==================== iiitb_sdm
## src/rtl/iiitb_sdm.sv

```systemverilog
// Serial "1010"-style sequence detector (Moore FSM) with a selectable
// overlap mode and a parameterised 4-bit target pattern, MSB received first.
module iiitb_sdm #(
    parameter int          OVERLAP = 1,
    parameter logic [3:0]  PATTERN = 4'b1010
) (
    input  logic din,
    input  logic reset,
    input  logic clk,
    output logic y
);

    // State value = number of pattern bits matched so far (S4 = full match).
    typedef enum logic [2:0] {
        S0 = 3'd0,
        S1 = 3'd1,
        S2 = 3'd2,
        S3 = 3'd3,
        S4 = 3'd4
    } state_t;

    // Power-up value keeps y low and detection usable without a reset.
    state_t r_state = S0;
    logic   r_y     = 1'b0;
    state_t w_next;

    // Longest prefix of PATTERN that is a suffix of (k matched bits + b).
    // For the default pattern this reduces to the hand-drawn 1010 table.
    function automatic logic [2:0] f_next(input logic [2:0] k, input logic b);
        logic [4:0] h;
        logic [4:0] m;
        logic [4:0] p;
        logic [2:0] res;
        h   = ((5'(PATTERN) >> (3'd4 - k)) << 1) | {4'b0000, b};
        res = 3'd0;
        for (int j = 1; j <= 4; j++) begin
            m = 5'((32'd1 << j) - 32'd1);
            p = 5'(PATTERN) >> (4 - j);
            if ((j <= int'(k) + 1) && ((h & m) == p)) begin
                res = 3'(j);
            end
        end
        return res;
    endfunction

    // Next-state decode; unused encodings fall back to S0.
    always_comb begin
        w_next = S0;
        case (r_state)
            S0, S1, S2, S3: w_next = state_t'(f_next(r_state, din));
            S4:             w_next = (OVERLAP != 0) ? state_t'(f_next(3'd4, din))
                                                    : state_t'(f_next(3'd0, din));
            default:        w_next = S0;
        endcase
    end

    // State and detect flag; y is registered alongside the state it decodes.
    always_ff @(posedge clk) begin
        if (reset) begin
            r_state <= S0;
            r_y     <= 1'b0;
        end else begin
            r_state <= w_next;
            r_y     <= (w_next == S4);
        end
    end

    assign y = r_y;

endmodule

```

## config.mk

```make
export PLATFORM = sky130hd
export DESIGN_NAME = iiitb_sdm
export DESIGN_NICKNAME = d
export VERILOG_FILES = /design/src/rtl/iiitb_sdm.sv
export SDC_FILE = /design/constraint.sdc
export NUM_CORES = 1
export LEC_CHECK = 0
export ABC_CLOCK_PERIOD_IN_PS = 1750
export CAP_MARGIN = 0
export CORE_AREA = 2 2 39 41
export CTS_BUF_LIST = sky130_fd_sc_hd__clkbuf_4 sky130_fd_sc_hd__clkbuf_8
export CTS_CLUSTER_DIAMETER = 60
export DETAILED_ROUTE_END_ITERATION = 8
export DIE_AREA = 0 0 41 43
export HOLD_SLACK_MARGIN = 0.12
export PLACE_DENSITY = 0.51
export RECOVER_POWER = 50
export SLEW_MARGIN = 5
export SYNTH_ARGS = -nofsm -noshare
export SYNTH_HDL_FRONTEND = slang
export SYNTH_SLANG_ARGS = --single-unit
```

## constraint.sdc

```tcl
create_clock -name clk -period 1.75 [get_ports clk]
set_clock_uncertainty 0.15 [all_clocks]
set_input_delay 0.2625 -clock clk [delete_from_list [all_inputs] [get_ports clk]]
set_output_delay 0.2625 -clock clk [all_outputs]
set_load 0.1 [all_outputs]
```

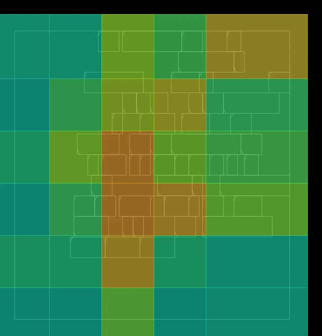
Fig. 1. Congestion heat map (iiitb_sdm).
WL per Instance: 11.0 um
met1 GRT Util: 0.138

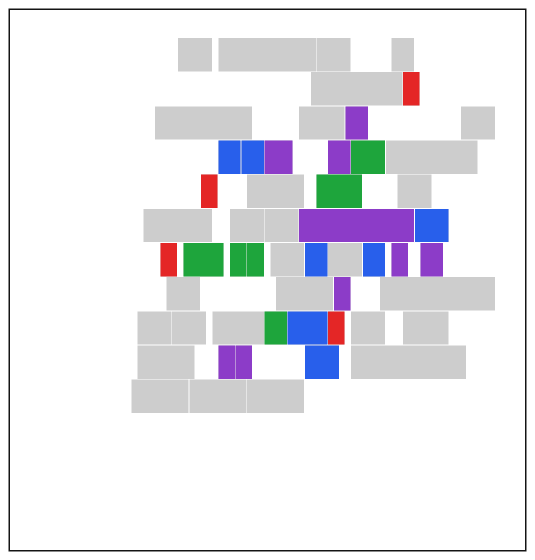
Fig. 2. Logic cells by family (iiitb_sdm).
family	color	cells
inv cells	red	4
nor cells	purple	9
nand cells	green	6
aoi and oai cells	blue	7

==> qor.yml <==
drt:
  vias: 336
  ant_nets: 0
  via_per_inst: 4.73
cells_and_area:
  area_growth_pct: 54.0
  final_cell_mix: "9 x buf_4, 6 x ha_1, 4 x inv_1, 4 x nor2_1"
  final_area_um2: 528
  lay_top_count: "buf_4"
floorplan:
  io_pins: 4
  core_um2: 1380
synthesis:
  avgSynthCellArea_um2: 8.57
  ys_top_logic_family: "adder cells"
  ys_ff: 4
  syn_inst: 40
  top_cell: "ha_1"
  synthTopCellsByCount: "9 x ha_1, 4 x dfxtp_1, 4 x inv_1, 4 x nor2_1"
  yosys_cells: 40
  mux_share: 0
clock_network:
  cts_tree: "built"
  cts_hold_buf: 0
  cts.sinks: 4
  root_buffer: "clkbuf_4"
  clock_latency_ns: 0.24
  cts_resized: 2
sta:
  fin_crit_sh: 0.952
  setup_tns_ns: 0
  tightest_slew_ns: 0.538
  fin_crit_ns: 1.67
status:
  outcome: "completed"
path summary, 6_finish.rpt:
kind	startpoint	to	slack, ns	cells after the start
worst max-delay path	r_state[0]	r_state[1]	0.08	5
worst min-delay path	reset	r_state[2]	0.47	2
worst min register to register	r_state[2]	r_state[1]	0.54	3
worst max register to register	r_state[0]	r_state[1]	0.08	5
flip-flops by register name, summed over array words and instances, names as in the netlist:
signal,cells
y,1
r_state,3
report_power, final:
| part | total [mW] | internal, mW | switching (mW) |
|---|---|---|---|
| logic | 0.0528 | 0.0287 | 0.0240 |
| clock network | 0.119 | 0.0770 | 0.0415 |
| registers | 0.0953 | 0.0938 | 0.00157 |
| total | 0.267 | 0.199 | 0.0671 |
area by class of cell:
cell class,count,area share
inverter,4,0.0284
timing repair buffer,12,0.175
tap,16,0.0379
sequential,4,0.156
clock buffer,3,0.0427
multi-input combinational,32,0.559
worst max-delay path: cells and delay by family (launching register included):
family | cells | cell delay [ns]
adders and majority gates | 2 | 0.48
DFF | 1 | 0.32
AOI/OAI and AO/OA | 2 | 0.50
buffers and inverters | 1 | 0.14

==================== serial_adder
Fig. 3: serial_adder, congestion heat map
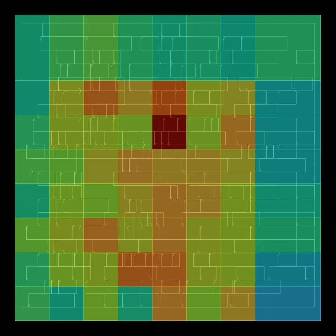
Fig. 4: serial_adder, cell sizes after repair
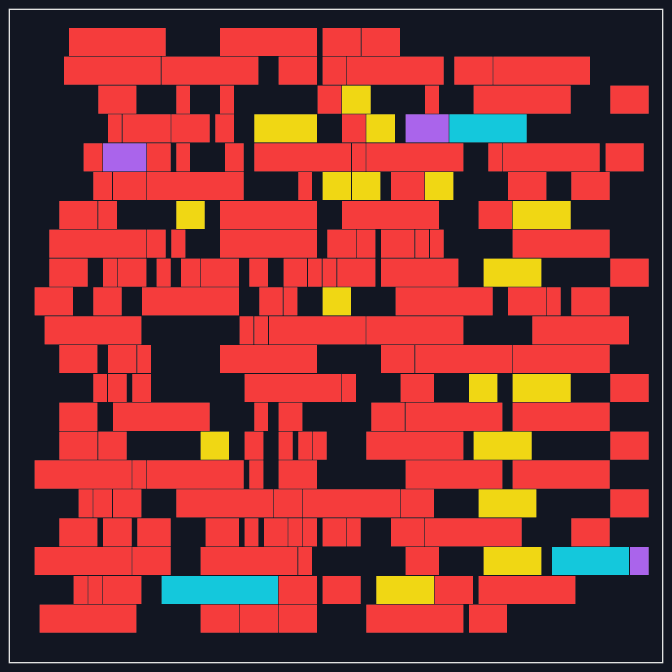
<file path="config.mk">
export PLATFORM = sky130hd
export DESIGN_NAME = serial_adder
export DESIGN_NICKNAME = d
export VERILOG_FILES = /design/src/rtl/serial_adder.sv
export SDC_FILE = /design/constraint.sdc
export NUM_CORES = 1
export LEC_CHECK = 0
export CAP_MARGIN = 20
export CORE_UTILIZATION = 50
export DETAILED_ROUTE_END_ITERATION = 10
export MAX_ROUTING_LAYER = met4
export PLACE_DENSITY_LB_ADDON = 0.1
export SLEW_MARGIN = 20
export SYNTH_ARGS = -nofsm -noshare
export SYNTH_HDL_FRONTEND = slang
export SYNTH_SLANG_ARGS = --single-unit
</file>
<file path="constraint.sdc">
create_clock -name clk -period 1.88 [get_ports clk]
set_clock_uncertainty 0.15 [all_clocks]
set_input_delay 0.188 -clock clk [delete_from_list [all_inputs] [get_ports clk]]
set_output_delay 0.188 -clock clk [all_outputs]
set_load 0.005 [all_outputs]
</file>
<file path="src/rtl/serial_adder.sv">
// rtl/serial_adder.sv - bit-serial two's-complement adder, one sum bit per clock
// Optional subtract path enabled by defining SERIAL_ADDER_SUB_EN.
module serial_adder #(
    parameter int WIDTH = 8,
    parameter int CNT_W = 4
) (
    input  logic             clk,
    input  logic             reset,
    input  logic             start,
    input  logic [WIDTH-1:0] A,
    input  logic [WIDTH-1:0] B,
    input  logic             sub,
    output logic [WIDTH-1:0] Y,
    output logic             carry_out,
    output logic             overflow,
    output logic             busy,
    output logic             done
);

    typedef enum logic [1:0] {IDLE, RUN, DONE} state_t;

    state_t           state_q;
    logic [WIDTH-1:0] opa_q, opb_q, acc_q, y_q;
    logic [CNT_W-1:0] cnt_q;
    logic             carry_q, cout_q, ovf_q, busy_q, done_q;

    logic             sum_bit, carry_d, accept, last_bit, seed;
    logic [WIDTH-1:0] acc_d, opb_load;

    assign sum_bit  = opa_q[0] ^ opb_q[0] ^ carry_q;
    assign carry_d  = (opa_q[0] & opb_q[0]) | (opa_q[0] & carry_q) | (opb_q[0] & carry_q);
    assign acc_d    = {sum_bit, acc_q[WIDTH-1:1]};
    assign last_bit = (cnt_q == CNT_W'(WIDTH - 1));
    // The DONE exit edge also samples start, so held requests issue every WIDTH+1 cycles.
    assign accept   = start && ((state_q == IDLE) || (state_q == DONE));

`ifdef SERIAL_ADDER_SUB_EN
    assign opb_load = sub ? ~B : B;
    assign seed     = sub;
`else
    logic unused_sub;
    assign unused_sub = sub;
    assign opb_load   = B;
    assign seed       = 1'b0;
`endif

    always_ff @(posedge clk or negedge reset) begin
        if (!reset) begin
            state_q <= IDLE;
            opa_q   <= '0;
            opb_q   <= '0;
            acc_q   <= '0;
            y_q     <= '0;
            cnt_q   <= '0;
            carry_q <= 1'b0;
            cout_q  <= 1'b0;
            ovf_q   <= 1'b0;
            busy_q  <= 1'b0;
            done_q  <= 1'b0;
        end else begin
            done_q <= 1'b0;
            if (accept) begin
                opa_q   <= A;
                opb_q   <= opb_load;
                carry_q <= seed;
                cnt_q   <= '0;
                acc_q   <= '0;
                busy_q  <= 1'b1;
                state_q <= RUN;
            end else begin
                case (state_q)
                    RUN: begin
                        acc_q   <= acc_d;
                        opa_q   <= opa_q >> 1;
                        opb_q   <= opb_q >> 1;
                        carry_q <= carry_d;
                        cnt_q   <= cnt_q + CNT_W'(1);
                        if (last_bit) begin
                            y_q     <= acc_d;
                            cout_q  <= carry_d;
                            // carry_q here is the carry into the MSB slice
                            ovf_q   <= carry_q ^ carry_d;
                            done_q  <= 1'b1;
                            state_q <= DONE;
                        end
                    end
                    default: begin
                        busy_q  <= 1'b0;
                        state_q <= IDLE;
                    end
                endcase
            end
        end
    end

    assign Y         = y_q;
    assign carry_out = cout_q;
    assign overflow  = ovf_q;
    assign busy      = busy_q;
    assign done      = done_q;

endmodule

</file>
==> qor.yml <==
status:
  outcome: "completed"
clock_network:
  post_cts_buffers: 0
  clock_latency_ns: 0.34
  h-tree-depth: 2
placed_design:
  finalWeightedCongestion: 0.712
  dp.cells: 218
  dpl.hpwl_mm: 2.09
  port_buffers: 30
drt:
  wl_met3_um: 165
  drt_iter0_drc: 36
  wl_met1_mm: 1.37
power:
  p_leak_nw: 1.00
  p_int_mw: 2.37
  p_sw_mw: 1.18
  seq_power_share: 0.436
global_route:
  antenna_found_initial: 0
  overflow: 0
  grt_pass1_wl_mm: 4.99
critical_path:
  critical_path.startpoint_type: "flop"
  critPathKind: "reg -> reg"
  ff2ff_setup_slack_ns: 0.17
  r2r-start: "cnt_q[0]"
floorplan:
  num_rows: 21
synthesis:
  top_area_cell: "dfrtp_1"
  synth-edff-count: 0
  ys_warn_count: 0
  async_flop_share: 1.00
  yosys_area_um2: 1770
  ys_top_logic_family: "simple AND/OR/NAND/NOR gates"
  synth_area_um2: 1770
  yosys.area_share.adder: 0.0184
flow_run:
  cap_violations: 0
  log.warning_count: 27
hold_path:
  hold_path.class: "in -> async"
cells_and_area:
  drive_above_1_share: 0.127
  final_nets: 202
sta:
  fin_hold_ws_ns: 0.180
  maxClockFrequency_mhz: 585
About Fig. 3:
met1 GRT Util: 0.223
GR peak layer: met2

About Fig. 4:
size	color	cells	most used
_0 and _1 cells	red	158	dfrtp_1
_6 and larger	cyan	3	buf_12
_2 cells	purple	3	mux2_2
_3 and _4 cells	yellow	17	mux2_4

## cells in the mapped netlist, types with 3 or more instances
cell type  number
a22o_1          9
mux2i_1         4
nor2_1          6
dfrtp_1        42
a31oi_1         5
nand3_1         8
nand2_1        23
buf_2           3
inv_1           5
clkbuf_1        3
mux2_4          7
a22oi_1         7
nor3_1          3
## final cells by class
class / instances / area share
multi-input combinational: 89 / 0.286
sequential: 42 / 0.476
inverter: 5 / 0.00849
clock inverter: 1 / 0.0136
timing repair buffer: 37 / 0.170
tap: 46 / 0.0260
clock buffer: 7 / 0.0204
## metal layers
| layer | up-vias | track usage |
|---|---|---|
| met1 | 604 | 0.223 |
| met5 | - | - |
| met4 | 0 | 0.0667 |
| li1 | 576 | - |
| met3 | 2 | 0.0693 |
| met2 | 33 | 0.313 |
## worst min-delay path: stages
cell	delay, ns
dlygate4sd3_1	0.52
buf_2	0.12
buf_12	0.23
## logic make-up after synthesis
family | Yosys count
buffers and inverters | 15
AND-OR/OR-AND | 27
flip-flops | 42
XOR/XNOR | 1
multiplexers | 13
AND/OR/NAND/NOR | 46
adder cells (fa/ha/maj) | 2
## repair_timing
action / CTS / global route
hold buffers: 1 / 0
hold endpoints to repair: 42 / 0
resized: 0 / 0

==================== alu_seq_param_flat
$ cat config.mk
export PLATFORM = sky130hd
export DESIGN_NAME = alu_seq_param_flat
export DESIGN_NICKNAME = d
export VERILOG_FILES = /design/src/rtl/alu_seq_param_if.sv /design/src/rtl/alu_seq_param.sv /design/src/flat_wrapper.sv
export SDC_FILE = /design/constraint.sdc
export NUM_CORES = 1
export LEC_CHECK = 0
export CAP_MARGIN = 30
export CORE_MARGIN = 10
export CORE_UTILIZATION = 50
export DETAILED_ROUTE_END_ITERATION = 12
export PLACE_DENSITY = 0.7
export SYNTH_ARGS = -nofsm -noshare
export SYNTH_HDL_FRONTEND = slang
export SYNTH_SLANG_ARGS = --single-unit
$ cat constraint.sdc
create_clock -name clk -period 9.85 [get_ports clk]
set_clock_uncertainty 0.15 [all_clocks]
set_input_delay 2.955 -clock clk [delete_from_list [all_inputs] [get_ports clk]]
set_output_delay 2.955 -clock clk [all_outputs]
set_load 0.02 [all_outputs]
$ cat src/rtl/alu_seq_param_if.sv
// Pad-side bus for alu_seq_param: operand loads, op/start handshake and result pins.
interface alu_seq_param_if #(parameter int W = 8);
  logic [W-1:0]   in_data;
  logic           load_a;
  logic           load_b;
  logic [2:0]     op;
  logic [1:0]     flag_sel;
  logic           start;
  logic           busy;
  logic           done;
  logic [2*W-1:0] result;
  logic           flag;
  logic           overflow;

  modport master (output in_data, load_a, load_b, op, flag_sel, start,
                  input  busy, done, result, flag, overflow);
  modport slave  (input  in_data, load_a, load_b, op, flag_sel, start,
                  output busy, done, result, flag, overflow);
endinterface

$ cat src/rtl/alu_seq_param.sv
// Sequential W-bit ALU: single-cycle add/sub/logic/shift, iterative shift-add
// multiply and restoring divide over W clocks, registered 2W-bit result and status.
module alu_seq_param #(parameter int W = 8) (
  input  logic          clk,
  input  logic          rst,
  alu_seq_param_if.slave bus
);
  localparam int CW = $clog2(W);
  localparam logic [0:0] S_IDLE = 1'b0, S_ITER = 1'b1;
  localparam logic [2:0] OP_ADD = 3'd0, OP_SUB = 3'd1, OP_AND = 3'd2, OP_OR = 3'd3,
                         OP_XOR = 3'd4, OP_SHL = 3'd5, OP_MUL = 3'd6, OP_DIV = 3'd7;

  logic [W-1:0]   a_q, b_q, opnd_q, hi_q, lo_q;
  logic [2:0]     op_q;
  logic [0:0]     state_q;
  logic [CW-1:0]  cnt_q;
  logic [2*W-1:0] res_q;
  logic           ovf_q, done_q, z_q, c_q, n_q, p_q;

  logic [W:0]     sum, diff, mul_sum, div_sh, div_tr;
  logic [2*W-1:0] sc_res, fin_res;
  logic           sc_c, sc_v, fin_v, fin_n, fin_en, start_ok, iter_op, last_iter;
  logic [W-1:0]   hi_nx, lo_nx;

  // Single-cycle results use the pre-edge operand registers directly.
  always_comb begin
    sc_res = '0;
    sc_c   = 1'b0;
    sc_v   = 1'b0;
    sum    = {1'b0, a_q} + {1'b0, b_q};
    diff   = {1'b0, a_q} - {1'b0, b_q};
    case (bus.op)
      OP_ADD: begin
        sc_res = {{(W-1){1'b0}}, sum};
        sc_c   = sum[W];
        sc_v   = (a_q[W-1] == b_q[W-1]) && (sum[W-1] != a_q[W-1]);
      end
      OP_SUB: begin
        sc_res = {{W{1'b0}}, diff[W-1:0]};
        sc_c   = diff[W];
        sc_v   = (a_q[W-1] != b_q[W-1]) && (diff[W-1] != a_q[W-1]);
      end
      OP_AND: sc_res = {{W{1'b0}}, a_q & b_q};
      OP_OR:  sc_res = {{W{1'b0}}, a_q | b_q};
      OP_XOR: sc_res = {{W{1'b0}}, a_q ^ b_q};
      OP_SHL: sc_res = {{W{1'b0}}, a_q} << b_q[CW-1:0];
      OP_DIV: begin
        sc_res = {a_q, {W{1'b1}}};
        sc_v   = 1'b1;
      end
      default: ;
    endcase
  end

  // MUL: hi/lo = running product / multiplier. DIV: hi/lo = remainder / quotient.
  always_comb begin
    mul_sum = {1'b0, hi_q} + (lo_q[0] ? {1'b0, opnd_q} : '0);
    div_sh  = {hi_q, lo_q[W-1]};
    div_tr  = div_sh - {1'b0, opnd_q};
    if (op_q == OP_MUL) begin
      hi_nx = mul_sum[W:1];
      lo_nx = {mul_sum[0], lo_q[W-1:1]};
    end else if (!div_tr[W]) begin
      hi_nx = div_tr[W-1:0];
      lo_nx = {lo_q[W-2:0], 1'b1};
    end else begin
      hi_nx = div_sh[W-1:0];
      lo_nx = {lo_q[W-2:0], 1'b0};
    end
  end

  assign start_ok  = bus.start && (state_q == S_IDLE);
  assign iter_op   = (bus.op == OP_MUL) || ((bus.op == OP_DIV) && (b_q != '0));
  assign last_iter = (state_q == S_ITER) && (cnt_q == CW'(W-1));
  assign fin_en    = (start_ok && !iter_op) || last_iter;
  assign fin_res   = (state_q == S_ITER) ? {hi_nx, lo_nx} : sc_res;
  assign fin_v     = (state_q == S_ITER) ? ((op_q == OP_MUL) && (hi_nx != '0)) : sc_v;
  assign fin_n     = ((state_q == S_ITER) && (op_q == OP_MUL)) ? fin_res[2*W-1] : fin_res[W-1];

  always_ff @(posedge clk or posedge rst) begin
    if (rst) begin
      a_q <= '0; b_q <= '0; opnd_q <= '0; hi_q <= '0; lo_q <= '0;
      op_q <= OP_ADD; state_q <= S_IDLE; cnt_q <= '0;
      res_q <= '0; ovf_q <= 1'b0; done_q <= 1'b0;
      z_q <= 1'b0; c_q <= 1'b0; n_q <= 1'b0; p_q <= 1'b0;
    end else begin
      done_q <= 1'b0;
      if (bus.load_a) a_q <= bus.in_data;
      if (bus.load_b) b_q <= bus.in_data;
      if (start_ok && iter_op) begin
        state_q <= S_ITER;
        op_q    <= bus.op;
        cnt_q   <= '0;
        opnd_q  <= (bus.op == OP_MUL) ? a_q : b_q;
        hi_q    <= '0;
        lo_q    <= (bus.op == OP_MUL) ? b_q : a_q;
      end else if (state_q == S_ITER) begin
        hi_q  <= hi_nx;
        lo_q  <= lo_nx;
        cnt_q <= cnt_q + 1'b1;
        if (last_iter) state_q <= S_IDLE;
      end
      if (fin_en) begin
        done_q <= 1'b1;
        res_q  <= fin_res;
        ovf_q  <= fin_v;
        z_q    <= (fin_res == '0);
        c_q    <= (state_q == S_ITER) ? 1'b0 : sc_c;
        n_q    <= fin_n;
        p_q    <= ^fin_res;
      end
    end
  end

  always_comb begin
    case (bus.flag_sel)
      2'b00:   bus.flag = z_q;
      2'b01:   bus.flag = c_q;
      2'b10:   bus.flag = n_q;
      default: bus.flag = p_q;
    endcase
  end

  assign bus.busy     = (state_q == S_ITER);
  assign bus.done     = done_q;
  assign bus.result   = res_q;
  assign bus.overflow = ovf_q;
endmodule

$ cat src/flat_wrapper.sv
// flat-port wrapper written by rule: the top's interface ports become plain ports
module alu_seq_param_flat 
#(parameter int W = 8)
  (clk, rst, bus_in_data, bus_load_a, bus_load_b, bus_op, bus_flag_sel, bus_start, bus_busy, bus_done, bus_result, bus_flag, bus_overflow);
  alu_seq_param_if #(.W(W)) bus_i ();
  input  logic clk;
  input  logic rst;
  input wire logic [$bits(bus_i.in_data)-1:0] bus_in_data;
  input wire logic [$bits(bus_i.load_a)-1:0] bus_load_a;
  input wire logic [$bits(bus_i.load_b)-1:0] bus_load_b;
  input wire logic [$bits(bus_i.op)-1:0] bus_op;
  input wire logic [$bits(bus_i.flag_sel)-1:0] bus_flag_sel;
  input wire logic [$bits(bus_i.start)-1:0] bus_start;
  output wire logic [$bits(bus_i.busy)-1:0] bus_busy;
  output wire logic [$bits(bus_i.done)-1:0] bus_done;
  output wire logic [$bits(bus_i.result)-1:0] bus_result;
  output wire logic [$bits(bus_i.flag)-1:0] bus_flag;
  output wire logic [$bits(bus_i.overflow)-1:0] bus_overflow;
  assign bus_i.in_data = bus_in_data;
  assign bus_i.load_a = bus_load_a;
  assign bus_i.load_b = bus_load_b;
  assign bus_i.op = bus_op;
  assign bus_i.flag_sel = bus_flag_sel;
  assign bus_i.start = bus_start;
  assign bus_busy = bus_i.busy;
  assign bus_done = bus_i.done;
  assign bus_result = bus_i.result;
  assign bus_flag = bus_i.flag;
  assign bus_overflow = bus_i.overflow;
  alu_seq_param #(.W(W)) u_core (.clk(clk), .rst(rst), .bus(bus_i));
endmodule
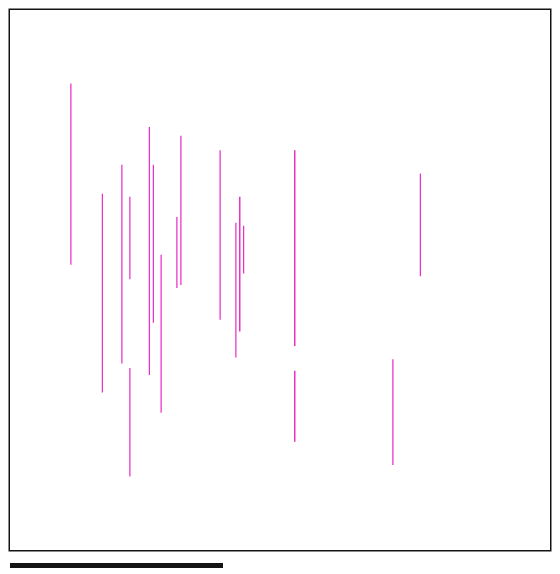
Fig. 5. Metal 4 (alu_seq_param_flat).
Scale bar: 50 um.
share of all routed wire	3.4%
wire length on this layer	584 um

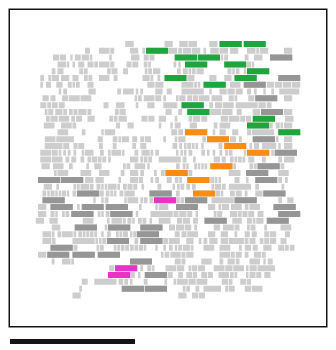
Fig. 6. Register map, names as in the netlist (alu_seq_param_flat).
Scale bar: 50 um. Other sequential cells in the stronger gray, the rest of the logic in the fainter gray.
name in the netlist	color	placed flops
`u_core.bus.result`	green	16
`u_core.lo_q`	orange	8
`u_core.op_q`	magenta	3
not colored	42

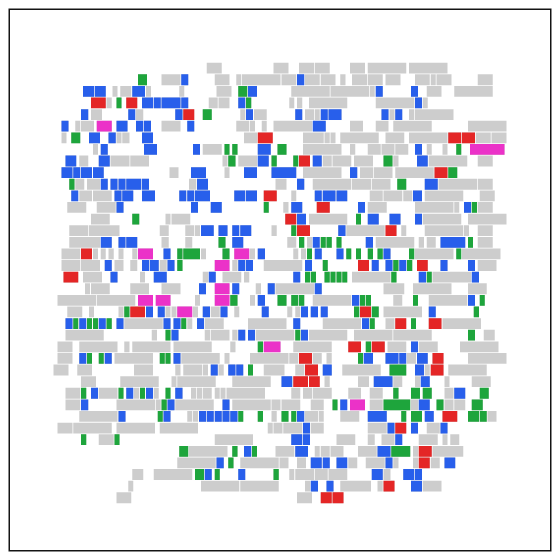
Fig. 7. Logic cells by family (alu_seq_param_flat).
family	color	cells
aoi and oai cells	blue	205
mux cells	magenta	12
non-inverting ao/oa cells	red	36
nand cells	green	113

cells in the final DEF, fill, tap and decap left out, types with 4 or more instances in the layout:
cell	count
a211oi_1	8
a21boi_0	4
a21o_1	13
a21oi_1	74
a22o_1	5
a22oi_1	10
a31oi_1	7
a41oi_1	4
and2_1	13
and3_1	5
clkbuf_16	9
clkdlybuf4s50_1	37
dfrtp_1	69
fa_1	4
ha_1	51
inv_1	34
mux2i_1	10
nand2_1	81
nand2b_1	9
nand3_1	11
nand4_1	5
nor2_1	63
nor3_1	10
nor4_1	6
o21a_1	4
o21ai_0	58
o21bai_1	6
o22a_1	4
o22ai_1	4
o31ai_1	8
xnor2_1	18
worst max-delay path by stage:
stage / startpoint / to / cells past startpoint
6_report: bus_flag_sel[0] / bus_flag / 3
2_1_floorplan: bus_flag_sel[0] / bus_flag / 1
3_5_place_dp: bus_flag_sel[0] / bus_flag / 3
3_3_place_gp: bus_flag_sel[0] / bus_flag / 3
5_1_grt: bus_flag_sel[0] / bus_flag / 3
4_1_cts: bus_flag_sel[0] / bus_flag / 3
==> qor.yml <==
drt:
  maxUsedRoutingLayer: "met4"
  drt_pre_antenna_iters: 7
  route.detailed.drc: 0
  wl_met3_um: 961
  vias: 5224
  drt_iter0_drc: 531
  wl_per_cell_um: 20.1
critical_path:
  path_max_fanout: 1
  critical_path.startpoint_type: "input port"
  r2r-end: "u_core.p_q"
  critPathTopFamily: "buffers and inverters"
global_route:
  use_met1: 0.274
  busiest_layer: "met2"
  antenna_found_initial: 0
cells_and_area:
  largest_cell_class: "combinational gates"
  buffers: 40
  drive_above_1_share: 0.0573
  final-comb-area_um2: 3650
  final_nets: 786
  buf_share: 0.0618
  clk_share: 0.0431
flow_run:
  log.warning_count: 43
power:
  p_clk_uw: 301
  p_sw_mw: 1.03
  pwr_density_cell_nw_per_um2: 351
synthesis:
  top_area_cell: "dfrtp_1"
  ff_type: "dfrtp_1"
  yosys_area_um2: 5670
  async_flop_share: 1.00
  top_cells_by_area: "dfrtp_1 30%, ha_1 11%, a21oi_1 6.5%"
placed_design:
  dp.cells: 842
  dp_slack_ns: 2.27
  finalWeightedCongestion: 0.940
sta:
  finalSetupViolCount: 0
  final_max_slew_viol_count: 0
hold_path:
  hp-start: "u_core.op_q[1]"
floorplan:
  nWellTaps: 140
  io_pins: 38
  num_rows: 38
clock_network:
  cts.sinks: 69
  cts_hold_buf: 0
  cts.clk_slew.worst_paths_ns: 0.05
  clock_latency_ns: 0.33
status:
  outcome: "completed"

==================== coin_acceptor
Fig. 8: coin_acceptor, signal wires by layer
Two of the layers only.
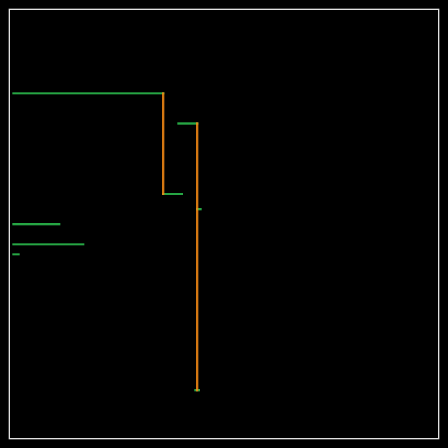
Fig. 9: coin_acceptor, register map, names as in the netlist
Scale bar: 20 um. Other sequential cells in the stronger gray, the rest of the logic in the fainter gray.
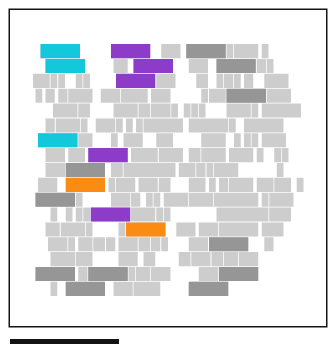
Fig. 10: coin_acceptor, logic cells by family
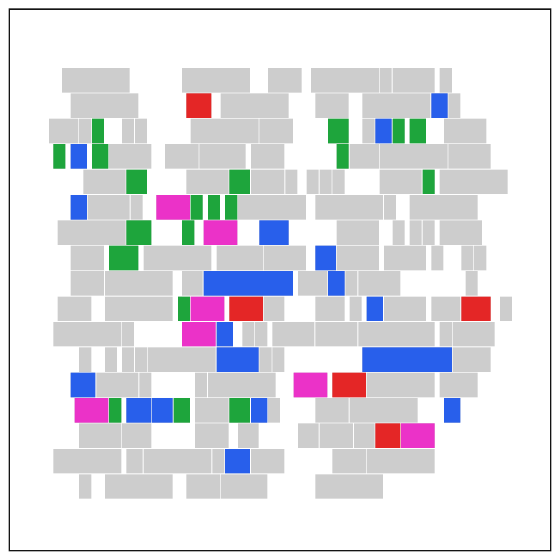
**src/rtl/coin_acceptor.sv**
```systemverilog
// coin_acceptor: coin-mechanism front end for vending_machine.
//
// Debounces the raw nickel and dime sensors, accumulates accepted coins as
// thermometer codes on N/D, refuses coins once the price is met, and runs the
// vend handshake: on R it holds the buses for HOLD_CYCLES, then clears them,
// and pulses change_nickel in the clear cycle if S was set on the R edge.
//
// Ports:
//   clk            system clock, rising edge
//   rst            synchronous active-high reset
//   nickel_in      raw nickel sensor (high while a coin passes)
//   dime_in        raw dime sensor (high while a coin passes)
//   R              release from vending_machine
//   S              change flag from vending_machine
//   N[4:0]         nickel thermometer code
//   D[2:0]         dime thermometer code
//   reject         one-cycle pulse: a debounced coin was refused
//   change_nickel  one-cycle pulse: dispense one nickel of change
//   busy           high while vending or clearing
module coin_acceptor #(
  parameter int unsigned DEBOUNCE_CYCLES = 4,
  parameter int unsigned HOLD_CYCLES     = 5,
  parameter int unsigned PRICE           = 25
) (
  input  logic       clk,
  input  logic       rst,
  input  logic       nickel_in,
  input  logic       dime_in,
  input  logic       R,
  input  logic       S,
  output logic [4:0] N,
  output logic [2:0] D,
  output logic       reject,
  output logic       change_nickel,
  output logic       busy
);

  localparam int unsigned DbW   = $clog2(DEBOUNCE_CYCLES + 1);
  localparam int unsigned HoldW = (HOLD_CYCLES > 1) ? $clog2(HOLD_CYCLES) : 1;

  localparam logic [DbW-1:0]   DbMax    = DbW'(DEBOUNCE_CYCLES);
  localparam logic [DbW-1:0]   DbFire   = DbW'(DEBOUNCE_CYCLES - 1);
  localparam logic [HoldW-1:0] HoldLast = HoldW'(HOLD_CYCLES - 1);
  localparam logic [5:0]       PriceC   = 6'(PRICE);

  typedef enum logic [1:0] {
    StIdle,
    StCollect,
    StVend,
    StClear
  } state_e;

  state_e           state_q, state_d;
  logic [DbW-1:0]   nick_cnt_q, nick_cnt_d;
  logic [DbW-1:0]   dime_cnt_q, dime_cnt_d;
  logic [4:0]       n_q, n_d;
  logic [2:0]       d_q, d_d;
  logic [HoldW-1:0] hold_q, hold_d;
  logic             s_q, s_d;
  logic             reject_q, reject_d;

  logic       nick_ev, dime_ev;
  logic       nick_ok, dime_ok;
  logic       accepting;
  logic [2:0] n_ones;
  logic [1:0] d_ones;
  logic [5:0] total, total_pd;

  // ---------------------------------------------------------------------------
  // State register (all flops)
  // ---------------------------------------------------------------------------
  always_ff @(posedge clk) begin
    if (rst) begin
      state_q    <= StIdle;
      nick_cnt_q <= '0;
      dime_cnt_q <= '0;
      n_q        <= '0;
      d_q        <= '0;
      hold_q     <= '0;
      s_q        <= 1'b0;
      reject_q   <= 1'b0;
    end else begin
      state_q    <= state_d;
      nick_cnt_q <= nick_cnt_d;
      dime_cnt_q <= dime_cnt_d;
      n_q        <= n_d;
      d_q        <= d_d;
      hold_q     <= hold_d;
      s_q        <= s_d;
      reject_q   <= reject_d;
    end
  end

  // ---------------------------------------------------------------------------
  // Debounce: saturating run-length counters. The event fires only on the
  // sample that brings the count to DEBOUNCE_CYCLES, so a long high period
  // still yields exactly one coin.
  // ---------------------------------------------------------------------------
  always_comb begin
    nick_cnt_d = '0;
    nick_ev    = 1'b0;
    if (nickel_in) begin
      nick_cnt_d = (nick_cnt_q == DbMax) ? nick_cnt_q : nick_cnt_q + DbW'(1);
      nick_ev    = (nick_cnt_q == DbFire);
    end
  end

  always_comb begin
    dime_cnt_d = '0;
    dime_ev    = 1'b0;
    if (dime_in) begin
      dime_cnt_d = (dime_cnt_q == DbMax) ? dime_cnt_q : dime_cnt_q + DbW'(1);
      dime_ev    = (dime_cnt_q == DbFire);
    end
  end

  // ---------------------------------------------------------------------------
  // Running total and coin acceptance. The dime is judged first; the nickel is
  // judged against the total including an accepted dime.
  // ---------------------------------------------------------------------------
  always_comb begin
    n_ones = '0;
    for (int i = 0; i < 5; i++) begin
      n_ones = n_ones + {2'b00, n_q[i]};
    end
    d_ones = '0;
    for (int i = 0; i < 3; i++) begin
      d_ones = d_ones + {1'b0, d_q[i]};
    end
  end

  always_comb begin
    total     = 6'(n_ones) * 6'd5 + 6'(d_ones) * 6'd10;
    accepting = (state_q == StIdle) || (state_q == StCollect);
    dime_ok   = dime_ev && accepting && (total < PriceC) && (d_q != 3'b111);
    total_pd  = total + (dime_ok ? 6'd10 : 6'd0);
    nick_ok   = nick_ev && accepting && (total_pd < PriceC) && (n_q != 5'b11111);
    reject_d  = (dime_ev && !dime_ok) || (nick_ev && !nick_ok);
  end

  // ---------------------------------------------------------------------------
  // Next-state logic
  // ---------------------------------------------------------------------------
  always_comb begin
    state_d = state_q;
    hold_d  = hold_q;
    s_d     = s_q;
    unique case (state_q)
      StIdle: begin
        if (dime_ok || nick_ok) begin
          state_d = StCollect;
        end
      end
      StCollect: begin
        if (R) begin
          state_d = StVend;
          hold_d  = '0;
          s_d     = S;
        end
      end
      StVend: begin
        if (hold_q == HoldLast) begin
          state_d = StClear;
        end else begin
          hold_d = hold_q + HoldW'(1);
        end
      end
      StClear: begin
        state_d = StIdle;
        s_d     = 1'b0;
      end
      default: begin
        state_d = StIdle;
      end
    endcase
  end

  // Bus update. Buses clear on the edge entering StClear, so the vending
  // machine already sees zero during the change-return cycle.
  always_comb begin
    n_d = n_q;
    d_d = d_q;
    if ((state_q == StVend) && (state_d == StClear)) begin
      n_d = '0;
      d_d = '0;
    end else begin
      if (dime_ok) begin
        d_d = {d_q[1:0], 1'b1};
      end
      if (nick_ok) begin
        n_d = {n_q[3:0], 1'b1};
      end
    end
  end

  // ---------------------------------------------------------------------------
  // Outputs
  // ---------------------------------------------------------------------------
  always_comb begin
    N             = n_q;
    D             = d_q;
    reject        = reject_q;
    busy          = (state_q == StVend) || (state_q == StClear);
    change_nickel = (state_q == StClear) && s_q;
  end

endmodule
```
**config.mk**
```make
export PLATFORM = sky130hd
export DESIGN_NAME = coin_acceptor
export DESIGN_NICKNAME = d
export VERILOG_FILES = /design/src/rtl/coin_acceptor.sv
export SDC_FILE = /design/constraint.sdc
export NUM_CORES = 1
export LEC_CHECK = 0
export CORE_MARGIN = 4
export CORE_UTILIZATION = 57
export CTS_BUF_LIST = sky130_fd_sc_hd__clkbuf_8
export DETAILED_ROUTE_END_ITERATION = 10
export PLACE_DENSITY = 0.81
export SLEW_MARGIN = 25
export SYNTH_ARGS = -nofsm -noshare
export SYNTH_HDL_FRONTEND = slang
export SYNTH_SLANG_ARGS = --single-unit
```
**constraint.sdc**
```tcl
create_clock -name clk -period 5.6 [get_ports clk]
set_input_delay 1.12 -clock clk [delete_from_list [all_inputs] [get_ports clk]]
set_output_delay 1.12 -clock clk [all_outputs]
set_load 0.005 [all_outputs]
```
==> qor.yml <==
status:
  outcome: "completed"
synthesis:
  synth-edff-count: 0
  ys_ff: 21
  synthTopCellsByCount: "22 x inv_1, 21 x dfxtp_1, 20 x ha_1, 15 x nor2_1, 11 x nand2_1"
  yosys_cells: 150
  ys_warn_count: 0
sta:
  fin_hold_ws_ns: 0.488
  tightest_slew_ns: 0.698
  fin_crit_sh: 0.940
  finalSetupViolCount: 0
  setup_tns_ns: 0
  rsz0062_at_grt: "no"
critical_path:
  ff2ff_setup_slack_ns: 0.34
  worst-path-buf-inv: 4
  arrival_ns: 5.44
  critPathTopFamily: "adder cells"
power:
  pwr_density_cell_nw_per_um2: 161
  p_int_uw: 208
  p_sw_uw: 58.3
drt:
  wl_per_cell_um: 12.9
  routed_wl_mm: 2.54
  ant_nets: 0
global_route:
  grt_max_degree: 12
hold_path:
  hold_depth: 2
placed_design:
  port_buffers: 16
  finalWeightedCongestion: 0.846
  dp.cells: 192
  place_area_um2: 1600
cells_and_area:
  lay_top_count: "inv_1"
  area_growth_pct: 16.4
clock_network:
  h-tree-depth: 1
  clockBufferDepth: 2
floorplan:
  num_rows: 17
Notes on Fig. 8 above:
layer	color	wire length
metal 3	green	42.1 um
metal 4	orange	49.6 um

Notes on Fig. 9 above:
name in the netlist	color	placed flops
`nick_cnt_q`	cyan	3
`N`	purple	5
`state_q`	orange	2
not colored	11

Notes on Fig. 10 above:
family	color	cells
mux cells	magenta	7
nand cells	green	20
non-inverting ao/oa cells	red	5
aoi and oai cells	blue	18

## cells by family after synthesis
logic type	share of synthesized area
simple gates	0.150
fa+ha+maj	0.247
buf+inv	0.0636
compound gates	0.140
flops	0.297
xor+xnor	0.0530
mux	0.0495
## metrics by stage
| stage | util | worst slack (ns) |
|---|---|---|
| floorplan | - | 0.696 |
| finish | 0.718 | 0.339 |
| detailed placement | 0.698 | 0.351 |
| global placement | 0.698 | 0.517 |
| CTS | 0.718 | 0.329 |
| global route | 0.718 | 0.0479 |
## routing by layer
metal  track usage  routed length [um]  part of all wire  vias to the layer above
li1              -                   -                 -                      544
met5             0                   0                 0                        -
met3        0.0290                  42             0.017                        5
met4        0.0795                  49             0.019                        0
met2         0.319                1280              0.51                        7
met1         0.219                1160              0.46                      491
## power groups by stage
stage	clock, mW	combinational (mW)	sequential (mW)
after floorplan	0	0.00946	0.156
final	0.0977	0.0157	0.153
after global routing	0.109	0.0184	0.153
after detailed placement	0	0.0158	0.156
after CTS	0.100	0.0159	0.153
after global placement	0	0.0151	0.156
## cell type report
class,instances,area [um^2]
clock buffer,3,41.3
clock inverter,1,3.75
fill,186,648
inverter,22,82.6
multi-input combinational,105,906
sequential,21,420
tap,28,35.0
timing repair buffer,16,160

==================== pipeline_hazard_controller
`config.mk`:
```
export PLATFORM = sky130hd
export DESIGN_NAME = pipeline_hazard_controller
export DESIGN_NICKNAME = d
export VERILOG_FILES = /design/src/rtl/pipeline_hazard_controller.sv
export SDC_FILE = /design/constraint.sdc
export NUM_CORES = 1
export LEC_CHECK = 0
export ABC_AREA = 1
export CAP_MARGIN = 40
export CORE_AREA = 4 4 76 78
export DETAILED_ROUTE_END_ITERATION = 8
export DIE_AREA = 0 0 80 82
export GPL_TIMING_DRIVEN = 0
export PLACE_DENSITY = 0.74
export SLEW_MARGIN = 20
export SYNTH_ARGS = -nofsm -noshare
export SYNTH_HDL_FRONTEND = slang
export SYNTH_SLANG_ARGS = --single-unit
export TNS_END_PERCENT = 1
```
`constraint.sdc`:
```
create_clock -name clk -period 1.89 [get_ports clk]
set_input_delay 0.2835 -clock clk [delete_from_list [all_inputs] [get_ports clk]]
set_output_delay 0.2835 -clock clk [all_outputs]
set_load 0.1 [all_outputs]
```
`src/rtl/pipeline_hazard_controller.sv`:
```
// Stall/flush sequencer for the 5-stage pipeline: resolves load-use, multi-cycle
// data-memory and taken-branch hazards, and keeps a saturating stall-cycle counter.
module pipeline_hazard_controller #(
    parameter int MEM_TIMEOUT  = 64,
    parameter bit R0_HARDWIRED = 1'b1,
    parameter int CNT_W        = 16
) (
    input  logic             clk,
    input  logic             reset,
    input  logic [3:0]       rs1_decode,
    input  logic [3:0]       rs2_decode,
    input  logic [3:0]       rd_execute,
    input  logic             load_execute,
    input  logic             wre_execute,
    input  logic             vector_wre_execute,
    input  logic             branch_taken_execute,
    input  logic             mem_request_memory,
    input  logic             mem_ready,
    input  logic             stall_cnt_clear,
    output logic             stall_fetch,
    output logic             stall_decode,
    output logic             bubble_execute,
    output logic             flush_decode,
    output logic             stall_memory,
    output logic             bubble_writeback,
    output logic             mem_timeout,
    output logic [1:0]       busy_state,
    output logic [CNT_W-1:0] stall_cycles
);

    typedef enum logic [1:0] {
        RUN      = 2'b00,
        MEM_WAIT = 2'b01,
        ABORT    = 2'b10
    } state_t;

    localparam logic [15:0] WAIT_LAST = 16'(MEM_TIMEOUT - 1);

    state_t      state;
    state_t      next_state;
    logic [15:0] wait_cnt;
    logic [15:0] wait_cnt_next;
    logic        timeout_set;
    logic        run_rules;

    logic        rd_match;
    logic        rd_nonzero;
    logic        load_use;
    logic        mem_busy;
    logic        mem_done;

    logic        sf_c;
    logic        sd_c;
    logic        bx_c;
    logic        fd_c;
    logic        sm_c;
    logic        bw_c;

    assign rd_match   = (rd_execute == rs1_decode) || (rd_execute == rs2_decode);
    assign rd_nonzero = !R0_HARDWIRED || (rd_execute != 4'd0);
    assign load_use   = load_execute && (wre_execute || vector_wre_execute) && rd_match && rd_nonzero;
    assign mem_busy   = mem_request_memory && !mem_ready;
    assign mem_done   = mem_request_memory && mem_ready;

    // The ready cycle of a memory wait falls back onto the RUN rules so that
    // branches and load-use hazards held behind the stall resolve immediately.
    always_comb begin
        next_state    = state;
        wait_cnt_next = wait_cnt;
        timeout_set   = 1'b0;
        run_rules     = 1'b0;
        sf_c          = 1'b0;
        sd_c          = 1'b0;
        bx_c          = 1'b0;
        fd_c          = 1'b0;
        sm_c          = 1'b0;
        bw_c          = 1'b0;

        case (state)
            RUN: begin
                run_rules = 1'b1;
            end
            MEM_WAIT: begin
                if (mem_done) begin
                    run_rules = 1'b1;
                end else begin
                    sf_c = 1'b1;
                    sd_c = 1'b1;
                    sm_c = 1'b1;
                    bw_c = 1'b1;
                    if (wait_cnt == WAIT_LAST) begin
                        next_state  = ABORT;
                        timeout_set = 1'b1;
                    end else begin
                        wait_cnt_next = wait_cnt + 16'd1;
                    end
                end
            end
            ABORT: begin
                sf_c          = 1'b1;
                bw_c          = 1'b1;
                next_state    = RUN;
                wait_cnt_next = 16'd0;
            end
            default: begin
                next_state    = RUN;
                wait_cnt_next = 16'd0;
            end
        endcase

        if (run_rules) begin
            if (mem_busy) begin
                sf_c          = 1'b1;
                sd_c          = 1'b1;
                sm_c          = 1'b1;
                bw_c          = 1'b1;
                next_state    = MEM_WAIT;
                wait_cnt_next = 16'd1;
            end else begin
                next_state    = RUN;
                wait_cnt_next = 16'd0;
                if (branch_taken_execute) begin
                    fd_c = 1'b1;
                    bx_c = 1'b1;
                end else if (load_use) begin
                    sf_c = 1'b1;
                    sd_c = 1'b1;
                    bx_c = 1'b1;
                end
            end
        end
    end

    // Gating with reset keeps every control low while reset is held, even
    // though the hazard inputs themselves may still be toggling.
    assign stall_fetch      = reset && sf_c;
    assign stall_decode     = reset && sd_c;
    assign bubble_execute   = reset && bx_c;
    assign flush_decode     = reset && fd_c;
    assign stall_memory     = reset && sm_c;
    assign bubble_writeback = reset && bw_c;
    assign busy_state       = state;

    always_ff @(posedge clk or negedge reset) begin
        if (!reset) begin
            state    <= RUN;
            wait_cnt <= 16'd0;
        end else begin
            state    <= next_state;
            wait_cnt <= wait_cnt_next;
        end
    end

    always_ff @(posedge clk or negedge reset) begin
        if (!reset) begin
            mem_timeout <= 1'b0;
        end else if (timeout_set) begin
            mem_timeout <= 1'b1;
        end
    end

    // Clear wins over increment; the counter parks at all-ones once full.
    always_ff @(posedge clk or negedge reset) begin
        if (!reset) begin
            stall_cycles <= '0;
        end else if (stall_cnt_clear) begin
            stall_cycles <= '0;
        end else if (sf_c && !(&stall_cycles)) begin
            stall_cycles <= stall_cycles + 1'b1;
        end
    end

endmodule

```
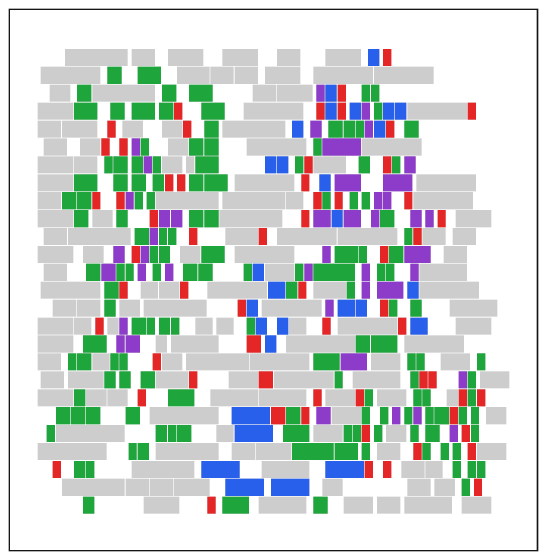
Fig. 11. Logic cells by family (pipeline_hazard_controller).
family	color	cells
nand cells	green	143
aoi and oai cells	blue	28
inv cells	red	60
nor cells	purple	43

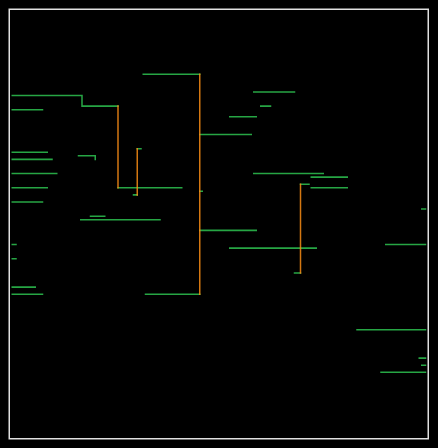
Fig. 12. Signal wires by layer (pipeline_hazard_controller).
Two of the layers only.
layer	color	wire length
metal 3	green	245 um
metal 4	orange	83.6 um

## sequential cells by signal, summed over array words and instances, names as in the netlist
name	flops
busy_state	2
mem_timeout	1
stall_cycles	16
wait_cnt	16
## power by group through the flow
| stage | clock network [mW] | logic, mW | registers, mW |
|---|---|---|---|
| floorplan | 0 | 0.188 | 0.814 |
| global placement | 0 | 0.331 | 0.781 |
| detailed placement | 0 | 0.382 | 0.782 |
| CTS | 0.567 | 0.385 | 0.766 |
| global route | 0.601 | 0.421 | 0.769 |
| finish | 0.554 | 0.392 | 0.767 |
## cell type report
class / count / area (um^2) / area share
buffer: 6 / 55.1 / 0.0148
timing repair buffer: 69 / 876 / 0.236
clock buffer: 6 / 72.6 / 0.0195
inverter: 60 / 233 / 0.0626
sequential: 35 / 906 / 0.244
multi-input combinational: 235 / 1470 / 0.397
clock inverter: 2 / 12.5 / 0.00337
tap: 70 / 87.6 / 0.0236
## what timing repair did
item | in CTS | in global routing
buffers inserted | 0 | 2
gates resized | 13 | 27
hold buffers | 2 | 0
endpoints found under the setup margin | 6 | 25
pin swaps | 1 | 13
hold endpoints to repair | 8 | 0
==> qor.yml <==
status:
  outcome: "finished, violations left"
  violations: "setup timing"
sta:
  fin_hold_ws_ns: 0.0497
  tightest_slew_ns: 0.370
  hold_viol_final: 0
  fin_crit_sh: 1.05
  rsz0062_at_grt: "yes"
  finalSetupViolCount: 5
  worst_slack_ns: -0.0872
critical_path:
  cpPeakStageDelay_ns: 0.52
  setup.worst_path.start: "busy_state[0]"
  cp-end-kind: "output port"
  rr_worst_depth: 10
  worst-path-buf-inv: 2
  path_max_fanout: 5
  worstPathRequired_ns: 1.61
power:
  p_sw_frac: 0.320
  clkPwrFrac: 0.323
  p_sw_uw: 549
  seq_power_share: 0.448
drt:
  vias: 2459
  routed_wl_mm: 6.74
  wl_met2_mm: 3.74
  wl_per_cell_um: 14.0
  drt_pre_antenna_iters: 4
  wl_met1_mm: 2.67
  maxUsedRoutingLayer: "met4"
synthesis:
  ys_seq_share: 0.357
  synth_xor_xnor_area_share: 0.0500
  synth-edff-count: 0
  syn_inst: 336
  fp_nets: 362
  synth_area_um2: 2450
  mux_share: 0
clock_network:
  cts.sinks: 35
  h-tree-depth: 2
cells_and_area:
  final_cell_mix: "68 x nand2_1, 47 x inv_1, 26 x nor2_1"
  drive_above_1_share: 0.295
  num_antenna_cells: 0
  final_area_um2: 3720
  area_growth_pct: 51.5
placed_design:
  finalWeightedCongestion: 0.912
floorplan:
  num_rows: 26

==================== imem_loader
Fig. 13: imem_loader, signal wires by layer
Two of the layers only.
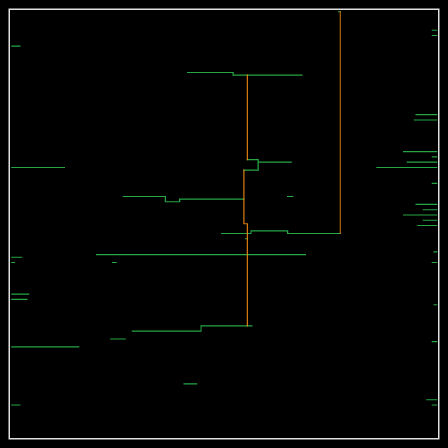
Fig. 14: imem_loader, congestion heat map
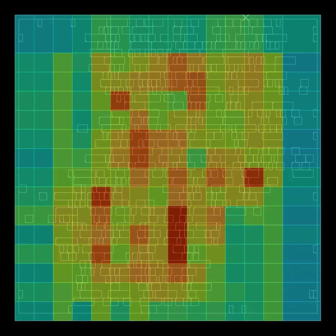
--- src/rtl/imem_loader.sv ---
// Boot loader: byte stream -> little-endian words -> instruction memory writes.
// Optional trailing XOR checksum byte when IMEM_LOADER_CHECKSUM_EN is defined.
module imem_loader #(
  parameter int          WORDS     = 256,
  parameter logic [31:0] BASE_ADDR = 32'h0000_0000
) (
  input  logic        clk,
  input  logic        rst,
  input  logic        start,
  input  logic        in_valid,
  input  logic [7:0]  in_byte,
  output logic        in_ready,
  output logic        we,
  output logic [31:0] waddr,
  output logic [31:0] wdata,
  output logic        core_rst,
  output logic        done,
  output logic        err
);

`ifdef IMEM_LOADER_CHECKSUM_EN
  typedef enum logic [2:0] {
    S_IDLE, S_LEN, S_DATA, S_WRITE,
    S_DONE, S_ERR, S_CHK
  } state_t;
  localparam state_t S_FIN = S_CHK;
`else
  typedef enum logic [2:0] {
    S_IDLE, S_LEN, S_DATA, S_WRITE,
    S_DONE, S_ERR
  } state_t;
  localparam state_t S_FIN = S_DONE;
`endif

  localparam logic [16:0] MAX_N = 17'(WORDS);

  state_t      state;
  state_t      state_n;
  logic [1:0]  byte_cnt;
  logic [15:0] len;
  logic [15:0] idx;
  logic [31:0] word_q;
`ifdef IMEM_LOADER_CHECKSUM_EN
  logic [7:0]  xor_q;
`endif

  logic        xfer;
  logic        restart;
  logic [15:0] len_full;
  logic [15:0] idx_next;

  assign xfer     = in_valid && in_ready;
  assign len_full = {in_byte, len[7:0]};
  assign idx_next = idx + 16'd1;
  assign restart  = start && (state == S_IDLE ||
                              state == S_DONE ||
                              state == S_ERR);

  always_ff @(posedge clk) begin
    if (rst) begin
      state <= S_IDLE;
    end else begin
      state <= state_n;
    end
  end

  always_comb begin
    state_n  = state;
    in_ready = 1'b0;
    we       = 1'b0;
    core_rst = 1'b1;
    done     = 1'b0;
    err      = 1'b0;
    case (state)
      S_IDLE: begin
        if (start) state_n = S_LEN;
      end
      S_LEN: begin
        in_ready = 1'b1;
        if (xfer && byte_cnt[0]) begin
          if ({1'b0, len_full} > MAX_N)
            state_n = S_ERR;
          else if (len_full == 16'd0)
            state_n = S_FIN;
          else
            state_n = S_DATA;
        end
      end
      S_DATA: begin
        in_ready = 1'b1;
        if (xfer && byte_cnt == 2'd3)
          state_n = S_WRITE;
      end
      S_WRITE: begin
        we      = 1'b1;
        state_n = (idx_next == len) ? S_FIN : S_DATA;
      end
`ifdef IMEM_LOADER_CHECKSUM_EN
      S_CHK: begin
        in_ready = 1'b1;
        if (xfer)
          state_n = (in_byte == xor_q) ? S_DONE : S_ERR;
      end
`endif
      S_DONE: begin
        core_rst = 1'b0;
        done     = 1'b1;
        if (start) state_n = S_LEN;
      end
      S_ERR: begin
        err = 1'b1;
        if (start) state_n = S_LEN;
      end
      default: state_n = S_IDLE;
    endcase
  end

  always_ff @(posedge clk) begin
    if (rst) begin
      byte_cnt <= 2'd0;
      len      <= 16'd0;
      idx      <= 16'd0;
      word_q   <= 32'd0;
`ifdef IMEM_LOADER_CHECKSUM_EN
      xor_q    <= 8'd0;
`endif
    end else begin
      if (restart) begin
        byte_cnt <= 2'd0;
        idx      <= 16'd0;
`ifdef IMEM_LOADER_CHECKSUM_EN
        xor_q    <= 8'd0;
`endif
      end
      if (xfer) begin
        // length bytes leave the counter at 0 so DATA starts on a word boundary
        if (state == S_LEN && byte_cnt[0])
          byte_cnt <= 2'd0;
        else
          byte_cnt <= byte_cnt + 2'd1;
`ifdef IMEM_LOADER_CHECKSUM_EN
        xor_q <= xor_q ^ in_byte;
`endif
        if (state == S_LEN) begin
          if (byte_cnt[0]) len[15:8] <= in_byte;
          else             len[7:0]  <= in_byte;
        end
        if (state == S_DATA)
          word_q <= {in_byte, word_q[31:8]};
      end
      if (state == S_WRITE)
        idx <= idx_next;
    end
  end

  assign wdata = word_q;
  assign waddr = BASE_ADDR + {14'd0, idx, 2'b00};

endmodule
--- config.mk ---
export PLATFORM = sky130hd
export DESIGN_NAME = imem_loader
export DESIGN_NICKNAME = d
export VERILOG_FILES = /design/src/rtl/imem_loader.sv
export SDC_FILE = /design/constraint.sdc
export NUM_CORES = 1
export LEC_CHECK = 0
export CAP_MARGIN = 20
export CORE_UTILIZATION = 30
export DETAILED_ROUTE_END_ITERATION = 10
export SETUP_SLACK_MARGIN = 0.3
export SLEW_MARGIN = 0
export SYNTH_ARGS = -nofsm -noshare
export SYNTH_HDL_FRONTEND = slang
export SYNTH_SLANG_ARGS = --single-unit
--- constraint.sdc ---
create_clock -name clk -period 3.05 [get_ports clk]
set_input_delay 0.915 -clock clk [delete_from_list [all_inputs] [get_ports clk]]
set_output_delay 0.915 -clock clk [all_outputs]
set_load 0.1 [all_outputs]
==> qor.yml <==
power:
  vdd_drop_max_v: 0.000215
  pwr_density_cell_nw_per_um2: 477
  p_leak_nw: 1.70
clock_network:
  cts_resized: 0
  h-tree-depth: 3
synthesis:
  ff_type: "dfxtp_1"
  synth_area_um2: 3520
  ys_ff: 69
drt:
  route.detailed.drc: 2
status:
  violations: "DRC"
  outcome: "finished, violations left"
cells_and_area:
  final_nets: 509
  final_core_util: 0.389
floorplan:
  die_y_um: 110
global_route:
  first_global_vias: 2750
Notes on Fig. 13 above:
layer	color	wire length
metal 4	orange	120 um
metal 3	green	335 um

Notes on Fig. 14 above:
met2 GRT Util: 0.234
WL per Instance: 13.9 um
GR peak layer: met2

metal layers:
metal  share of wire  wire [um]  vias to the layer above  track usage
li1                -          -                     1612            -
met1            0.47       4230                     1470        0.203
met2            0.47       4220                       48        0.234
met3           0.038        334                        8       0.0364
met4           0.013        119                        0       0.0564
met5               0          0                        -            0
metrics by stage:
step / total power [mW] / instance area [um^2] / hold slack (ns) / setup TNS [ns]
2_1_floorplan: 1.13 / 3600 / 0.447 / 0
3_3_place_gp: 1.17 / 4160 / 0.445 / 0
3_5_place_dp: 1.17 / 4160 / 0.451 / -0.0103
4_1_cts: 2.13 / 4430 / 0.459 / 0
5_1_grt: 2.19 / 4440 / 0.482 / 0
6_report: 2.12 / 4440 / 0.456 / 0
worst max-delay path: cells and delay by family:
kind	cells	cell delay, ns
compound gates	3	0.51
buf+inv	1	0.43
simple gates	3	1.11
state kept, by name, indices dropped and copies added (netlist names):
register  cells
idx          16
wdata        32
state         3
len          16
byte_cnt      2
path summary, 6_finish.rpt:
path / start / endpoint / slack, ns
max: in_byte[6] / state[1] / 0.35
min: wdata[0] / wdata[0] / 0.46
max reg2reg: idx[0] / state[2] / 0.71
min reg2reg: wdata[0] / wdata[0] / 0.46

==================== servo_cmd_sequencer
**config.mk**
```make
export PLATFORM = sky130hd
export DESIGN_NAME = servo_cmd_sequencer
export DESIGN_NICKNAME = d
export VERILOG_FILES = /design/src/rtl/servo_cmd_pkg.sv /design/src/rtl/servo_slew.sv /design/src/rtl/servo_cmd_sequencer.sv
export SDC_FILE = /design/constraint.sdc
export NUM_CORES = 1
export LEC_CHECK = 0
export CAP_MARGIN = 10
export CORE_ASPECT_RATIO = 0.5
export CORE_UTILIZATION = 38
export DETAILED_ROUTE_END_ITERATION = 8
export GPL_TIMING_DRIVEN = 0
export PLACE_DENSITY = 0.65
export SYNTH_ARGS = -nofsm -noshare
export SYNTH_HDL_FRONTEND = slang
export SYNTH_SLANG_ARGS = --single-unit
export TNS_END_PERCENT = 1
```
**constraint.sdc**
```tcl
create_clock -name Clk -period 4.1 [get_ports Clk]
set_input_delay 1.23 -clock Clk [delete_from_list [all_inputs] [get_ports Clk]]
set_output_delay 1.23 -clock Clk [all_outputs]
set_load 0.05 [all_outputs]
```
**src/rtl/servo_cmd_pkg.sv**
```systemverilog
// servo_cmd_pkg: shared constants, FSM state encoding and frame validation
// helper for the servo command sequencer.
package servo_cmd_pkg;

    localparam logic [7:0] HDR_BYTE     = 8'hA5;
    localparam logic [7:0] ACK_BYTE     = 8'h06;
    localparam logic [7:0] NAK_BYTE     = 8'h15;
    localparam logic [7:0] ANGLE_MAX    = 8'd180;
    localparam logic [7:0] ANGLE_CENTER = 8'd90;

    typedef enum logic [2:0] {
        IDLE,
        GET_CH,
        GET_ANG,
        GET_CS,
        SEND,
        WAIT_TX
    } state_t;

    // A frame is accepted only with a matching checksum, an existing channel
    // and an angle inside the servo's mechanical range.
    function automatic logic frame_valid(input logic [7:0]  ch,
                                         input logic [7:0]  ang,
                                         input logic [7:0]  cs,
                                         input int unsigned n_ch);
        return (cs == (ch ^ ang)) && (32'(ch) < n_ch) && (ang <= ANGLE_MAX);
    endfunction

endpackage

```
**src/rtl/servo_slew.sv**
```systemverilog
// servo_slew: one channel's target/current angle registers.
// With SERVO_SLEW_EN defined the current angle walks toward the target by at
// most STEP_DEG per frame tick; otherwise the written angle is applied at once.
module servo_slew
    import servo_cmd_pkg::*;
`ifdef SERVO_SLEW_EN
#(
    parameter int STEP_DEG = 2
)
`endif
(
    input  logic       clk,
    input  logic       rst,
`ifdef SERVO_SLEW_EN
    input  logic       tick,
`endif
    input  logic       wr_en,
    input  logic [7:0] wr_ang,
    output logic [7:0] angle,
    output logic       busy
);

`ifdef SERVO_SLEW_EN
    localparam logic [7:0] STEP = 8'(STEP_DEG);

    logic [7:0] tgt;

    // Target write and per-tick slew; a same-cycle write is seen by the next
    // tick only, because the slew compares against the pre-edge target.
    always_ff @(posedge clk or posedge rst) begin
        if (rst) begin
            tgt   <= ANGLE_CENTER;
            angle <= ANGLE_CENTER;
        end else begin
            if (wr_en)
                tgt <= wr_ang;
            if (tick) begin
                // Compare first so the subtraction below never wraps.
                if (angle < tgt)
                    angle <= ((tgt - angle) > STEP) ? (angle + STEP) : tgt;
                else if (angle > tgt)
                    angle <= ((angle - tgt) > STEP) ? (angle - STEP) : tgt;
            end
        end
    end

    assign busy = (angle != tgt);
`else
    // Without slewing the target is the output angle itself.
    always_ff @(posedge clk or posedge rst) begin
        if (rst)
            angle <= ANGLE_CENTER;
        else if (wr_en)
            angle <= wr_ang;
    end

    assign busy = 1'b0;
`endif

endmodule

```
**src/rtl/servo_cmd_sequencer.sv**
```systemverilog
// servo_cmd_sequencer: parses A5/CH/ANG/CS frames from the UART RX path,
// updates per-channel servo targets and answers each frame with ACK or NAK.
// Optional feature macro: SERVO_SLEW_EN (frame-rate slew limiting).
module servo_cmd_sequencer
    import servo_cmd_pkg::*;
#(
    parameter int N_CH        = 4,
    parameter int CLK_HZ      = 50000000,
    parameter int FRAME_HZ    = 50,
    parameter int STEP_DEG    = 2,
    parameter int TIMEOUT_CYC = 5000000
)(
    input  logic              Clk,
    input  logic              Rst,
    input  logic [7:0]        RxData,
    input  logic              RxDone,
    output logic [7:0]        TxData,
    output logic              TxStart,
    input  logic              TxDone,
    output logic [8*N_CH-1:0] Angle,
    output logic              Busy,
    output logic [7:0]        ErrCnt
);

    // Elaboration-time parameter sanity checks.
    if (N_CH < 1 || N_CH > 8) begin : g_bad_nch
        $error("N_CH must be 1..8");
    end
    if (STEP_DEG < 1 || STEP_DEG > 180) begin : g_bad_step
        $error("STEP_DEG must be 1..180");
    end
    if (FRAME_HZ < 1 || CLK_HZ < 2 * FRAME_HZ) begin : g_bad_frame
        $error("CLK_HZ/FRAME_HZ must be at least 2");
    end
    if (TIMEOUT_CYC < 1) begin : g_bad_to
        $error("TIMEOUT_CYC must be at least 1");
    end

    localparam int TO_W = $clog2(TIMEOUT_CYC + 1);

    state_t            state;
    logic [7:0]        ch_q;
    logic [7:0]        ang_q;
    logic [TO_W-1:0]   to_cnt;
    logic              timeout;
    logic              frame_ok;
    logic              wr_en;
    logic [N_CH-1:0]   busy_ch;

    assign timeout  = (to_cnt == TO_W'(TIMEOUT_CYC - 1));
    assign frame_ok = frame_valid(ch_q, ang_q, RxData, N_CH);
    // Target registers latch on the edge that samples the CS byte.
    assign wr_en    = (state == GET_CS) && RxDone && frame_ok;

    // Frame parser, response generation, error counter and inter-byte timer.
    always_ff @(posedge Clk or posedge Rst) begin
        if (Rst) begin
            state   <= IDLE;
            ch_q    <= '0;
            ang_q   <= '0;
            to_cnt  <= '0;
            TxData  <= 8'h00;
            TxStart <= 1'b0;
            ErrCnt  <= 8'h00;
        end else begin
            TxStart <= 1'b0;
            case (state)
                IDLE: begin
                    to_cnt <= '0;
                    if (RxDone && RxData == HDR_BYTE)
                        state <= GET_CH;
                end
                GET_CH: if (RxDone) begin
                    ch_q  <= RxData;
                    state <= GET_ANG;
                end
                GET_ANG: if (RxDone) begin
                    ang_q <= RxData;
                    state <= GET_CS;
                end
                GET_CS: if (RxDone) begin
                    if (frame_ok) begin
                        TxData <= ACK_BYTE;
                    end else begin
                        TxData <= NAK_BYTE;
                        if (ErrCnt != 8'hFF)
                            ErrCnt <= ErrCnt + 8'd1;
                    end
                    // Raised here so it is high for exactly the SEND cycle.
                    TxStart <= 1'b1;
                    state   <= SEND;
                end
                SEND:    state <= WAIT_TX;
                WAIT_TX: if (TxDone) state <= IDLE;
                default: state <= IDLE;
            endcase

            // A stalled partial frame is abandoned silently; any byte restarts the timer.
            if (state == GET_CH || state == GET_ANG || state == GET_CS) begin
                if (RxDone) begin
                    to_cnt <= '0;
                end else if (timeout) begin
                    to_cnt <= '0;
                    state  <= IDLE;
                end else begin
                    to_cnt <= to_cnt + 1'b1;
                end
            end
        end
    end

`ifdef SERVO_SLEW_EN
    localparam int FRAME_DIV = CLK_HZ / FRAME_HZ;
    localparam int FC_W      = $clog2(FRAME_DIV);

    logic [FC_W-1:0] frame_cnt;
    logic            tick;

    assign tick = (frame_cnt == FC_W'(FRAME_DIV - 1));

    // Free-running servo frame counter; tick marks the wrap cycle.
    always_ff @(posedge Clk or posedge Rst) begin
        if (Rst)
            frame_cnt <= '0;
        else if (tick)
            frame_cnt <= '0;
        else
            frame_cnt <= frame_cnt + 1'b1;
    end
`endif

    for (genvar k = 0; k < N_CH; k++) begin : g_ch
        logic wr_ch;
        assign wr_ch = wr_en && (ch_q == 8'(k));
`ifdef SERVO_SLEW_EN
        servo_slew #(
            .STEP_DEG (STEP_DEG)
        ) u_slew (
            .clk    (Clk),
            .rst    (Rst),
            .tick   (tick),
            .wr_en  (wr_ch),
            .wr_ang (ang_q),
            .angle  (Angle[8*k +: 8]),
            .busy   (busy_ch[k])
        );
`else
        servo_slew u_slew (
            .clk    (Clk),
            .rst    (Rst),
            .wr_en  (wr_ch),
            .wr_ang (ang_q),
            .angle  (Angle[8*k +: 8]),
            .busy   (busy_ch[k])
        );
`endif
    end

    assign Busy = |busy_ch;

endmodule

```
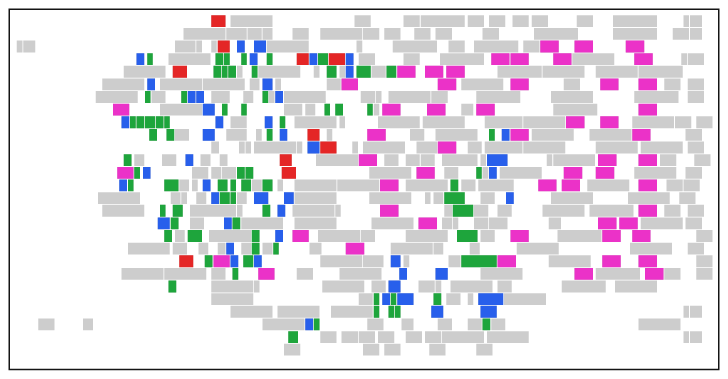
Fig. 15. Logic cells by family (servo_cmd_sequencer).
family	color	cells
mux cells	magenta	54
nand cells	green	72
non-inverting ao/oa cells	red	10
aoi and oai cells	blue	47

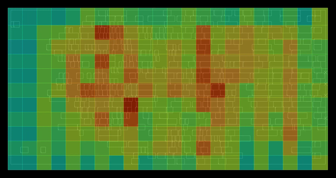
Fig. 16. Congestion heat map (servo_cmd_sequencer).
WL per Instance: 15.4 um
met2 GRT Util: 0.267
met3 Use GR: 0.0367

## placed cells by master (no fill, tap or decap), types with 5 or more instances in the layout
cell / Yosys / final
dfrtp_1: 70 / 70
clkdlybuf4s50_1: 0 / 56
mux2_2: 45 / 45
nand2_1: 32 / 32
nand3_1: 22 / 22
o21ai_0: 17 / 17
dfstp_2: 16 / 16
xnor2_1: 14 / 14
a21oi_1: 13 / 13
nor2_1: 12 / 12
clkbuf_1: 9 / 9
clkbuf_16: 0 / 9
inv_1: 9 / 8
and3_1: 8 / 8
and2_1: 8 / 8
nand4_1: 7 / 7
xor2_1: 7 / 7
buf_4: 7 / 7
mux2i_1: 6 / 6
a211oi_1: 5 / 5
conb_1: 1 / 5
## cell type report
cell class	instances	share of cell area
sequential	86	0.404
multi-input combinational	262	0.370
timing repair buffer	57	0.109
clock buffer	9	0.0419
tap	145	0.0338
buffer	21	0.0217
clock inverter	7	0.0116
inverter	10	0.00745
## layer usage
metal / wire length, um / vias to the layer above / GRT usage
li1: - / 1494 / -
met1: 4440 / 1552 / 0.225
met2: 4290 / 59 / 0.267
met3: 341 / 9 / 0.0367
met4: 109 / 0 / 0.0485
met5: 0 / - / 0
==> qor.yml <==
status:
  outcome: "finished, violations left"
  violations: "DRC"
sta:
  tightest_slew_ns: 0.991
  setup_tns_ns: 0
  fin_skew_ns: 0.00786
  fin_crit_ns: 3.28
  relSlewSlack: 0.334
hold_path:
  hold_end: "TxData[2]"
critical_path:
  ff2ff_setup_slack_ns: 1.71
  cp-end-kind: "flop"
  endpoint: "g_ch[1].u_slew.angle[0]"
  worst-path-buf-inv: 3
  r2r-start: "state[2]"
synthesis:
  synth_xor_xnor_area_share: 0.0533
  yosys_cells: 375
  ys_seq_share: 0.505
flow_run:
  cap_violations: 0
power:
  pwr_density_cell_nw_per_um2: 525
  seq-power_mw: 1.13
global_route:
  overflow: 0
floorplan:
  die_w_um: 152
clock_network:
  post_cts_buffers: 0
drt:
  route.detailed.drc: 4

==================== cam_capture_ctrl
### src/rtl/cam_capture_ctrl.sv
// Camera capture controller: takes an 8-bit RGB565 camera stream on an
// unrelated pixel clock, resynchronises it into clk, waits for a clean frame
// boundary and writes one RGB332 byte per pixel into a frame buffer.
// Reports completion, line-length and overflow errors as sticky flags.
module cam_capture_ctrl #(
  parameter int H_PIXELS = 160,
  parameter int V_LINES  = 120,
  parameter int ADDR_W   = 15
) (
  input  logic              clk,
  input  logic              reset,
  input  logic              start_i,
  input  logic              abort_i,
  input  logic              cam_pclk_i,
  input  logic              cam_vsync_i,
  input  logic              cam_href_i,
  input  logic [7:0]        cam_data_i,
  output logic              buf_we_o,
  output logic [ADDR_W-1:0] buf_addr_o,
  output logic [7:0]        buf_wdata_o,
  output logic              busy_o,
  output logic              done_o,
  output logic              err_line_o,
  output logic              err_ovf_o,
  output logic [ADDR_W:0]   pix_count_o
);

  // Counters are one step wider than their limit so an over-long line or an
  // extra line can be recognised without wrapping back into the valid range.
  localparam int COL_W  = $clog2(H_PIXELS + 2);
  localparam int LINE_W = $clog2(V_LINES + 1);

  localparam logic [ADDR_W:0]   FRAME_PIX = (ADDR_W+1)'(H_PIXELS * V_LINES);
  localparam logic [COL_W-1:0]  COL_MAX   = COL_W'(H_PIXELS);
  localparam logic [LINE_W-1:0] LINE_MAX  = LINE_W'(V_LINES);

  typedef enum logic [2:0] {
    IDLE,
    WAIT_VS,
    WAIT_START,
    CAPTURE,
    FINISH
  } state_t;

  state_t state_q, state_d;

  logic       pclk_meta_q, pclk_sync_q, pclk_prev_q;
  logic       vsync_meta_q, vsync_sync_q, vsync_prev_q;
  logic       href_meta_q, href_sync_q, href_prev_q;
  logic [7:0] data_meta_q, data_sync_q;

  logic              phase_q, phase_d;
  logic [7:0]        hi_q, hi_d;
  logic [COL_W-1:0]  col_q, col_d;
  logic [LINE_W-1:0] line_q, line_d;
  logic [ADDR_W:0]   addr_q, addr_d;
  logic              buf_we_q, buf_we_d;
  logic [ADDR_W-1:0] buf_addr_q, buf_addr_d;
  logic [7:0]        buf_wdata_q, buf_wdata_d;
  logic              done_q, done_d;
  logic              err_line_q, err_line_d;
  logic              err_ovf_q, err_ovf_d;

  logic pclk_rise, vsync_rise, vsync_fall, href_fall;

  // Two-flop synchronisers for every camera input plus one history flop for edge detection.
  always_ff @(posedge clk) begin
    if (reset) begin
      pclk_meta_q  <= 1'b0;
      pclk_sync_q  <= 1'b0;
      pclk_prev_q  <= 1'b0;
      vsync_meta_q <= 1'b0;
      vsync_sync_q <= 1'b0;
      vsync_prev_q <= 1'b0;
      href_meta_q  <= 1'b0;
      href_sync_q  <= 1'b0;
      href_prev_q  <= 1'b0;
      data_meta_q  <= 8'h00;
      data_sync_q  <= 8'h00;
    end else begin
      pclk_meta_q  <= cam_pclk_i;
      pclk_sync_q  <= pclk_meta_q;
      pclk_prev_q  <= pclk_sync_q;
      vsync_meta_q <= cam_vsync_i;
      vsync_sync_q <= vsync_meta_q;
      vsync_prev_q <= vsync_sync_q;
      href_meta_q  <= cam_href_i;
      href_sync_q  <= href_meta_q;
      href_prev_q  <= href_sync_q;
      data_meta_q  <= cam_data_i;
      data_sync_q  <= data_meta_q;
    end
  end

  assign pclk_rise  = pclk_sync_q & ~pclk_prev_q;
  assign vsync_rise = vsync_sync_q & ~vsync_prev_q;
  assign vsync_fall = ~vsync_sync_q & vsync_prev_q;
  assign href_fall  = ~href_sync_q & href_prev_q;

  // State and datapath registers; everything clears on reset.
  always_ff @(posedge clk) begin
    if (reset) begin
      state_q     <= IDLE;
      phase_q     <= 1'b0;
      hi_q        <= 8'h00;
      col_q       <= '0;
      line_q      <= '0;
      addr_q      <= '0;
      buf_we_q    <= 1'b0;
      buf_addr_q  <= '0;
      buf_wdata_q <= 8'h00;
      done_q      <= 1'b0;
      err_line_q  <= 1'b0;
      err_ovf_q   <= 1'b0;
    end else begin
      state_q     <= state_d;
      phase_q     <= phase_d;
      hi_q        <= hi_d;
      col_q       <= col_d;
      line_q      <= line_d;
      addr_q      <= addr_d;
      buf_we_q    <= buf_we_d;
      buf_addr_q  <= buf_addr_d;
      buf_wdata_q <= buf_wdata_d;
      done_q      <= done_d;
      err_line_q  <= err_line_d;
      err_ovf_q   <= err_ovf_d;
    end
  end

  // Next-state logic: frame sequencing, byte pairing, bounds checks and abort handling.
  always_comb begin
    state_d     = state_q;
    phase_d     = phase_q;
    hi_d        = hi_q;
    col_d       = col_q;
    line_d      = line_q;
    addr_d      = addr_q;
    buf_we_d    = 1'b0;
    buf_addr_d  = buf_addr_q;
    buf_wdata_d = buf_wdata_q;
    done_d      = done_q;
    err_line_d  = err_line_q;
    err_ovf_d   = err_ovf_q;

    case (state_q)
      IDLE: begin
        if (start_i) begin
          state_d    = WAIT_VS;
          done_d     = 1'b0;
          err_line_d = 1'b0;
          err_ovf_d  = 1'b0;
          addr_d     = '0;
          col_d      = '0;
          line_d     = '0;
          phase_d    = 1'b0;
        end
      end
      WAIT_VS: begin
        if (vsync_sync_q) state_d = WAIT_START;
      end
      WAIT_START: begin
        if (vsync_fall) state_d = CAPTURE;
      end
      CAPTURE: begin
        if (pclk_rise && href_sync_q) begin
          phase_d = ~phase_q;
          if (!phase_q) begin
            hi_d = data_sync_q;
          end else begin
            if (col_q <= COL_MAX) col_d = col_q + COL_W'(1);
            if ((addr_q >= FRAME_PIX) || (line_q >= LINE_MAX)) begin
              err_ovf_d = 1'b1;
            end else begin
              buf_we_d    = 1'b1;
              buf_addr_d  = addr_q[ADDR_W-1:0];
              buf_wdata_d = {hi_q[7:5], hi_q[2:0], data_sync_q[4:3]};
              addr_d      = addr_q + (ADDR_W+1)'(1);
            end
          end
        end
        if (href_fall) begin
          phase_d = 1'b0;
          if (col_q != COL_MAX) err_line_d = 1'b1;
          col_d = '0;
          if (line_q < LINE_MAX) line_d = line_q + LINE_W'(1);
        end
        if (vsync_rise) state_d = FINISH;
      end
      FINISH: begin
        done_d  = 1'b1;
        state_d = IDLE;
      end
      default: state_d = IDLE;
    endcase

    if ((state_q != IDLE) && abort_i) begin
      state_d     = IDLE;
      buf_we_d    = 1'b0;
      buf_addr_d  = buf_addr_q;
      buf_wdata_d = buf_wdata_q;
      addr_d      = addr_q;
      done_d      = done_q;
      err_line_d  = err_line_q;
      err_ovf_d   = err_ovf_q;
    end
  end

  assign buf_we_o    = buf_we_q;
  assign buf_addr_o  = buf_addr_q;
  assign buf_wdata_o = buf_wdata_q;
  assign busy_o      = (state_q != IDLE);
  assign done_o      = done_q;
  assign err_line_o  = err_line_q;
  assign err_ovf_o   = err_ovf_q;
  assign pix_count_o = addr_q;

endmodule
### config.mk
export PLATFORM = sky130hd
export DESIGN_NAME = cam_capture_ctrl
export DESIGN_NICKNAME = d
export VERILOG_FILES = /design/src/rtl/cam_capture_ctrl.sv
export SDC_FILE = /design/constraint.sdc
export NUM_CORES = 1
export LEC_CHECK = 0
export ABC_AREA = 0
export CAP_MARGIN = 20
export CORE_ASPECT_RATIO = 0.6
export CORE_MARGIN = 3
export CORE_UTILIZATION = 48
export CTS_CLUSTER_SIZE = 20
export DETAILED_ROUTE_END_ITERATION = 16
export PLACE_DENSITY = 0.73
export RECOVER_POWER = 25
export SKIP_LAST_GASP = 1
export SYNTH_ARGS = -nofsm -noshare
export SYNTH_HDL_FRONTEND = slang
export SYNTH_SLANG_ARGS = --single-unit
### constraint.sdc
create_clock -name clk -period 1.9 [get_ports clk]
set_input_delay 0.19 -clock clk [delete_from_list [all_inputs] [get_ports clk]]
set_output_delay 0.19 -clock clk [all_outputs]
set_load 0.05 [all_outputs]
==> qor.yml <==
status:
  outcome: "completed"
synthesis:
  avgSynthCellArea_um2: 8.78
  mux_share: 0.0188
  fp_nets: 446
  synth_area_um2: 3730
  simple_gate_share: 0.251
  synthDistinctLibCells: 51
  top_cells_by_area: "dfxtp_1 50%, nand2_1 6.6%, a21oi_1 5.1%"
  ys_seq_share: 0.499
  syn_inst: 425
sta:
  final_max_slew_viol_count: 0
  tightest_slew_ns: 0.656
  relSlewSlack: 0.563
  worst_slack_ns: 0.00390
  maxClockFrequency_mhz: 527
  rsz0062_at_grt: "yes"
critical_path:
  rr_worst_depth: 8
  r2r-end: "col_q[3]"
  ff2ff_setup_slack_ns: 0.004
cells_and_area:
  area_growth_pct: 32.9
  fin_cells: 615
drt:
  via_per_inst: 5.35
  routed_wl_mm: 8.76
  drt_iter0_drc: 272
  ant_nets: 0
  vias: 3292
  route.detailed.drc: 0
flow_run:
  cap_violations: 0
  log.warning_count: 33
power:
  p_comb_uw: 141
  pwr_density_cell_nw_per_um2: 802
  vdd_drop_max_v: 0.000491
  p_int_mw: 3.17
global_route:
  grt_use_met2: 0.299
  busiest_layer: "met2"
  globalRouteTotalUtil: 0.202
hold_path:
  hold_end: "done_o"
  hold_path.class: "in -> reg"
floorplan:
  die_y_um: 74.3
clock_network:
  post_cts_buffers: 1
  cts.sinks: 93
-- area by class of cell --
type | instances | area share
clock inverters | 4 | 0.0111
inverters | 13 | 0.00984
clock buffers | 12 | 0.0537
well taps | 104 | 0.0262
multi-input cells | 299 | 0.352
flip-flops and latches | 93 | 0.376
repair buffers | 90 | 0.171
-- metal layers --
layer  up-vias  share of wire
li1       1633              -
met1      1528           0.48
met2       120           0.44
met3        11          0.065
met4         0          0.011
met5         -              0
-- layout by cell type (no fill, tap or decap), types with 4 or more instances in the layout --
master / instances
nor3_1: 5
dfxtp_1: 89
nand3_1: 15
and3_1: 5
dfxtp_2: 4
inv_1: 11
o21ai_0: 20
a31oi_1: 4
a21oi_1: 38
buf_4: 28
nand4_1: 5
dlymetal6s2s_1: 5
and2_1: 5
nor2_1: 34
xor2_1: 4
clkbuf_16: 9
o21ai_1: 5
nor2b_1: 26
nand2_1: 65
a41oi_1: 4
clkdlybuf4s50_1: 51
ha_1: 5
mux2i_1: 7
o31ai_1: 13
-- sequential cells by signal, summed over array words and instances, names as in the netlist, 3 cells and up --
register / count
data_sync_q: 8
pix_count_o: 16
buf_addr_o: 15
buf_wdata_o: 8
col_q: 8
hi_q: 6
line_q: 7
state_q: 3
data_meta_q: 8
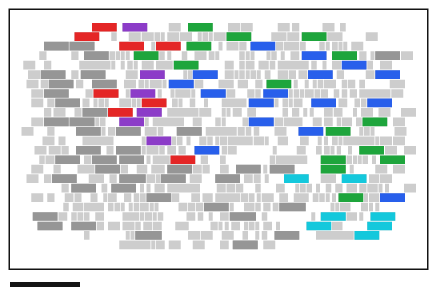
Fig. 17. Register map, names as in the netlist (cam_capture_ctrl).
Scale bar: 20 um. Other sequential cells in the stronger gray, the rest of the logic in the fainter gray.
name in the netlist	color	placed flops
`line_q`	cyan	7
`buf_addr_o`	green	15
`pix_count_o`	blue	16
`buf_wdata_o`	red	8
`hi_q`	purple	6


==================== spi_coef_loader
Fig. 18: spi_coef_loader, signal wires by layer
Two of the layers only.
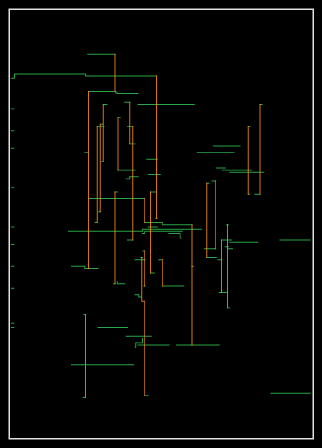
Fig. 19: spi_coef_loader, metal 4
Scale bar: 20 um.
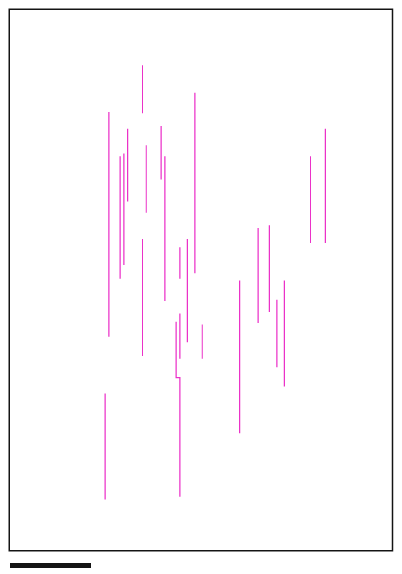
File: src/rtl/filter_pkg.sv
// Shared types and constants for the SPI coefficient loader.
// Frame layout struct, command bytes and the receiver state enum.
package filter_pkg;

    localparam int WORD_W = 32;
    localparam int N_TAPS = 32;
    localparam int ADDR_W = 5;
    localparam int COEF_W = 12;
    localparam int CNT_W  = 5;

    localparam logic [7:0] CMD_WR  = 8'hFB;
    localparam logic [7:0] CMD_CLR = 8'hFC;

    typedef enum logic [2:0] {
        ST_IDLE,
        ST_SETUP,
        ST_SHIFT,
        ST_COMMIT,
        ST_WAIT
    } spi_st_e;

    typedef struct packed {
        logic [7:0]        cmd;
        logic [2:0]        rsvd_hi;
        logic [ADDR_W-1:0] addr;
        logic [3:0]        rsvd_lo;
        logic [COEF_W-1:0] coef;
    } coef_pkt_t;

endpackage

File: src/rtl/spi_coef_loader_rx.sv
// SPI frame receiver: setup slot, 32-bit MSB-first shift, abort on CS high.
// Ports: clk_i, rst_ni, cs_i, mosi_i in; st_o, bitcnt_o, word_vld_o, word_o out.
module spi_coef_loader_rx
    import filter_pkg::*;
(
    input  logic              clk_i,
    input  logic              rst_ni,
    input  logic              cs_i,
    input  logic              mosi_i,
    output spi_st_e           st_o,
    output logic [CNT_W-1:0]  bitcnt_o,
    output logic              word_vld_o,
    output logic [WORD_W-1:0] word_o
);

    spi_st_e           st_q, st_d;
    logic [CNT_W-1:0]  bitcnt_q, bitcnt_d;
    logic [WORD_W-1:0] shreg_q, shreg_d;

    always_ff @(posedge clk_i or negedge rst_ni) begin
        if (!rst_ni) begin
            st_q     <= ST_IDLE;
            bitcnt_q <= '0;
            shreg_q  <= '0;
        end else begin
            st_q     <= st_d;
            bitcnt_q <= bitcnt_d;
            shreg_q  <= shreg_d;
        end
    end

    always_comb begin
        st_d     = st_q;
        bitcnt_d = bitcnt_q;
        shreg_d  = shreg_q;
        unique case (st_q)
            ST_IDLE: begin
                if (!cs_i) begin
                    st_d     = ST_SETUP;
                    bitcnt_d = '0;
                end
            end
            ST_SETUP: begin
                st_d = cs_i ? ST_IDLE : ST_SHIFT;
            end
            ST_SHIFT: begin
                if (cs_i) begin
                    // Abort: partial word never reaches COMMIT
                    st_d     = ST_IDLE;
                    bitcnt_d = '0;
                end else begin
                    shreg_d  = {shreg_q[WORD_W-2:0], mosi_i};
                    bitcnt_d = bitcnt_q + 1'b1;
                    if (bitcnt_q == CNT_W'(WORD_W - 1)) begin
                        st_d = ST_COMMIT;
                    end
                end
            end
            ST_COMMIT: begin
                st_d = ST_WAIT;
            end
            ST_WAIT: begin
                if (cs_i) begin
                    st_d = ST_IDLE;
                end
            end
            default: begin
                st_d = ST_IDLE;
            end
        endcase
    end

    assign st_o       = st_q;
    assign bitcnt_o   = bitcnt_q;
    assign word_vld_o = (st_q == ST_COMMIT);
    assign word_o     = shreg_q;

endmodule

File: src/rtl/spi_coef_loader.sv
// SPI-slave coefficient loader: decodes frames into FIR tap writes.
// Ports: Clk, Hlt_n, CS, MOSI in; MISO, coef_we/addr/data, coef_ready, err_cnt out.
module spi_coef_loader
    import filter_pkg::*;
(
    input  logic              Clk,
    input  logic              Hlt_n,
    input  logic              CS,
    input  logic              MOSI,
    output logic              MISO,
    output logic              coef_we,
    output logic [ADDR_W-1:0] coef_addr,
    output logic [COEF_W-1:0] coef_data,
    output logic              coef_ready,
    output logic [7:0]        err_cnt
);

    spi_st_e           st;
    logic [CNT_W-1:0]  bitcnt;
    logic              word_vld;
    logic [WORD_W-1:0] word;
    coef_pkt_t         pkt;

    logic              is_wr, is_clr, is_bad;

    logic              we_q, we_d;
    logic [ADDR_W-1:0] addr_q, addr_d;
    logic [COEF_W-1:0] data_q, data_d;
    logic [N_TAPS-1:0] mask_q, mask_d;
    logic              ready_q, ready_d;
    logic [7:0]        err_q, err_d;
    logic [WORD_W-1:0] rb_q, rb_d;

    spi_coef_loader_rx u_rx (
        .clk_i      (Clk),
        .rst_ni     (Hlt_n),
        .cs_i       (CS),
        .mosi_i     (MOSI),
        .st_o       (st),
        .bitcnt_o   (bitcnt),
        .word_vld_o (word_vld),
        .word_o     (word)
    );

    assign pkt = coef_pkt_t'(word);

    // Out-of-range tap index falls through to the error path
    assign is_wr  = word_vld && (pkt.cmd == CMD_WR)
                    && (int'(pkt.addr) < N_TAPS);
    assign is_clr = word_vld && (pkt.cmd == CMD_CLR);
    assign is_bad = word_vld && !is_wr && !is_clr;

    always_comb begin
        we_d    = is_wr;
        addr_d  = addr_q;
        data_d  = data_q;
        mask_d  = mask_q;
        err_d   = err_q;
        rb_d    = rb_q;
        ready_d = &mask_q;
        if (is_wr) begin
            addr_d         = pkt.addr;
            data_d         = pkt.coef;
            mask_d[pkt.addr] = 1'b1;
        end
        if (is_clr) begin
            mask_d = '0;
        end
        if (is_bad && (err_q != 8'hFF)) begin
            err_d = err_q + 8'd1;
        end
        if (word_vld) begin
            rb_d = pkt;
        end
    end

    always_ff @(posedge Clk or negedge Hlt_n) begin
        if (!Hlt_n) begin
            we_q    <= 1'b0;
            addr_q  <= '0;
            data_q  <= '0;
            mask_q  <= '0;
            ready_q <= 1'b0;
            err_q   <= '0;
            rb_q    <= '0;
        end else begin
            we_q    <= we_d;
            addr_q  <= addr_d;
            data_q  <= data_d;
            mask_q  <= mask_d;
            ready_q <= ready_d;
            err_q   <= err_d;
            rb_q    <= rb_d;
        end
    end

    // Readback bit follows the bit counter, so it advances on each sample edge
    assign MISO = (st == ST_SHIFT) ? rb_q[CNT_W'(WORD_W - 1) - bitcnt] : 1'b0;

    assign coef_we    = we_q;
    assign coef_addr  = addr_q;
    assign coef_data  = data_q;
    assign coef_ready = ready_q;
    assign err_cnt    = err_q;

endmodule

File: config.mk
export PLATFORM = sky130hd
export DESIGN_NAME = spi_coef_loader
export DESIGN_NICKNAME = d
export VERILOG_FILES = /design/src/rtl/filter_pkg.sv /design/src/rtl/spi_coef_loader_rx.sv /design/src/rtl/spi_coef_loader.sv
export SDC_FILE = /design/constraint.sdc
export NUM_CORES = 1
export LEC_CHECK = 0
export CORE_ASPECT_RATIO = 1.5
export CORE_MARGIN = 8
export CORE_UTILIZATION = 60
export CTS_CLUSTER_SIZE = 16
export DETAILED_ROUTE_END_ITERATION = 6
export GPL_ROUTABILITY_DRIVEN = 0
export PLACE_DENSITY = 0.86
export SLEW_MARGIN = 20
export SYNTH_ARGS = -nofsm -noshare
export SYNTH_HDL_FRONTEND = slang
export SYNTH_SLANG_ARGS = --single-unit
File: constraint.sdc
create_clock -name Clk -period 4.6 [get_ports Clk]
set_input_delay 0.69 -clock Clk [delete_from_list [all_inputs] [get_ports Clk]]
set_output_delay 0.69 -clock Clk [all_outputs]
set_load 0.02 [all_outputs]
==> qor.yml <==
status:
  outcome: "completed"
drt:
  routed_wl_mm: 11.8
  via_per_inst: 6.07
  wl_met2_mm: 6.51
  drt_iter0_drc: 200
global_route:
  grt_max_degree: 60
cells_and_area:
  final_cell_mix: "131 x dfrtp_1, 122 x nand2_1, 42 x mux2_2"
  final-comb-area_um2: 2060
  final_nets: 510
  buf_share: 0.0533
  n_fill_cell: 549
clock_network:
  cts_buffers: 17
synthesis:
  top_cells_by_area: "dfrtp_1 60%, mux2_2 8.6%, nand2_1 8.4%"
  mux_share: 0.134
  ys_ff: 131
  aoi_share: 0.0696
critical_path:
  cpPeakStageDelay_ns: 0.73
  slowest_stage: "dfrtp_1"
floorplan:
  io_pins: 32
  die_area_um2: 12500
  core_um2: 8880
placed_design:
  dp.cells: 594
  dpl.hpwl_mm: 7.60
Notes on Fig. 18 above:
layer	color	wire length
metal 4	orange	573 um
metal 3	green	412 um

Notes on Fig. 19 above:
wire length on this layer	573 um
nets with wire on the layer	20
longest straight run	55.1 um

==> worst paths after layout <==
check | slack (ns) | endpoint | depth (start not counted) | from
max | 1.07 | MISO | 6 | u_rx.bitcnt_o[1]
min | 0.34 | u_rx.word_o[25] | 1 | Hlt_n
max reg2reg | 2.17 | mask_q[30] | 6 | u_rx.st_o[1]
min reg2reg | 0.48 | mask_q[9] | 2 | mask_q[9]
max in group asynchronous | 3.31 | u_rx.word_o[16] | 2 | Hlt_n
min in group Clk | 0.48 | mask_q[9] | 2 | mask_q[9]
==> state kept, by name (all words and copies together) (netlist names) <==
register and flops:
err_cnt 8, coef_we 1, rb_q 32, mask_q 32, u_rx.word_o 32, coef_ready 1
u_rx.bitcnt_o 5, coef_data 12, coef_addr 5, u_rx.st_o 3
==> metrics by stage <==
| step | worst slack, ns | cell area, um^2 |
|---|---|---|
| after global placement | 1.65 | 5840 |
| after global routing | 0.927 | 6560 |
| after floorplan | 2.27 | 5480 |
| after detailed placement | 1.59 | 5850 |
| final | 1.07 | 6560 |
| after CTS | 1.08 | 6560 |
==> power by group <==
part | total (mW) | internal, mW | switching, mW
registers | 1.40 | 1.27 | 0.130
logic | 0.362 | 0.166 | 0.196
clock network | 1.59 | 1.10 | 0.491

==================== unary_digit_collector_flat
===== config.mk =====
export PLATFORM = sky130hd
export DESIGN_NAME = unary_digit_collector_flat
export DESIGN_NICKNAME = d
export VERILOG_FILES = /design/src/rtl/unary_digit_collector_if.sv /design/src/rtl/unary_digit_collector.sv /design/src/flat_wrapper.sv
export SDC_FILE = /design/constraint.sdc
export NUM_CORES = 1
export LEC_CHECK = 0
export CORE_MARGIN = 8
export CORE_UTILIZATION = 50
export CTS_CLUSTER_SIZE = 40
export DETAILED_ROUTE_END_ITERATION = 8
export GPL_TIMING_DRIVEN = 0
export HOLD_SLACK_MARGIN = 0.02
export PLACE_DENSITY = 0.75
export SLEW_MARGIN = 20
export SYNTH_ARGS = -nofsm -noshare
export SYNTH_HDL_FRONTEND = slang
export SYNTH_SLANG_ARGS = --single-unit

===== constraint.sdc =====
create_clock -name clk_i -period 2.5 [get_ports clk_i]
set_input_delay 0.25 -clock clk_i [delete_from_list [all_inputs] [get_ports clk_i]]
set_output_delay 0.25 -clock clk_i [all_outputs]
set_load 0.005 [all_outputs]

===== src/rtl/unary_digit_collector_if.sv =====
// Result handshake between the unary digit collector and the next stage:
// the collector drives digit/carry/overflow qualified by valid, and the next stage answers with ready.
interface unary_digit_collector_if;
    logic       valid;
    logic       ready;
    logic [3:0] digit;
    logic       carry;
    logic       overflow;

    modport master (
        output valid,
        output digit,
        output carry,
        output overflow,
        input  ready
    );

    modport slave (
        input  valid,
        input  digit,
        input  carry,
        input  overflow,
        output ready
    );
endinterface


===== src/rtl/unary_digit_collector.sv =====
// Counts the write-phase ones of the serial unary adder output into a 4-bit digit and
// presents digit, carry and overflow to the next stage over a valid/ready handshake.
module unary_digit_collector #(
    parameter logic [3:0] DIGIT_MAX = 4'd9
) (
    input  logic                            clk_i,
    input  logic                            rst_i,
    input  logic                            en_i,
    input  logic                            read_or_write_i,
    input  logic                            din_i,
    input  logic                            cin_i,
    unary_digit_collector_if.master         res_o
);

    typedef enum logic [1:0] {
        ST_IDLE    = 2'd0,
        ST_COLLECT = 2'd1,
        ST_HOLD    = 2'd2
    } state_e;

    state_e     state_q, state_d;
    logic [3:0] acc_q, acc_d;
    logic       seen_one_q, seen_one_d;
    logic       carry_pend_q, carry_pend_d;
    logic       sat_q, sat_d;
    logic       valid_q, valid_d;
    logic [3:0] digit_q, digit_d;
    logic       carry_out_q, carry_out_d;
    logic       overflow_q, overflow_d;
    logic       end_s;

    // A digit ends at the first zero after a one, or when the write phase closes.
    assign end_s = (seen_one_q && !din_i) || !read_or_write_i;

    // State register with synchronous reset; reset discards any partial digit.
    always_ff @(posedge clk_i) begin
        if (rst_i) begin
            state_q      <= ST_IDLE;
            acc_q        <= 4'd0;
            seen_one_q   <= 1'b0;
            carry_pend_q <= 1'b0;
            sat_q        <= 1'b0;
            valid_q      <= 1'b0;
            digit_q      <= 4'd0;
            carry_out_q  <= 1'b0;
            overflow_q   <= 1'b0;
        end else begin
            state_q      <= state_d;
            acc_q        <= acc_d;
            seen_one_q   <= seen_one_d;
            carry_pend_q <= carry_pend_d;
            sat_q        <= sat_d;
            valid_q      <= valid_d;
            digit_q      <= digit_d;
            carry_out_q  <= carry_out_d;
            overflow_q   <= overflow_d;
        end
    end

    // Next-state and output logic; en gates sampling, but the HOLD handshake is ungated.
    always_comb begin
        state_d      = state_q;
        acc_d        = acc_q;
        seen_one_d   = seen_one_q;
        carry_pend_d = carry_pend_q;
        sat_d        = sat_q;
        valid_d      = valid_q;
        digit_d      = digit_q;
        carry_out_d  = carry_out_q;
        overflow_d   = overflow_q;

        case (state_q)
            ST_IDLE: begin
                if (en_i && read_or_write_i) begin
                    state_d    = ST_COLLECT;
                    acc_d      = {3'b000, din_i};
                    seen_one_d = din_i;
                end else begin
                    state_d = ST_IDLE;
                end
            end
            ST_COLLECT: begin
                if (en_i && end_s) begin
                    digit_d      = acc_q;
                    carry_out_d  = carry_pend_q;
                    overflow_d   = (acc_q > DIGIT_MAX) | sat_q;
                    valid_d      = 1'b1;
                    carry_pend_d = 1'b0;
                    state_d      = ST_HOLD;
                end else if (en_i && din_i) begin
                    seen_one_d = 1'b1;
                    if (acc_q == 4'd15) begin
                        sat_d = 1'b1;
                    end else begin
                        acc_d = acc_q + 4'd1;
                    end
                end else begin
                    state_d = ST_COLLECT;
                end
            end
            ST_HOLD: begin
                if (valid_q && res_o.ready) begin
                    valid_d    = 1'b0;
                    acc_d      = 4'd0;
                    seen_one_d = 1'b0;
                    sat_d      = 1'b0;
                    state_d    = ST_IDLE;
                end else begin
                    state_d = ST_HOLD;
                end
            end
            default: begin
                state_d = ST_IDLE;
            end
        endcase

        // A carry arriving on the closing cycle belongs to the next digit.
        if (en_i && cin_i) begin
            carry_pend_d = 1'b1;
        end else begin
            carry_pend_d = carry_pend_d;
        end
    end

    assign res_o.valid    = valid_q;
    assign res_o.digit    = digit_q;
    assign res_o.carry    = carry_out_q;
    assign res_o.overflow = overflow_q;

endmodule


===== src/flat_wrapper.sv =====
// flat-port wrapper written by rule: the top's interface ports become plain ports
module unary_digit_collector_flat 
#(
    parameter logic [3:0] DIGIT_MAX = 4'd9
)
  (clk_i, rst_i, en_i, read_or_write_i, din_i, cin_i, res_o_valid, res_o_digit, res_o_carry, res_o_overflow, res_o_ready);
  unary_digit_collector_if res_o_i ();
  input  logic clk_i;
  input  logic rst_i;
  input  logic en_i;
  input  logic read_or_write_i;
  input  logic din_i;
  input  logic cin_i;
  output wire logic [$bits(res_o_i.valid)-1:0] res_o_valid;
  output wire logic [$bits(res_o_i.digit)-1:0] res_o_digit;
  output wire logic [$bits(res_o_i.carry)-1:0] res_o_carry;
  output wire logic [$bits(res_o_i.overflow)-1:0] res_o_overflow;
  input wire logic [$bits(res_o_i.ready)-1:0] res_o_ready;
  assign res_o_valid = res_o_i.valid;
  assign res_o_digit = res_o_i.digit;
  assign res_o_carry = res_o_i.carry;
  assign res_o_overflow = res_o_i.overflow;
  assign res_o_i.ready = res_o_ready;
  unary_digit_collector #(.DIGIT_MAX(DIGIT_MAX)) u_core (.clk_i(clk_i), .rst_i(rst_i), .en_i(en_i), .read_or_write_i(read_or_write_i), .din_i(din_i), .cin_i(cin_i), .res_o(res_o_i));
endmodule

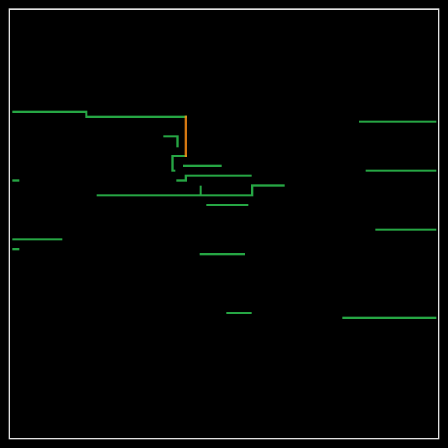
Fig. 20. Signal wires by layer (unary_digit_collector_flat).
Two of the layers only.
layer	color	wire length
metal 4	orange	5.40 um
metal 3	green	140 um

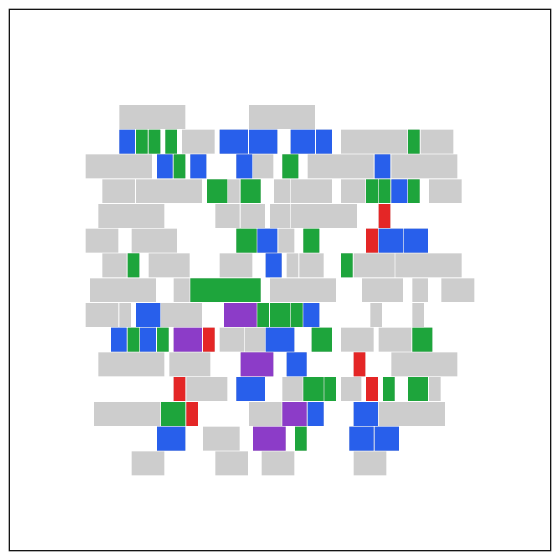
Fig. 21. Logic cells by family (unary_digit_collector_flat).
family	color	cells
aoi and oai cells	blue	26
non-inverting ao/oa cells	purple	5
inv cells	red	7
nand cells	green	29

==> layout make-up <==
| class | count | area (um^2) | area share |
|---|---|---|---|
| sequential | 16 | 320 | 0.284 |
| buffer | 5 | 27.5 | 0.0244 |
| multi-input combinational | 84 | 566 | 0.502 |
| tap | 25 | 31.3 | 0.0277 |
| timing repair buffer | 12 | 120 | 0.107 |
| clock buffer | 4 | 36.3 | 0.0322 |
| inverter | 7 | 26.3 | 0.0233 |
==> metrics by stage <==
step	utilization	std cells	power [mW]	setup slack [ns]
after floorplan	-	112	0.350	0.795
after global placement	0.625	149	0.380	0.566
after detailed placement	0.625	149	0.383	0.539
after CTS	0.646	153	0.553	0.627
after global routing	0.646	153	0.580	0.521
final	0.646	153	0.548	0.646
==> metal layers <==
metal | part of all wire | global-route usage | wire length [um]
met1 | 0.43 | 0.151 | 870
met2 | 0.50 | 0.211 | 1020
met3 | 0.068 | 0.0499 | 139
met4 | 0.0025 | 0.0205 | 5
met5 | 0 | 0 | 0
==> report_power, final <==
part / leakage (nW) / internal, mW / switching, mW
Sequential: 0.130 / 0.267 / 0.0110
Combinational: 0.246 / 0.0492 / 0.0501
Clock: 0.0210 / 0.0888 / 0.0817
==> qor.yml <==
placed_design:
  dpl.hpwl_mm: 1.54
  place_area_um2: 1090
  finalWeightedCongestion: 0.793
floorplan:
  die_area_um2: 3520
  num_rows: 15
critical_path:
  worst-path-buf-inv: 2
  cp_num_cells: 7
  setup.worst_path.start: "u_core.state_q[1]"
  worstPathRequired_ns: 2.73
  rr_worst_depth: 7
power:
  pwr_density_cell_nw_per_um2: 486
  vdd_drop_max_v: 0.000382
clock_network:
  cts.clk_slew.worst_paths_ns: 0.10
  cts_hold_buf: 0
  clockBufferDepth: 2
  cts_tree: "built"
  cts_buffers: 3
  root_buffer: "clkbuf_4"
  cts.sinks: 16
  h-tree-depth: 1
  cts_resized: 0
synthesis:
  synth_xor_xnor_area_share: 0
  fp_nets: 126
  ff_type: "dfxtp_1"
  synth_top_area_share: 0.341
drt:
  via_per_inst: 5.58
cells_and_area:
  final_area_um2: 1130
  lay_top_count: "nand2_1"
  n_fill_cell: 164
hold_path:
  hold_depth: 2
global_route:
  first_global_vias: 822
  globalRouteTotalUtil: 0.127
  grt_max_degree: 11
sta:
  tightest_slew_ns: 0.442
  finalSetupViolCount: 0
status:
  outcome: "completed"

==================== fetch_sequencer
**config.mk**
```make
export PLATFORM = sky130hd
export DESIGN_NAME = fetch_sequencer
export DESIGN_NICKNAME = d
export VERILOG_FILES = /design/src/rtl/fetch_sequencer.sv
export SDC_FILE = /design/constraint.sdc
export NUM_CORES = 1
export LEC_CHECK = 0
export CAP_MARGIN = 20
export CORE_UTILIZATION = 44
export CTS_CLUSTER_SIZE = 24
export DETAILED_ROUTE_END_ITERATION = 7
export PLACE_DENSITY = 0.8
export SLEW_MARGIN = 10
export SYNTH_ARGS = -nofsm -noshare
export SYNTH_HDL_FRONTEND = slang
export SYNTH_SLANG_ARGS = --single-unit
export TNS_END_PERCENT = 1
```
**constraint.sdc**
```tcl
create_clock -name clk -period 2.3 [get_ports clk]
set_input_delay 0.46 -clock clk [delete_from_list [all_inputs] [get_ports clk]]
set_output_delay 0.46 -clock clk [all_outputs]
set_load 0.02 [all_outputs]
```
**src/rtl/fetch_sequencer.sv**
```systemverilog
// Fetch-stage control FSM: sequences load-use stalls, branch/jump redirects with
// flush bubbles, and halt, and counts the bubble cycles it inserts.
module fetch_sequencer #(
  parameter int STALL_CYCLES = 1,
  parameter int FLUSH_CYCLES = 1
) (
  input  logic        clk,
  input  logic        reset,
  input  logic        halt_req,
  input  logic        resume,
  input  logic        load_use_hazard,
  input  logic        branch_taken,
  input  logic [15:0] branch_target,
  input  logic        jump,
  input  logic [15:0] jump_target,
  output logic        pc_mux_sel,
  output logic [15:0] jmp_loc,
  output logic        stall,
  output logic        stall_pm,
  output logic        flush,
  output logic        halted,
  output logic [2:0]  state,
  output logic [15:0] bubble_count
);

  typedef enum logic [2:0] {
    RUN      = 3'd0,
    STALL    = 3'd1,
    REDIRECT = 3'd2,
    FLUSH    = 3'd3,
    HALT     = 3'd4
  } state_t;

  localparam logic [3:0] STALL_LOAD = 4'(STALL_CYCLES - 1);
  localparam logic [3:0] FLUSH_LOAD = 4'(FLUSH_CYCLES - 1);

  state_t      state_q, state_d;
  logic [3:0]  cnt_q, cnt_d;
  logic [15:0] jmp_loc_q, jmp_loc_d;
  logic        pc_mux_sel_q, stall_q, flush_q, halted_q;
  logic [15:0] bubble_q;

  logic        redirect_s;
  logic [15:0] target_s;

  // The branch is older than the jump in decode, so it wins when both fire.
  assign redirect_s = branch_taken | jump;
  assign target_s   = branch_taken ? branch_target : jump_target;

  // Next-state, counter and redirect-target selection.
  always_comb begin
    state_d   = state_q;
    cnt_d     = cnt_q;
    jmp_loc_d = jmp_loc_q;
    case (state_q)
      RUN: begin
        if (halt_req) begin
          state_d = HALT;
        end else if (redirect_s) begin
          state_d   = REDIRECT;
          jmp_loc_d = target_s;
          cnt_d     = 4'd0;
        end else if (load_use_hazard) begin
          state_d = STALL;
          cnt_d   = STALL_LOAD;
        end else begin
          state_d = RUN;
        end
      end
      STALL, FLUSH: begin
        if (redirect_s) begin
          state_d   = REDIRECT;
          jmp_loc_d = target_s;
          cnt_d     = 4'd0;
        end else if (cnt_q == 4'd0) begin
          state_d = RUN;
        end else begin
          cnt_d = cnt_q - 4'd1;
        end
      end
      REDIRECT: begin
        state_d = FLUSH;
        cnt_d   = FLUSH_LOAD;
      end
      HALT: begin
        if (resume) begin
          state_d = RUN;
        end else begin
          state_d = HALT;
        end
      end
      default: begin
        state_d = RUN;
        cnt_d   = 4'd0;
      end
    endcase
  end

  // State, counter and outputs; outputs are decoded from the next state so they
  // change together with the state register.
  always_ff @(posedge clk or posedge reset) begin
    if (reset) begin
      state_q      <= RUN;
      cnt_q        <= 4'd0;
      jmp_loc_q    <= 16'h0000;
      pc_mux_sel_q <= 1'b0;
      stall_q      <= 1'b0;
      flush_q      <= 1'b0;
      halted_q     <= 1'b0;
      bubble_q     <= 16'h0000;
    end else begin
      state_q      <= state_d;
      cnt_q        <= cnt_d;
      jmp_loc_q    <= jmp_loc_d;
      pc_mux_sel_q <= (state_d == REDIRECT);
      stall_q      <= (state_d == STALL) || (state_d == HALT);
      flush_q      <= (state_d == REDIRECT) || (state_d == FLUSH);
      halted_q     <= (state_d == HALT);
      if ((stall_q || flush_q) && (bubble_q != 16'hFFFF)) begin
        bubble_q <= bubble_q + 16'd1;
      end else begin
        bubble_q <= bubble_q;
      end
    end
  end

  assign pc_mux_sel   = pc_mux_sel_q;
  assign jmp_loc      = jmp_loc_q;
  assign stall        = stall_q;
  assign stall_pm     = stall_q;
  assign flush        = flush_q;
  assign halted       = halted_q;
  assign state        = state_q;
  assign bubble_count = bubble_q;

endmodule

```
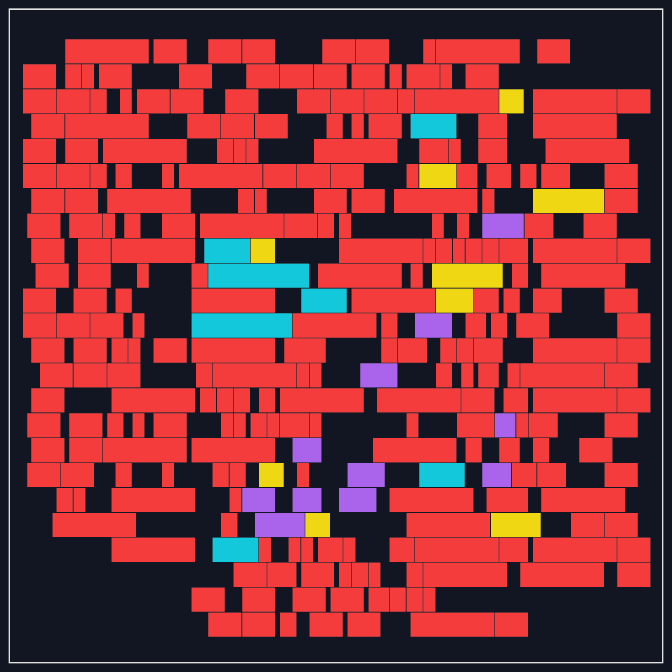
Fig. 22. Cell sizes after repair (fetch_sequencer).
size	color	cells
_3 and _4 cells	yellow	9
_2 cells	purple	11
_6 and larger	cyan	7
_0 and _1 cells	red	256

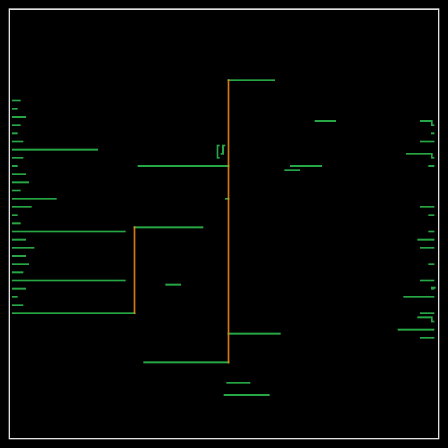
Fig. 23. Signal wires by layer (fetch_sequencer).
Two of the layers only.
layer	color	wire length
metal 3	green	240 um
metal 4	orange	61.2 um

==> qor.yml <==
status:
  outcome: "finished, violations left"
  violations: "DRC"
placed_design:
  dpl.hpwl_mm: 3.32
  dp.cells: 327
cells_and_area:
  n_fill_cell: 343
  final_cell_mix: "78 x clkdlybuf4s50_1, 43 x dfrtp_1, 24 x o21ai_0"
  buffers: 82
  clk_share: 0.0431
  lay_top_count: "clkdlybuf4s50_1"
synthesis:
  mux_share: 0.0987
  synth_xor_xnor_area_share: 0.0499
  synthDistinctLibCells: 41
  yosys.area_share.adder: 0.0119
floorplan:
  die_area_um2: 5060
hold_path:
  hold_path.class: "in -> async"
global_route:
  globalRouteTotalUtil: 0.180
drt:
  route.detailed.drc: 4
  via_per_inst: 5.25
  vias: 1759
clock_network:
  cts_resized: 0
  cts.clk_slew.worst_paths_ns: 0.08
critical_path:
  critPathTopFamily: "buffers and inverters"
  critical_path.startpoint_type: "flop"
  r2r-start: "bubble_count[0]"
## report_power, final
group	total, mW	switching (mW)	internal (mW)	leakage [nW]
clock	0.681	0.248	0.434	0.0654
combinational	1.45	0.730	0.721	0.737
sequential	1.23	0.221	1.00	0.548
total	3.36	1.20	2.16	1.35
## cells in the mapped netlist, drive strengths merged (2+ instances only)
master | count | share of area
clkbuf | 5 | 0.0089
mux2i | 17 | 0.081
xor2 | 8 | 0.033
o21ai | 25 | 0.059
xnor2 | 4 | 0.017
a211oi | 2 | 0.0071
ha | 2 | 0.012
buf | 3 | 0.0095
or3b | 2 | 0.0083
mux2 | 3 | 0.018
dfrtp | 43 | 0.51
inv | 10 | 0.018
a21oi | 3 | 0.0089
nor4 | 2 | 0.016
nand3 | 8 | 0.019
nor2 | 11 | 0.020
nor3 | 9 | 0.021
o221a | 2 | 0.011
nand2 | 23 | 0.041
nand4 | 4 | 0.019
## routing by layer
metal | vias up | wire [um]
met3 | 7 | 240
met5 | - | 0
met1 | 815 | 1850
met4 | 0 | 61
li1 | 870 | -
met2 | 67 | 2120

==================== alu_cond_unit
--- config.mk ---
export PLATFORM = sky130hd
export DESIGN_NAME = alu_cond_unit
export DESIGN_NICKNAME = d
export VERILOG_FILES = /design/src/rtl/alu_cond_pkg.sv /design/src/rtl/alu_cond_fifo.sv /design/src/rtl/alu_cond_unit.sv
export SDC_FILE = /design/constraint.sdc
export NUM_CORES = 1
export LEC_CHECK = 0
export CORE_UTILIZATION = 55
export DETAILED_ROUTE_END_ITERATION = 8
export GPL_TIMING_DRIVEN = 1
export PLACE_DENSITY = 0.84
export SLEW_MARGIN = 20
export SYNTH_ARGS = -nofsm -noshare
export SYNTH_HDL_FRONTEND = slang
export SYNTH_SLANG_ARGS = --single-unit
--- constraint.sdc ---
create_clock -name clk -period 6.4 [get_ports clk]
set_input_delay 1.28 -clock clk [delete_from_list [all_inputs] [get_ports clk]]
set_output_delay 1.28 -clock clk [all_outputs]
set_load 0.005 [all_outputs]
--- src/rtl/alu_cond_pkg.sv ---
// alu_cond_pkg: condition codes, flag bit positions {V,Z,S,C}, queue state enum, condition evaluator
package alu_cond_pkg;
  localparam logic [3:0] CC_EQ = 4'd0, CC_NE = 4'd1, CC_CS = 4'd2, CC_CC = 4'd3;
  localparam logic [3:0] CC_MI = 4'd4, CC_PL = 4'd5, CC_VS = 4'd6, CC_VC = 4'd7;
  localparam logic [3:0] CC_HI = 4'd8, CC_LS = 4'd9, CC_GE = 4'd10, CC_LT = 4'd11;
  localparam logic [3:0] CC_GT = 4'd12, CC_LE = 4'd13, CC_AL = 4'd14, CC_NV = 4'd15;
  localparam int FV = 3, FZ = 2, FS = 1, FC = 0;
  localparam int FIFO_W = 40;
  typedef enum logic [1:0] {ST_EMPTY, ST_PARTIAL, ST_FULL} state_t;
  function automatic logic cond_eval(input logic [3:0] cc, input logic [3:0] f);
    logic [7:0] base;
    base = {1'b1, !f[FZ] & (f[FS] == f[FV]), f[FS] == f[FV], f[FC] & !f[FZ], f[FV], f[FS], f[FC], f[FZ]};
    return base[cc[3:1]] ^ cc[0];
  endfunction
endpackage

--- src/rtl/alu_cond_fifo.sv ---
// alu_cond_fifo: DEPTH-entry queue; push on in_valid&in_ready, pop on out_valid&out_ready, out_data=0 when empty, level/state tracked
module alu_cond_fifo
  import alu_cond_pkg::*;
#(
  parameter int DEPTH = 4,
  parameter int W = FIFO_W
) (
  input  logic                     clk,
  input  logic                     rst_n,
  input  logic                     in_valid,
  output logic                     in_ready,
  input  logic [W-1:0]             in_data,
  output logic                     out_valid,
  input  logic                     out_ready,
  output logic [W-1:0]             out_data,
  output logic [$clog2(DEPTH):0]   level
);
  localparam int AW = $clog2(DEPTH);
  localparam logic [AW:0] LAST = (AW+1)'(DEPTH - 1);
  localparam logic [AW:0] ONE = (AW+1)'(1);
  logic [W-1:0] mem [DEPTH];
  logic [AW-1:0] wp, rp;
  state_t state, state_d;
  logic push, pop;
  assign in_ready = state != ST_FULL;
  assign out_valid = state != ST_EMPTY;
  assign push = in_valid & in_ready;
  assign pop = out_valid & out_ready;
  assign out_data = out_valid ? mem[rp] : '0;
  always_comb begin
    state_d = state == ST_EMPTY ? (push ? ST_PARTIAL : ST_EMPTY) :
              state == ST_FULL ? (pop ? ST_PARTIAL : ST_FULL) :
              (push & !pop & level == LAST) ? ST_FULL :
              (pop & !push & level == ONE) ? ST_EMPTY : ST_PARTIAL;
  end
  always_ff @(posedge clk or negedge rst_n) begin
    if (!rst_n) begin
      state <= ST_EMPTY;
      wp <= '0;
      rp <= '0;
      level <= '0;
    end else begin
      state <= state_d;
      wp <= wp + AW'(push);
      rp <= rp + AW'(pop);
      level <= level + (AW+1)'(push) - (AW+1)'(pop);
    end
  end
  always_ff @(posedge clk) if (push) mem[wp] <= in_data;
endmodule

--- src/rtl/alu_cond_unit.sv ---
// alu_cond_unit: queued ALU results with per-entry condition evaluation; head {result,flags,taken} out, last popped flags held
module alu_cond_unit
  import alu_cond_pkg::*;
#(
  parameter int DEPTH = 4
) (
  input  logic                   clk,
  input  logic                   rst_n,
  input  logic                   in_valid,
  output logic                   in_ready,
  input  logic [31:0]            in_result,
  input  logic [3:0]             in_flags,
  input  logic [3:0]             in_cond,
  output logic                   out_valid,
  input  logic                   out_ready,
  output logic [31:0]            out_result,
  output logic [3:0]             out_flags,
  output logic                   out_taken,
  output logic [3:0]             last_flags,
  output logic [$clog2(DEPTH):0] level
);
  logic [FIFO_W-1:0] head;
  alu_cond_fifo #(.DEPTH(DEPTH), .W(FIFO_W)) u_fifo (
    .clk(clk),
    .rst_n(rst_n),
    .in_valid(in_valid),
    .in_ready(in_ready),
    .in_data({in_result, in_flags, in_cond}),
    .out_valid(out_valid),
    .out_ready(out_ready),
    .out_data(head),
    .level(level)
  );
  assign out_result = head[39:8];
  assign out_flags = head[7:4];
  assign out_taken = out_valid & cond_eval(head[3:0], head[7:4]);
  always_ff @(posedge clk or negedge rst_n) begin
    if (!rst_n) last_flags <= '0;
    else if (out_valid & out_ready) last_flags <= out_flags;
  end
endmodule

==> qor.yml <==
status:
  outcome: "completed"
sta:
  setup_tns_ns: 0
  maxClockFrequency_mhz: 212
  fin_skew_ns: 0.0122
  relSlewSlack: 0.283
critical_path:
  critical_path.startpoint_type: "flop"
  critPathTopFamily: "flip-flops"
  cp_num_cells: 6
  setup.worst_path.start: "u_fifo.rp[0]"
cells_and_area:
  final-comb-area_um2: 1520
  buf_share: 0.110
  clockBufferCount: 17
  buffers: 93
  seq_area_frac: 0.614
drt:
  maxUsedRoutingLayer: "met4"
  drt_iter0_drc: 193
synthesis:
  ys_ff: 173
  mux_share: 0.145
  yosys.area_share.adder: 0.0104
  simple_gate_share: 0.0505
  ys_warn_count: 0
  synthDistinctLibCells: 33
  ff_type: "edfxtp_1"
flow_run:
  log.warning_count: 26
clock_network:
  cts_buffers: 17
  cts.clk_slew.worst_paths_ns: 0.06
  cts_tree: "built"
  clock_latency_ns: 0.42
  h-tree-depth: 4
  post_cts_buffers: 0
floorplan:
  die_y_um: 112
  num_rows: 39
placed_design:
  dp_slack_ns: 2.11
hold_path:
  hold_end: "last_flags[2]"
  hp-start: "last_flags[2]"
global_route:
  grt.met3_usage: 0.0497
-- power by group --
group          internal [mW]  switching [mW]
logic                  0.827           0.498
clock network          0.612           0.413
registers               1.50           0.203
-- flip-flops by register name (all words and copies together) (netlist names) --
register	flops
u_fifo.level	3
last_flags	4
u_fifo.wp	2
u_fifo.rp	2
u_fifo.state	2
u_fifo.mem	160
-- cells in the mapped netlist (2+ instances only) --
| cell type | number | area, um^2 |
|---|---|---|
| xor2_1 | 2 | 17.5 |
| xnor2_1 | 3 | 26.3 |
| dfrtp_1 | 13 | 325 |
| inv_1 | 5 | 18.8 |
| mux2i_1 | 3 | 30.0 |
| buf_6 | 2 | 22.5 |
| nor2_1 | 5 | 18.8 |
| mux4_2 | 40 | 901 |
| mux2_2 | 4 | 45.0 |
| buf_2 | 4 | 20.0 |
| clkbuf_1 | 6 | 22.5 |
| edfxtp_1 | 160 | 4800 |
| a21oi_1 | 2 | 10.0 |
| and2_1 | 36 | 225 |
| ha_1 | 4 | 50.1 |
| nand2_1 | 6 | 22.5 |
| nor2b_1 | 3 | 18.8 |
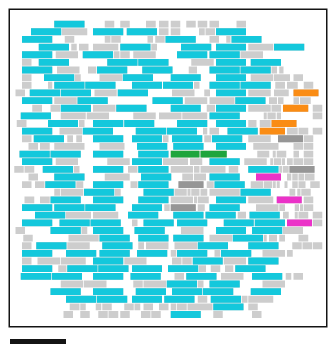
Fig. 24. Register map, names as in the netlist (alu_cond_unit).
Scale bar: 20 um. Other sequential cells in the stronger gray, the rest of the logic in the fainter gray.
name in the netlist	color	placed flops
`u_fifo.rp`	green	2
`u_fifo.level`	magenta	3
`u_fifo.mem`	cyan	160
`last_flags`	orange	4

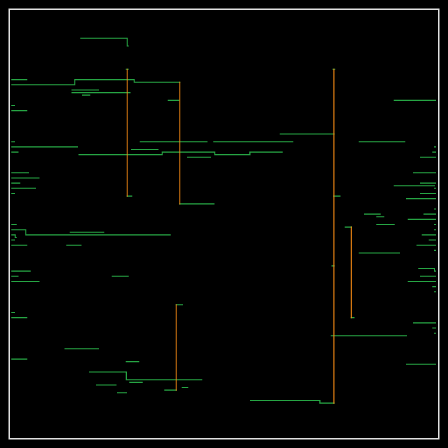
Fig. 25. Signal wires by layer (alu_cond_unit).
Two of the layers only.
layer	color	wire length
metal 4	orange	199 um
metal 3	green	596 um



==> notes/layouts.md <==
Pictures saved along the way, in no particular order.

Congestion heat map.
shot_01.png
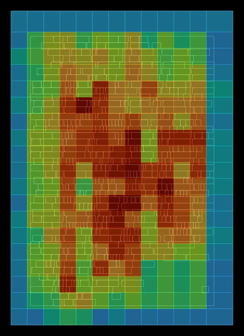
shot_02.png
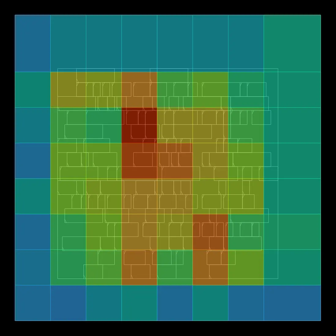
shot_03.png
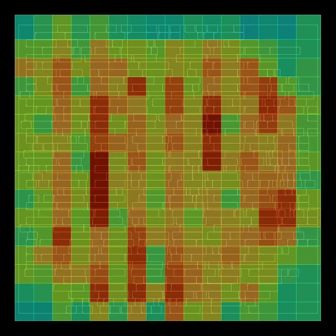
shot_04.png
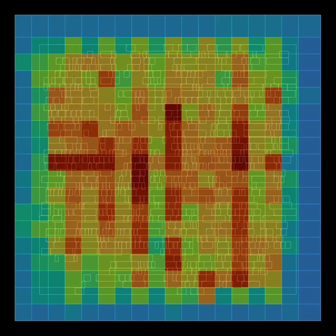
shot_05.png
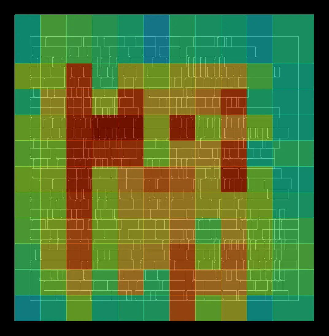
shot_06.png
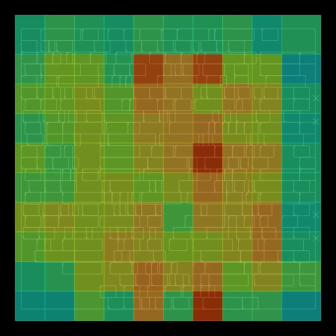
Of these, lowest track usage: shot_02.png
alu_cond_unit is shot_03.png.
unary_digit_collector_flat is shot_02.png.
pipeline_hazard_controller is shot_05.png.
alu_seq_param_flat is shot_04.png.
fetch_sequencer is shot_06.png.
spi_coef_loader is shot_01.png.


==> screenshots <==
Signal wires by layer.
Two of the layers only.
image #1
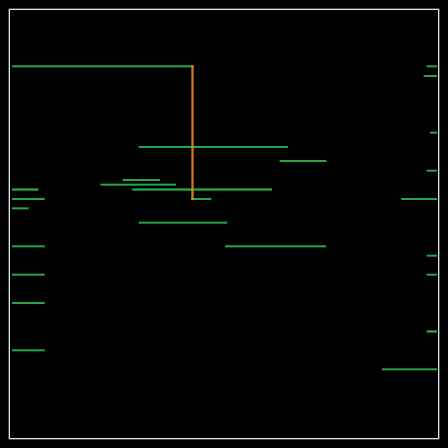
image #2
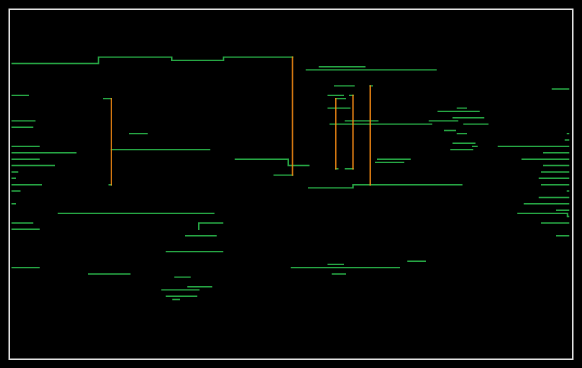
image #3
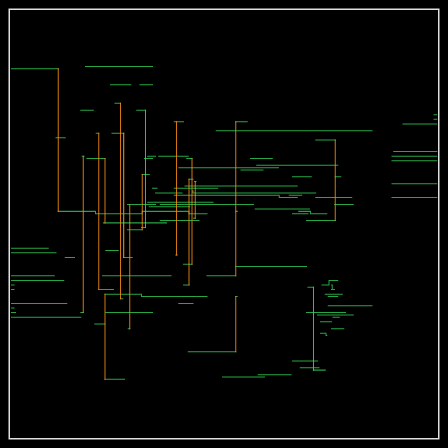
image #4
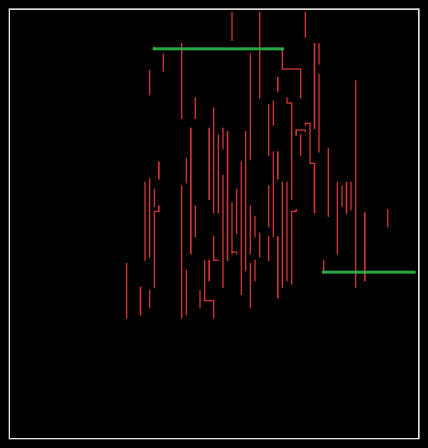
image #5
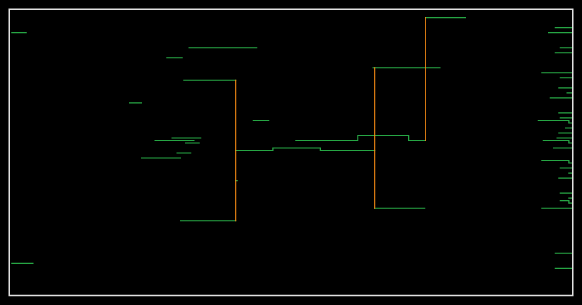
The one with the least wire is image #4.
The one with the most wire is image #3.
| from | picture |
|---|---|
| serial_adder | image #1 |
| servo_cmd_sequencer | image #5 |
| cam_capture_ctrl | image #2 |
| iiitb_sdm | image #4 |
| alu_seq_param_flat | image #3 |

Key to image #5:
layer	color	wire length
metal 3	green	342 um
metal 4	orange	110 um

Power is estimated from default activity; no workload was simulated.
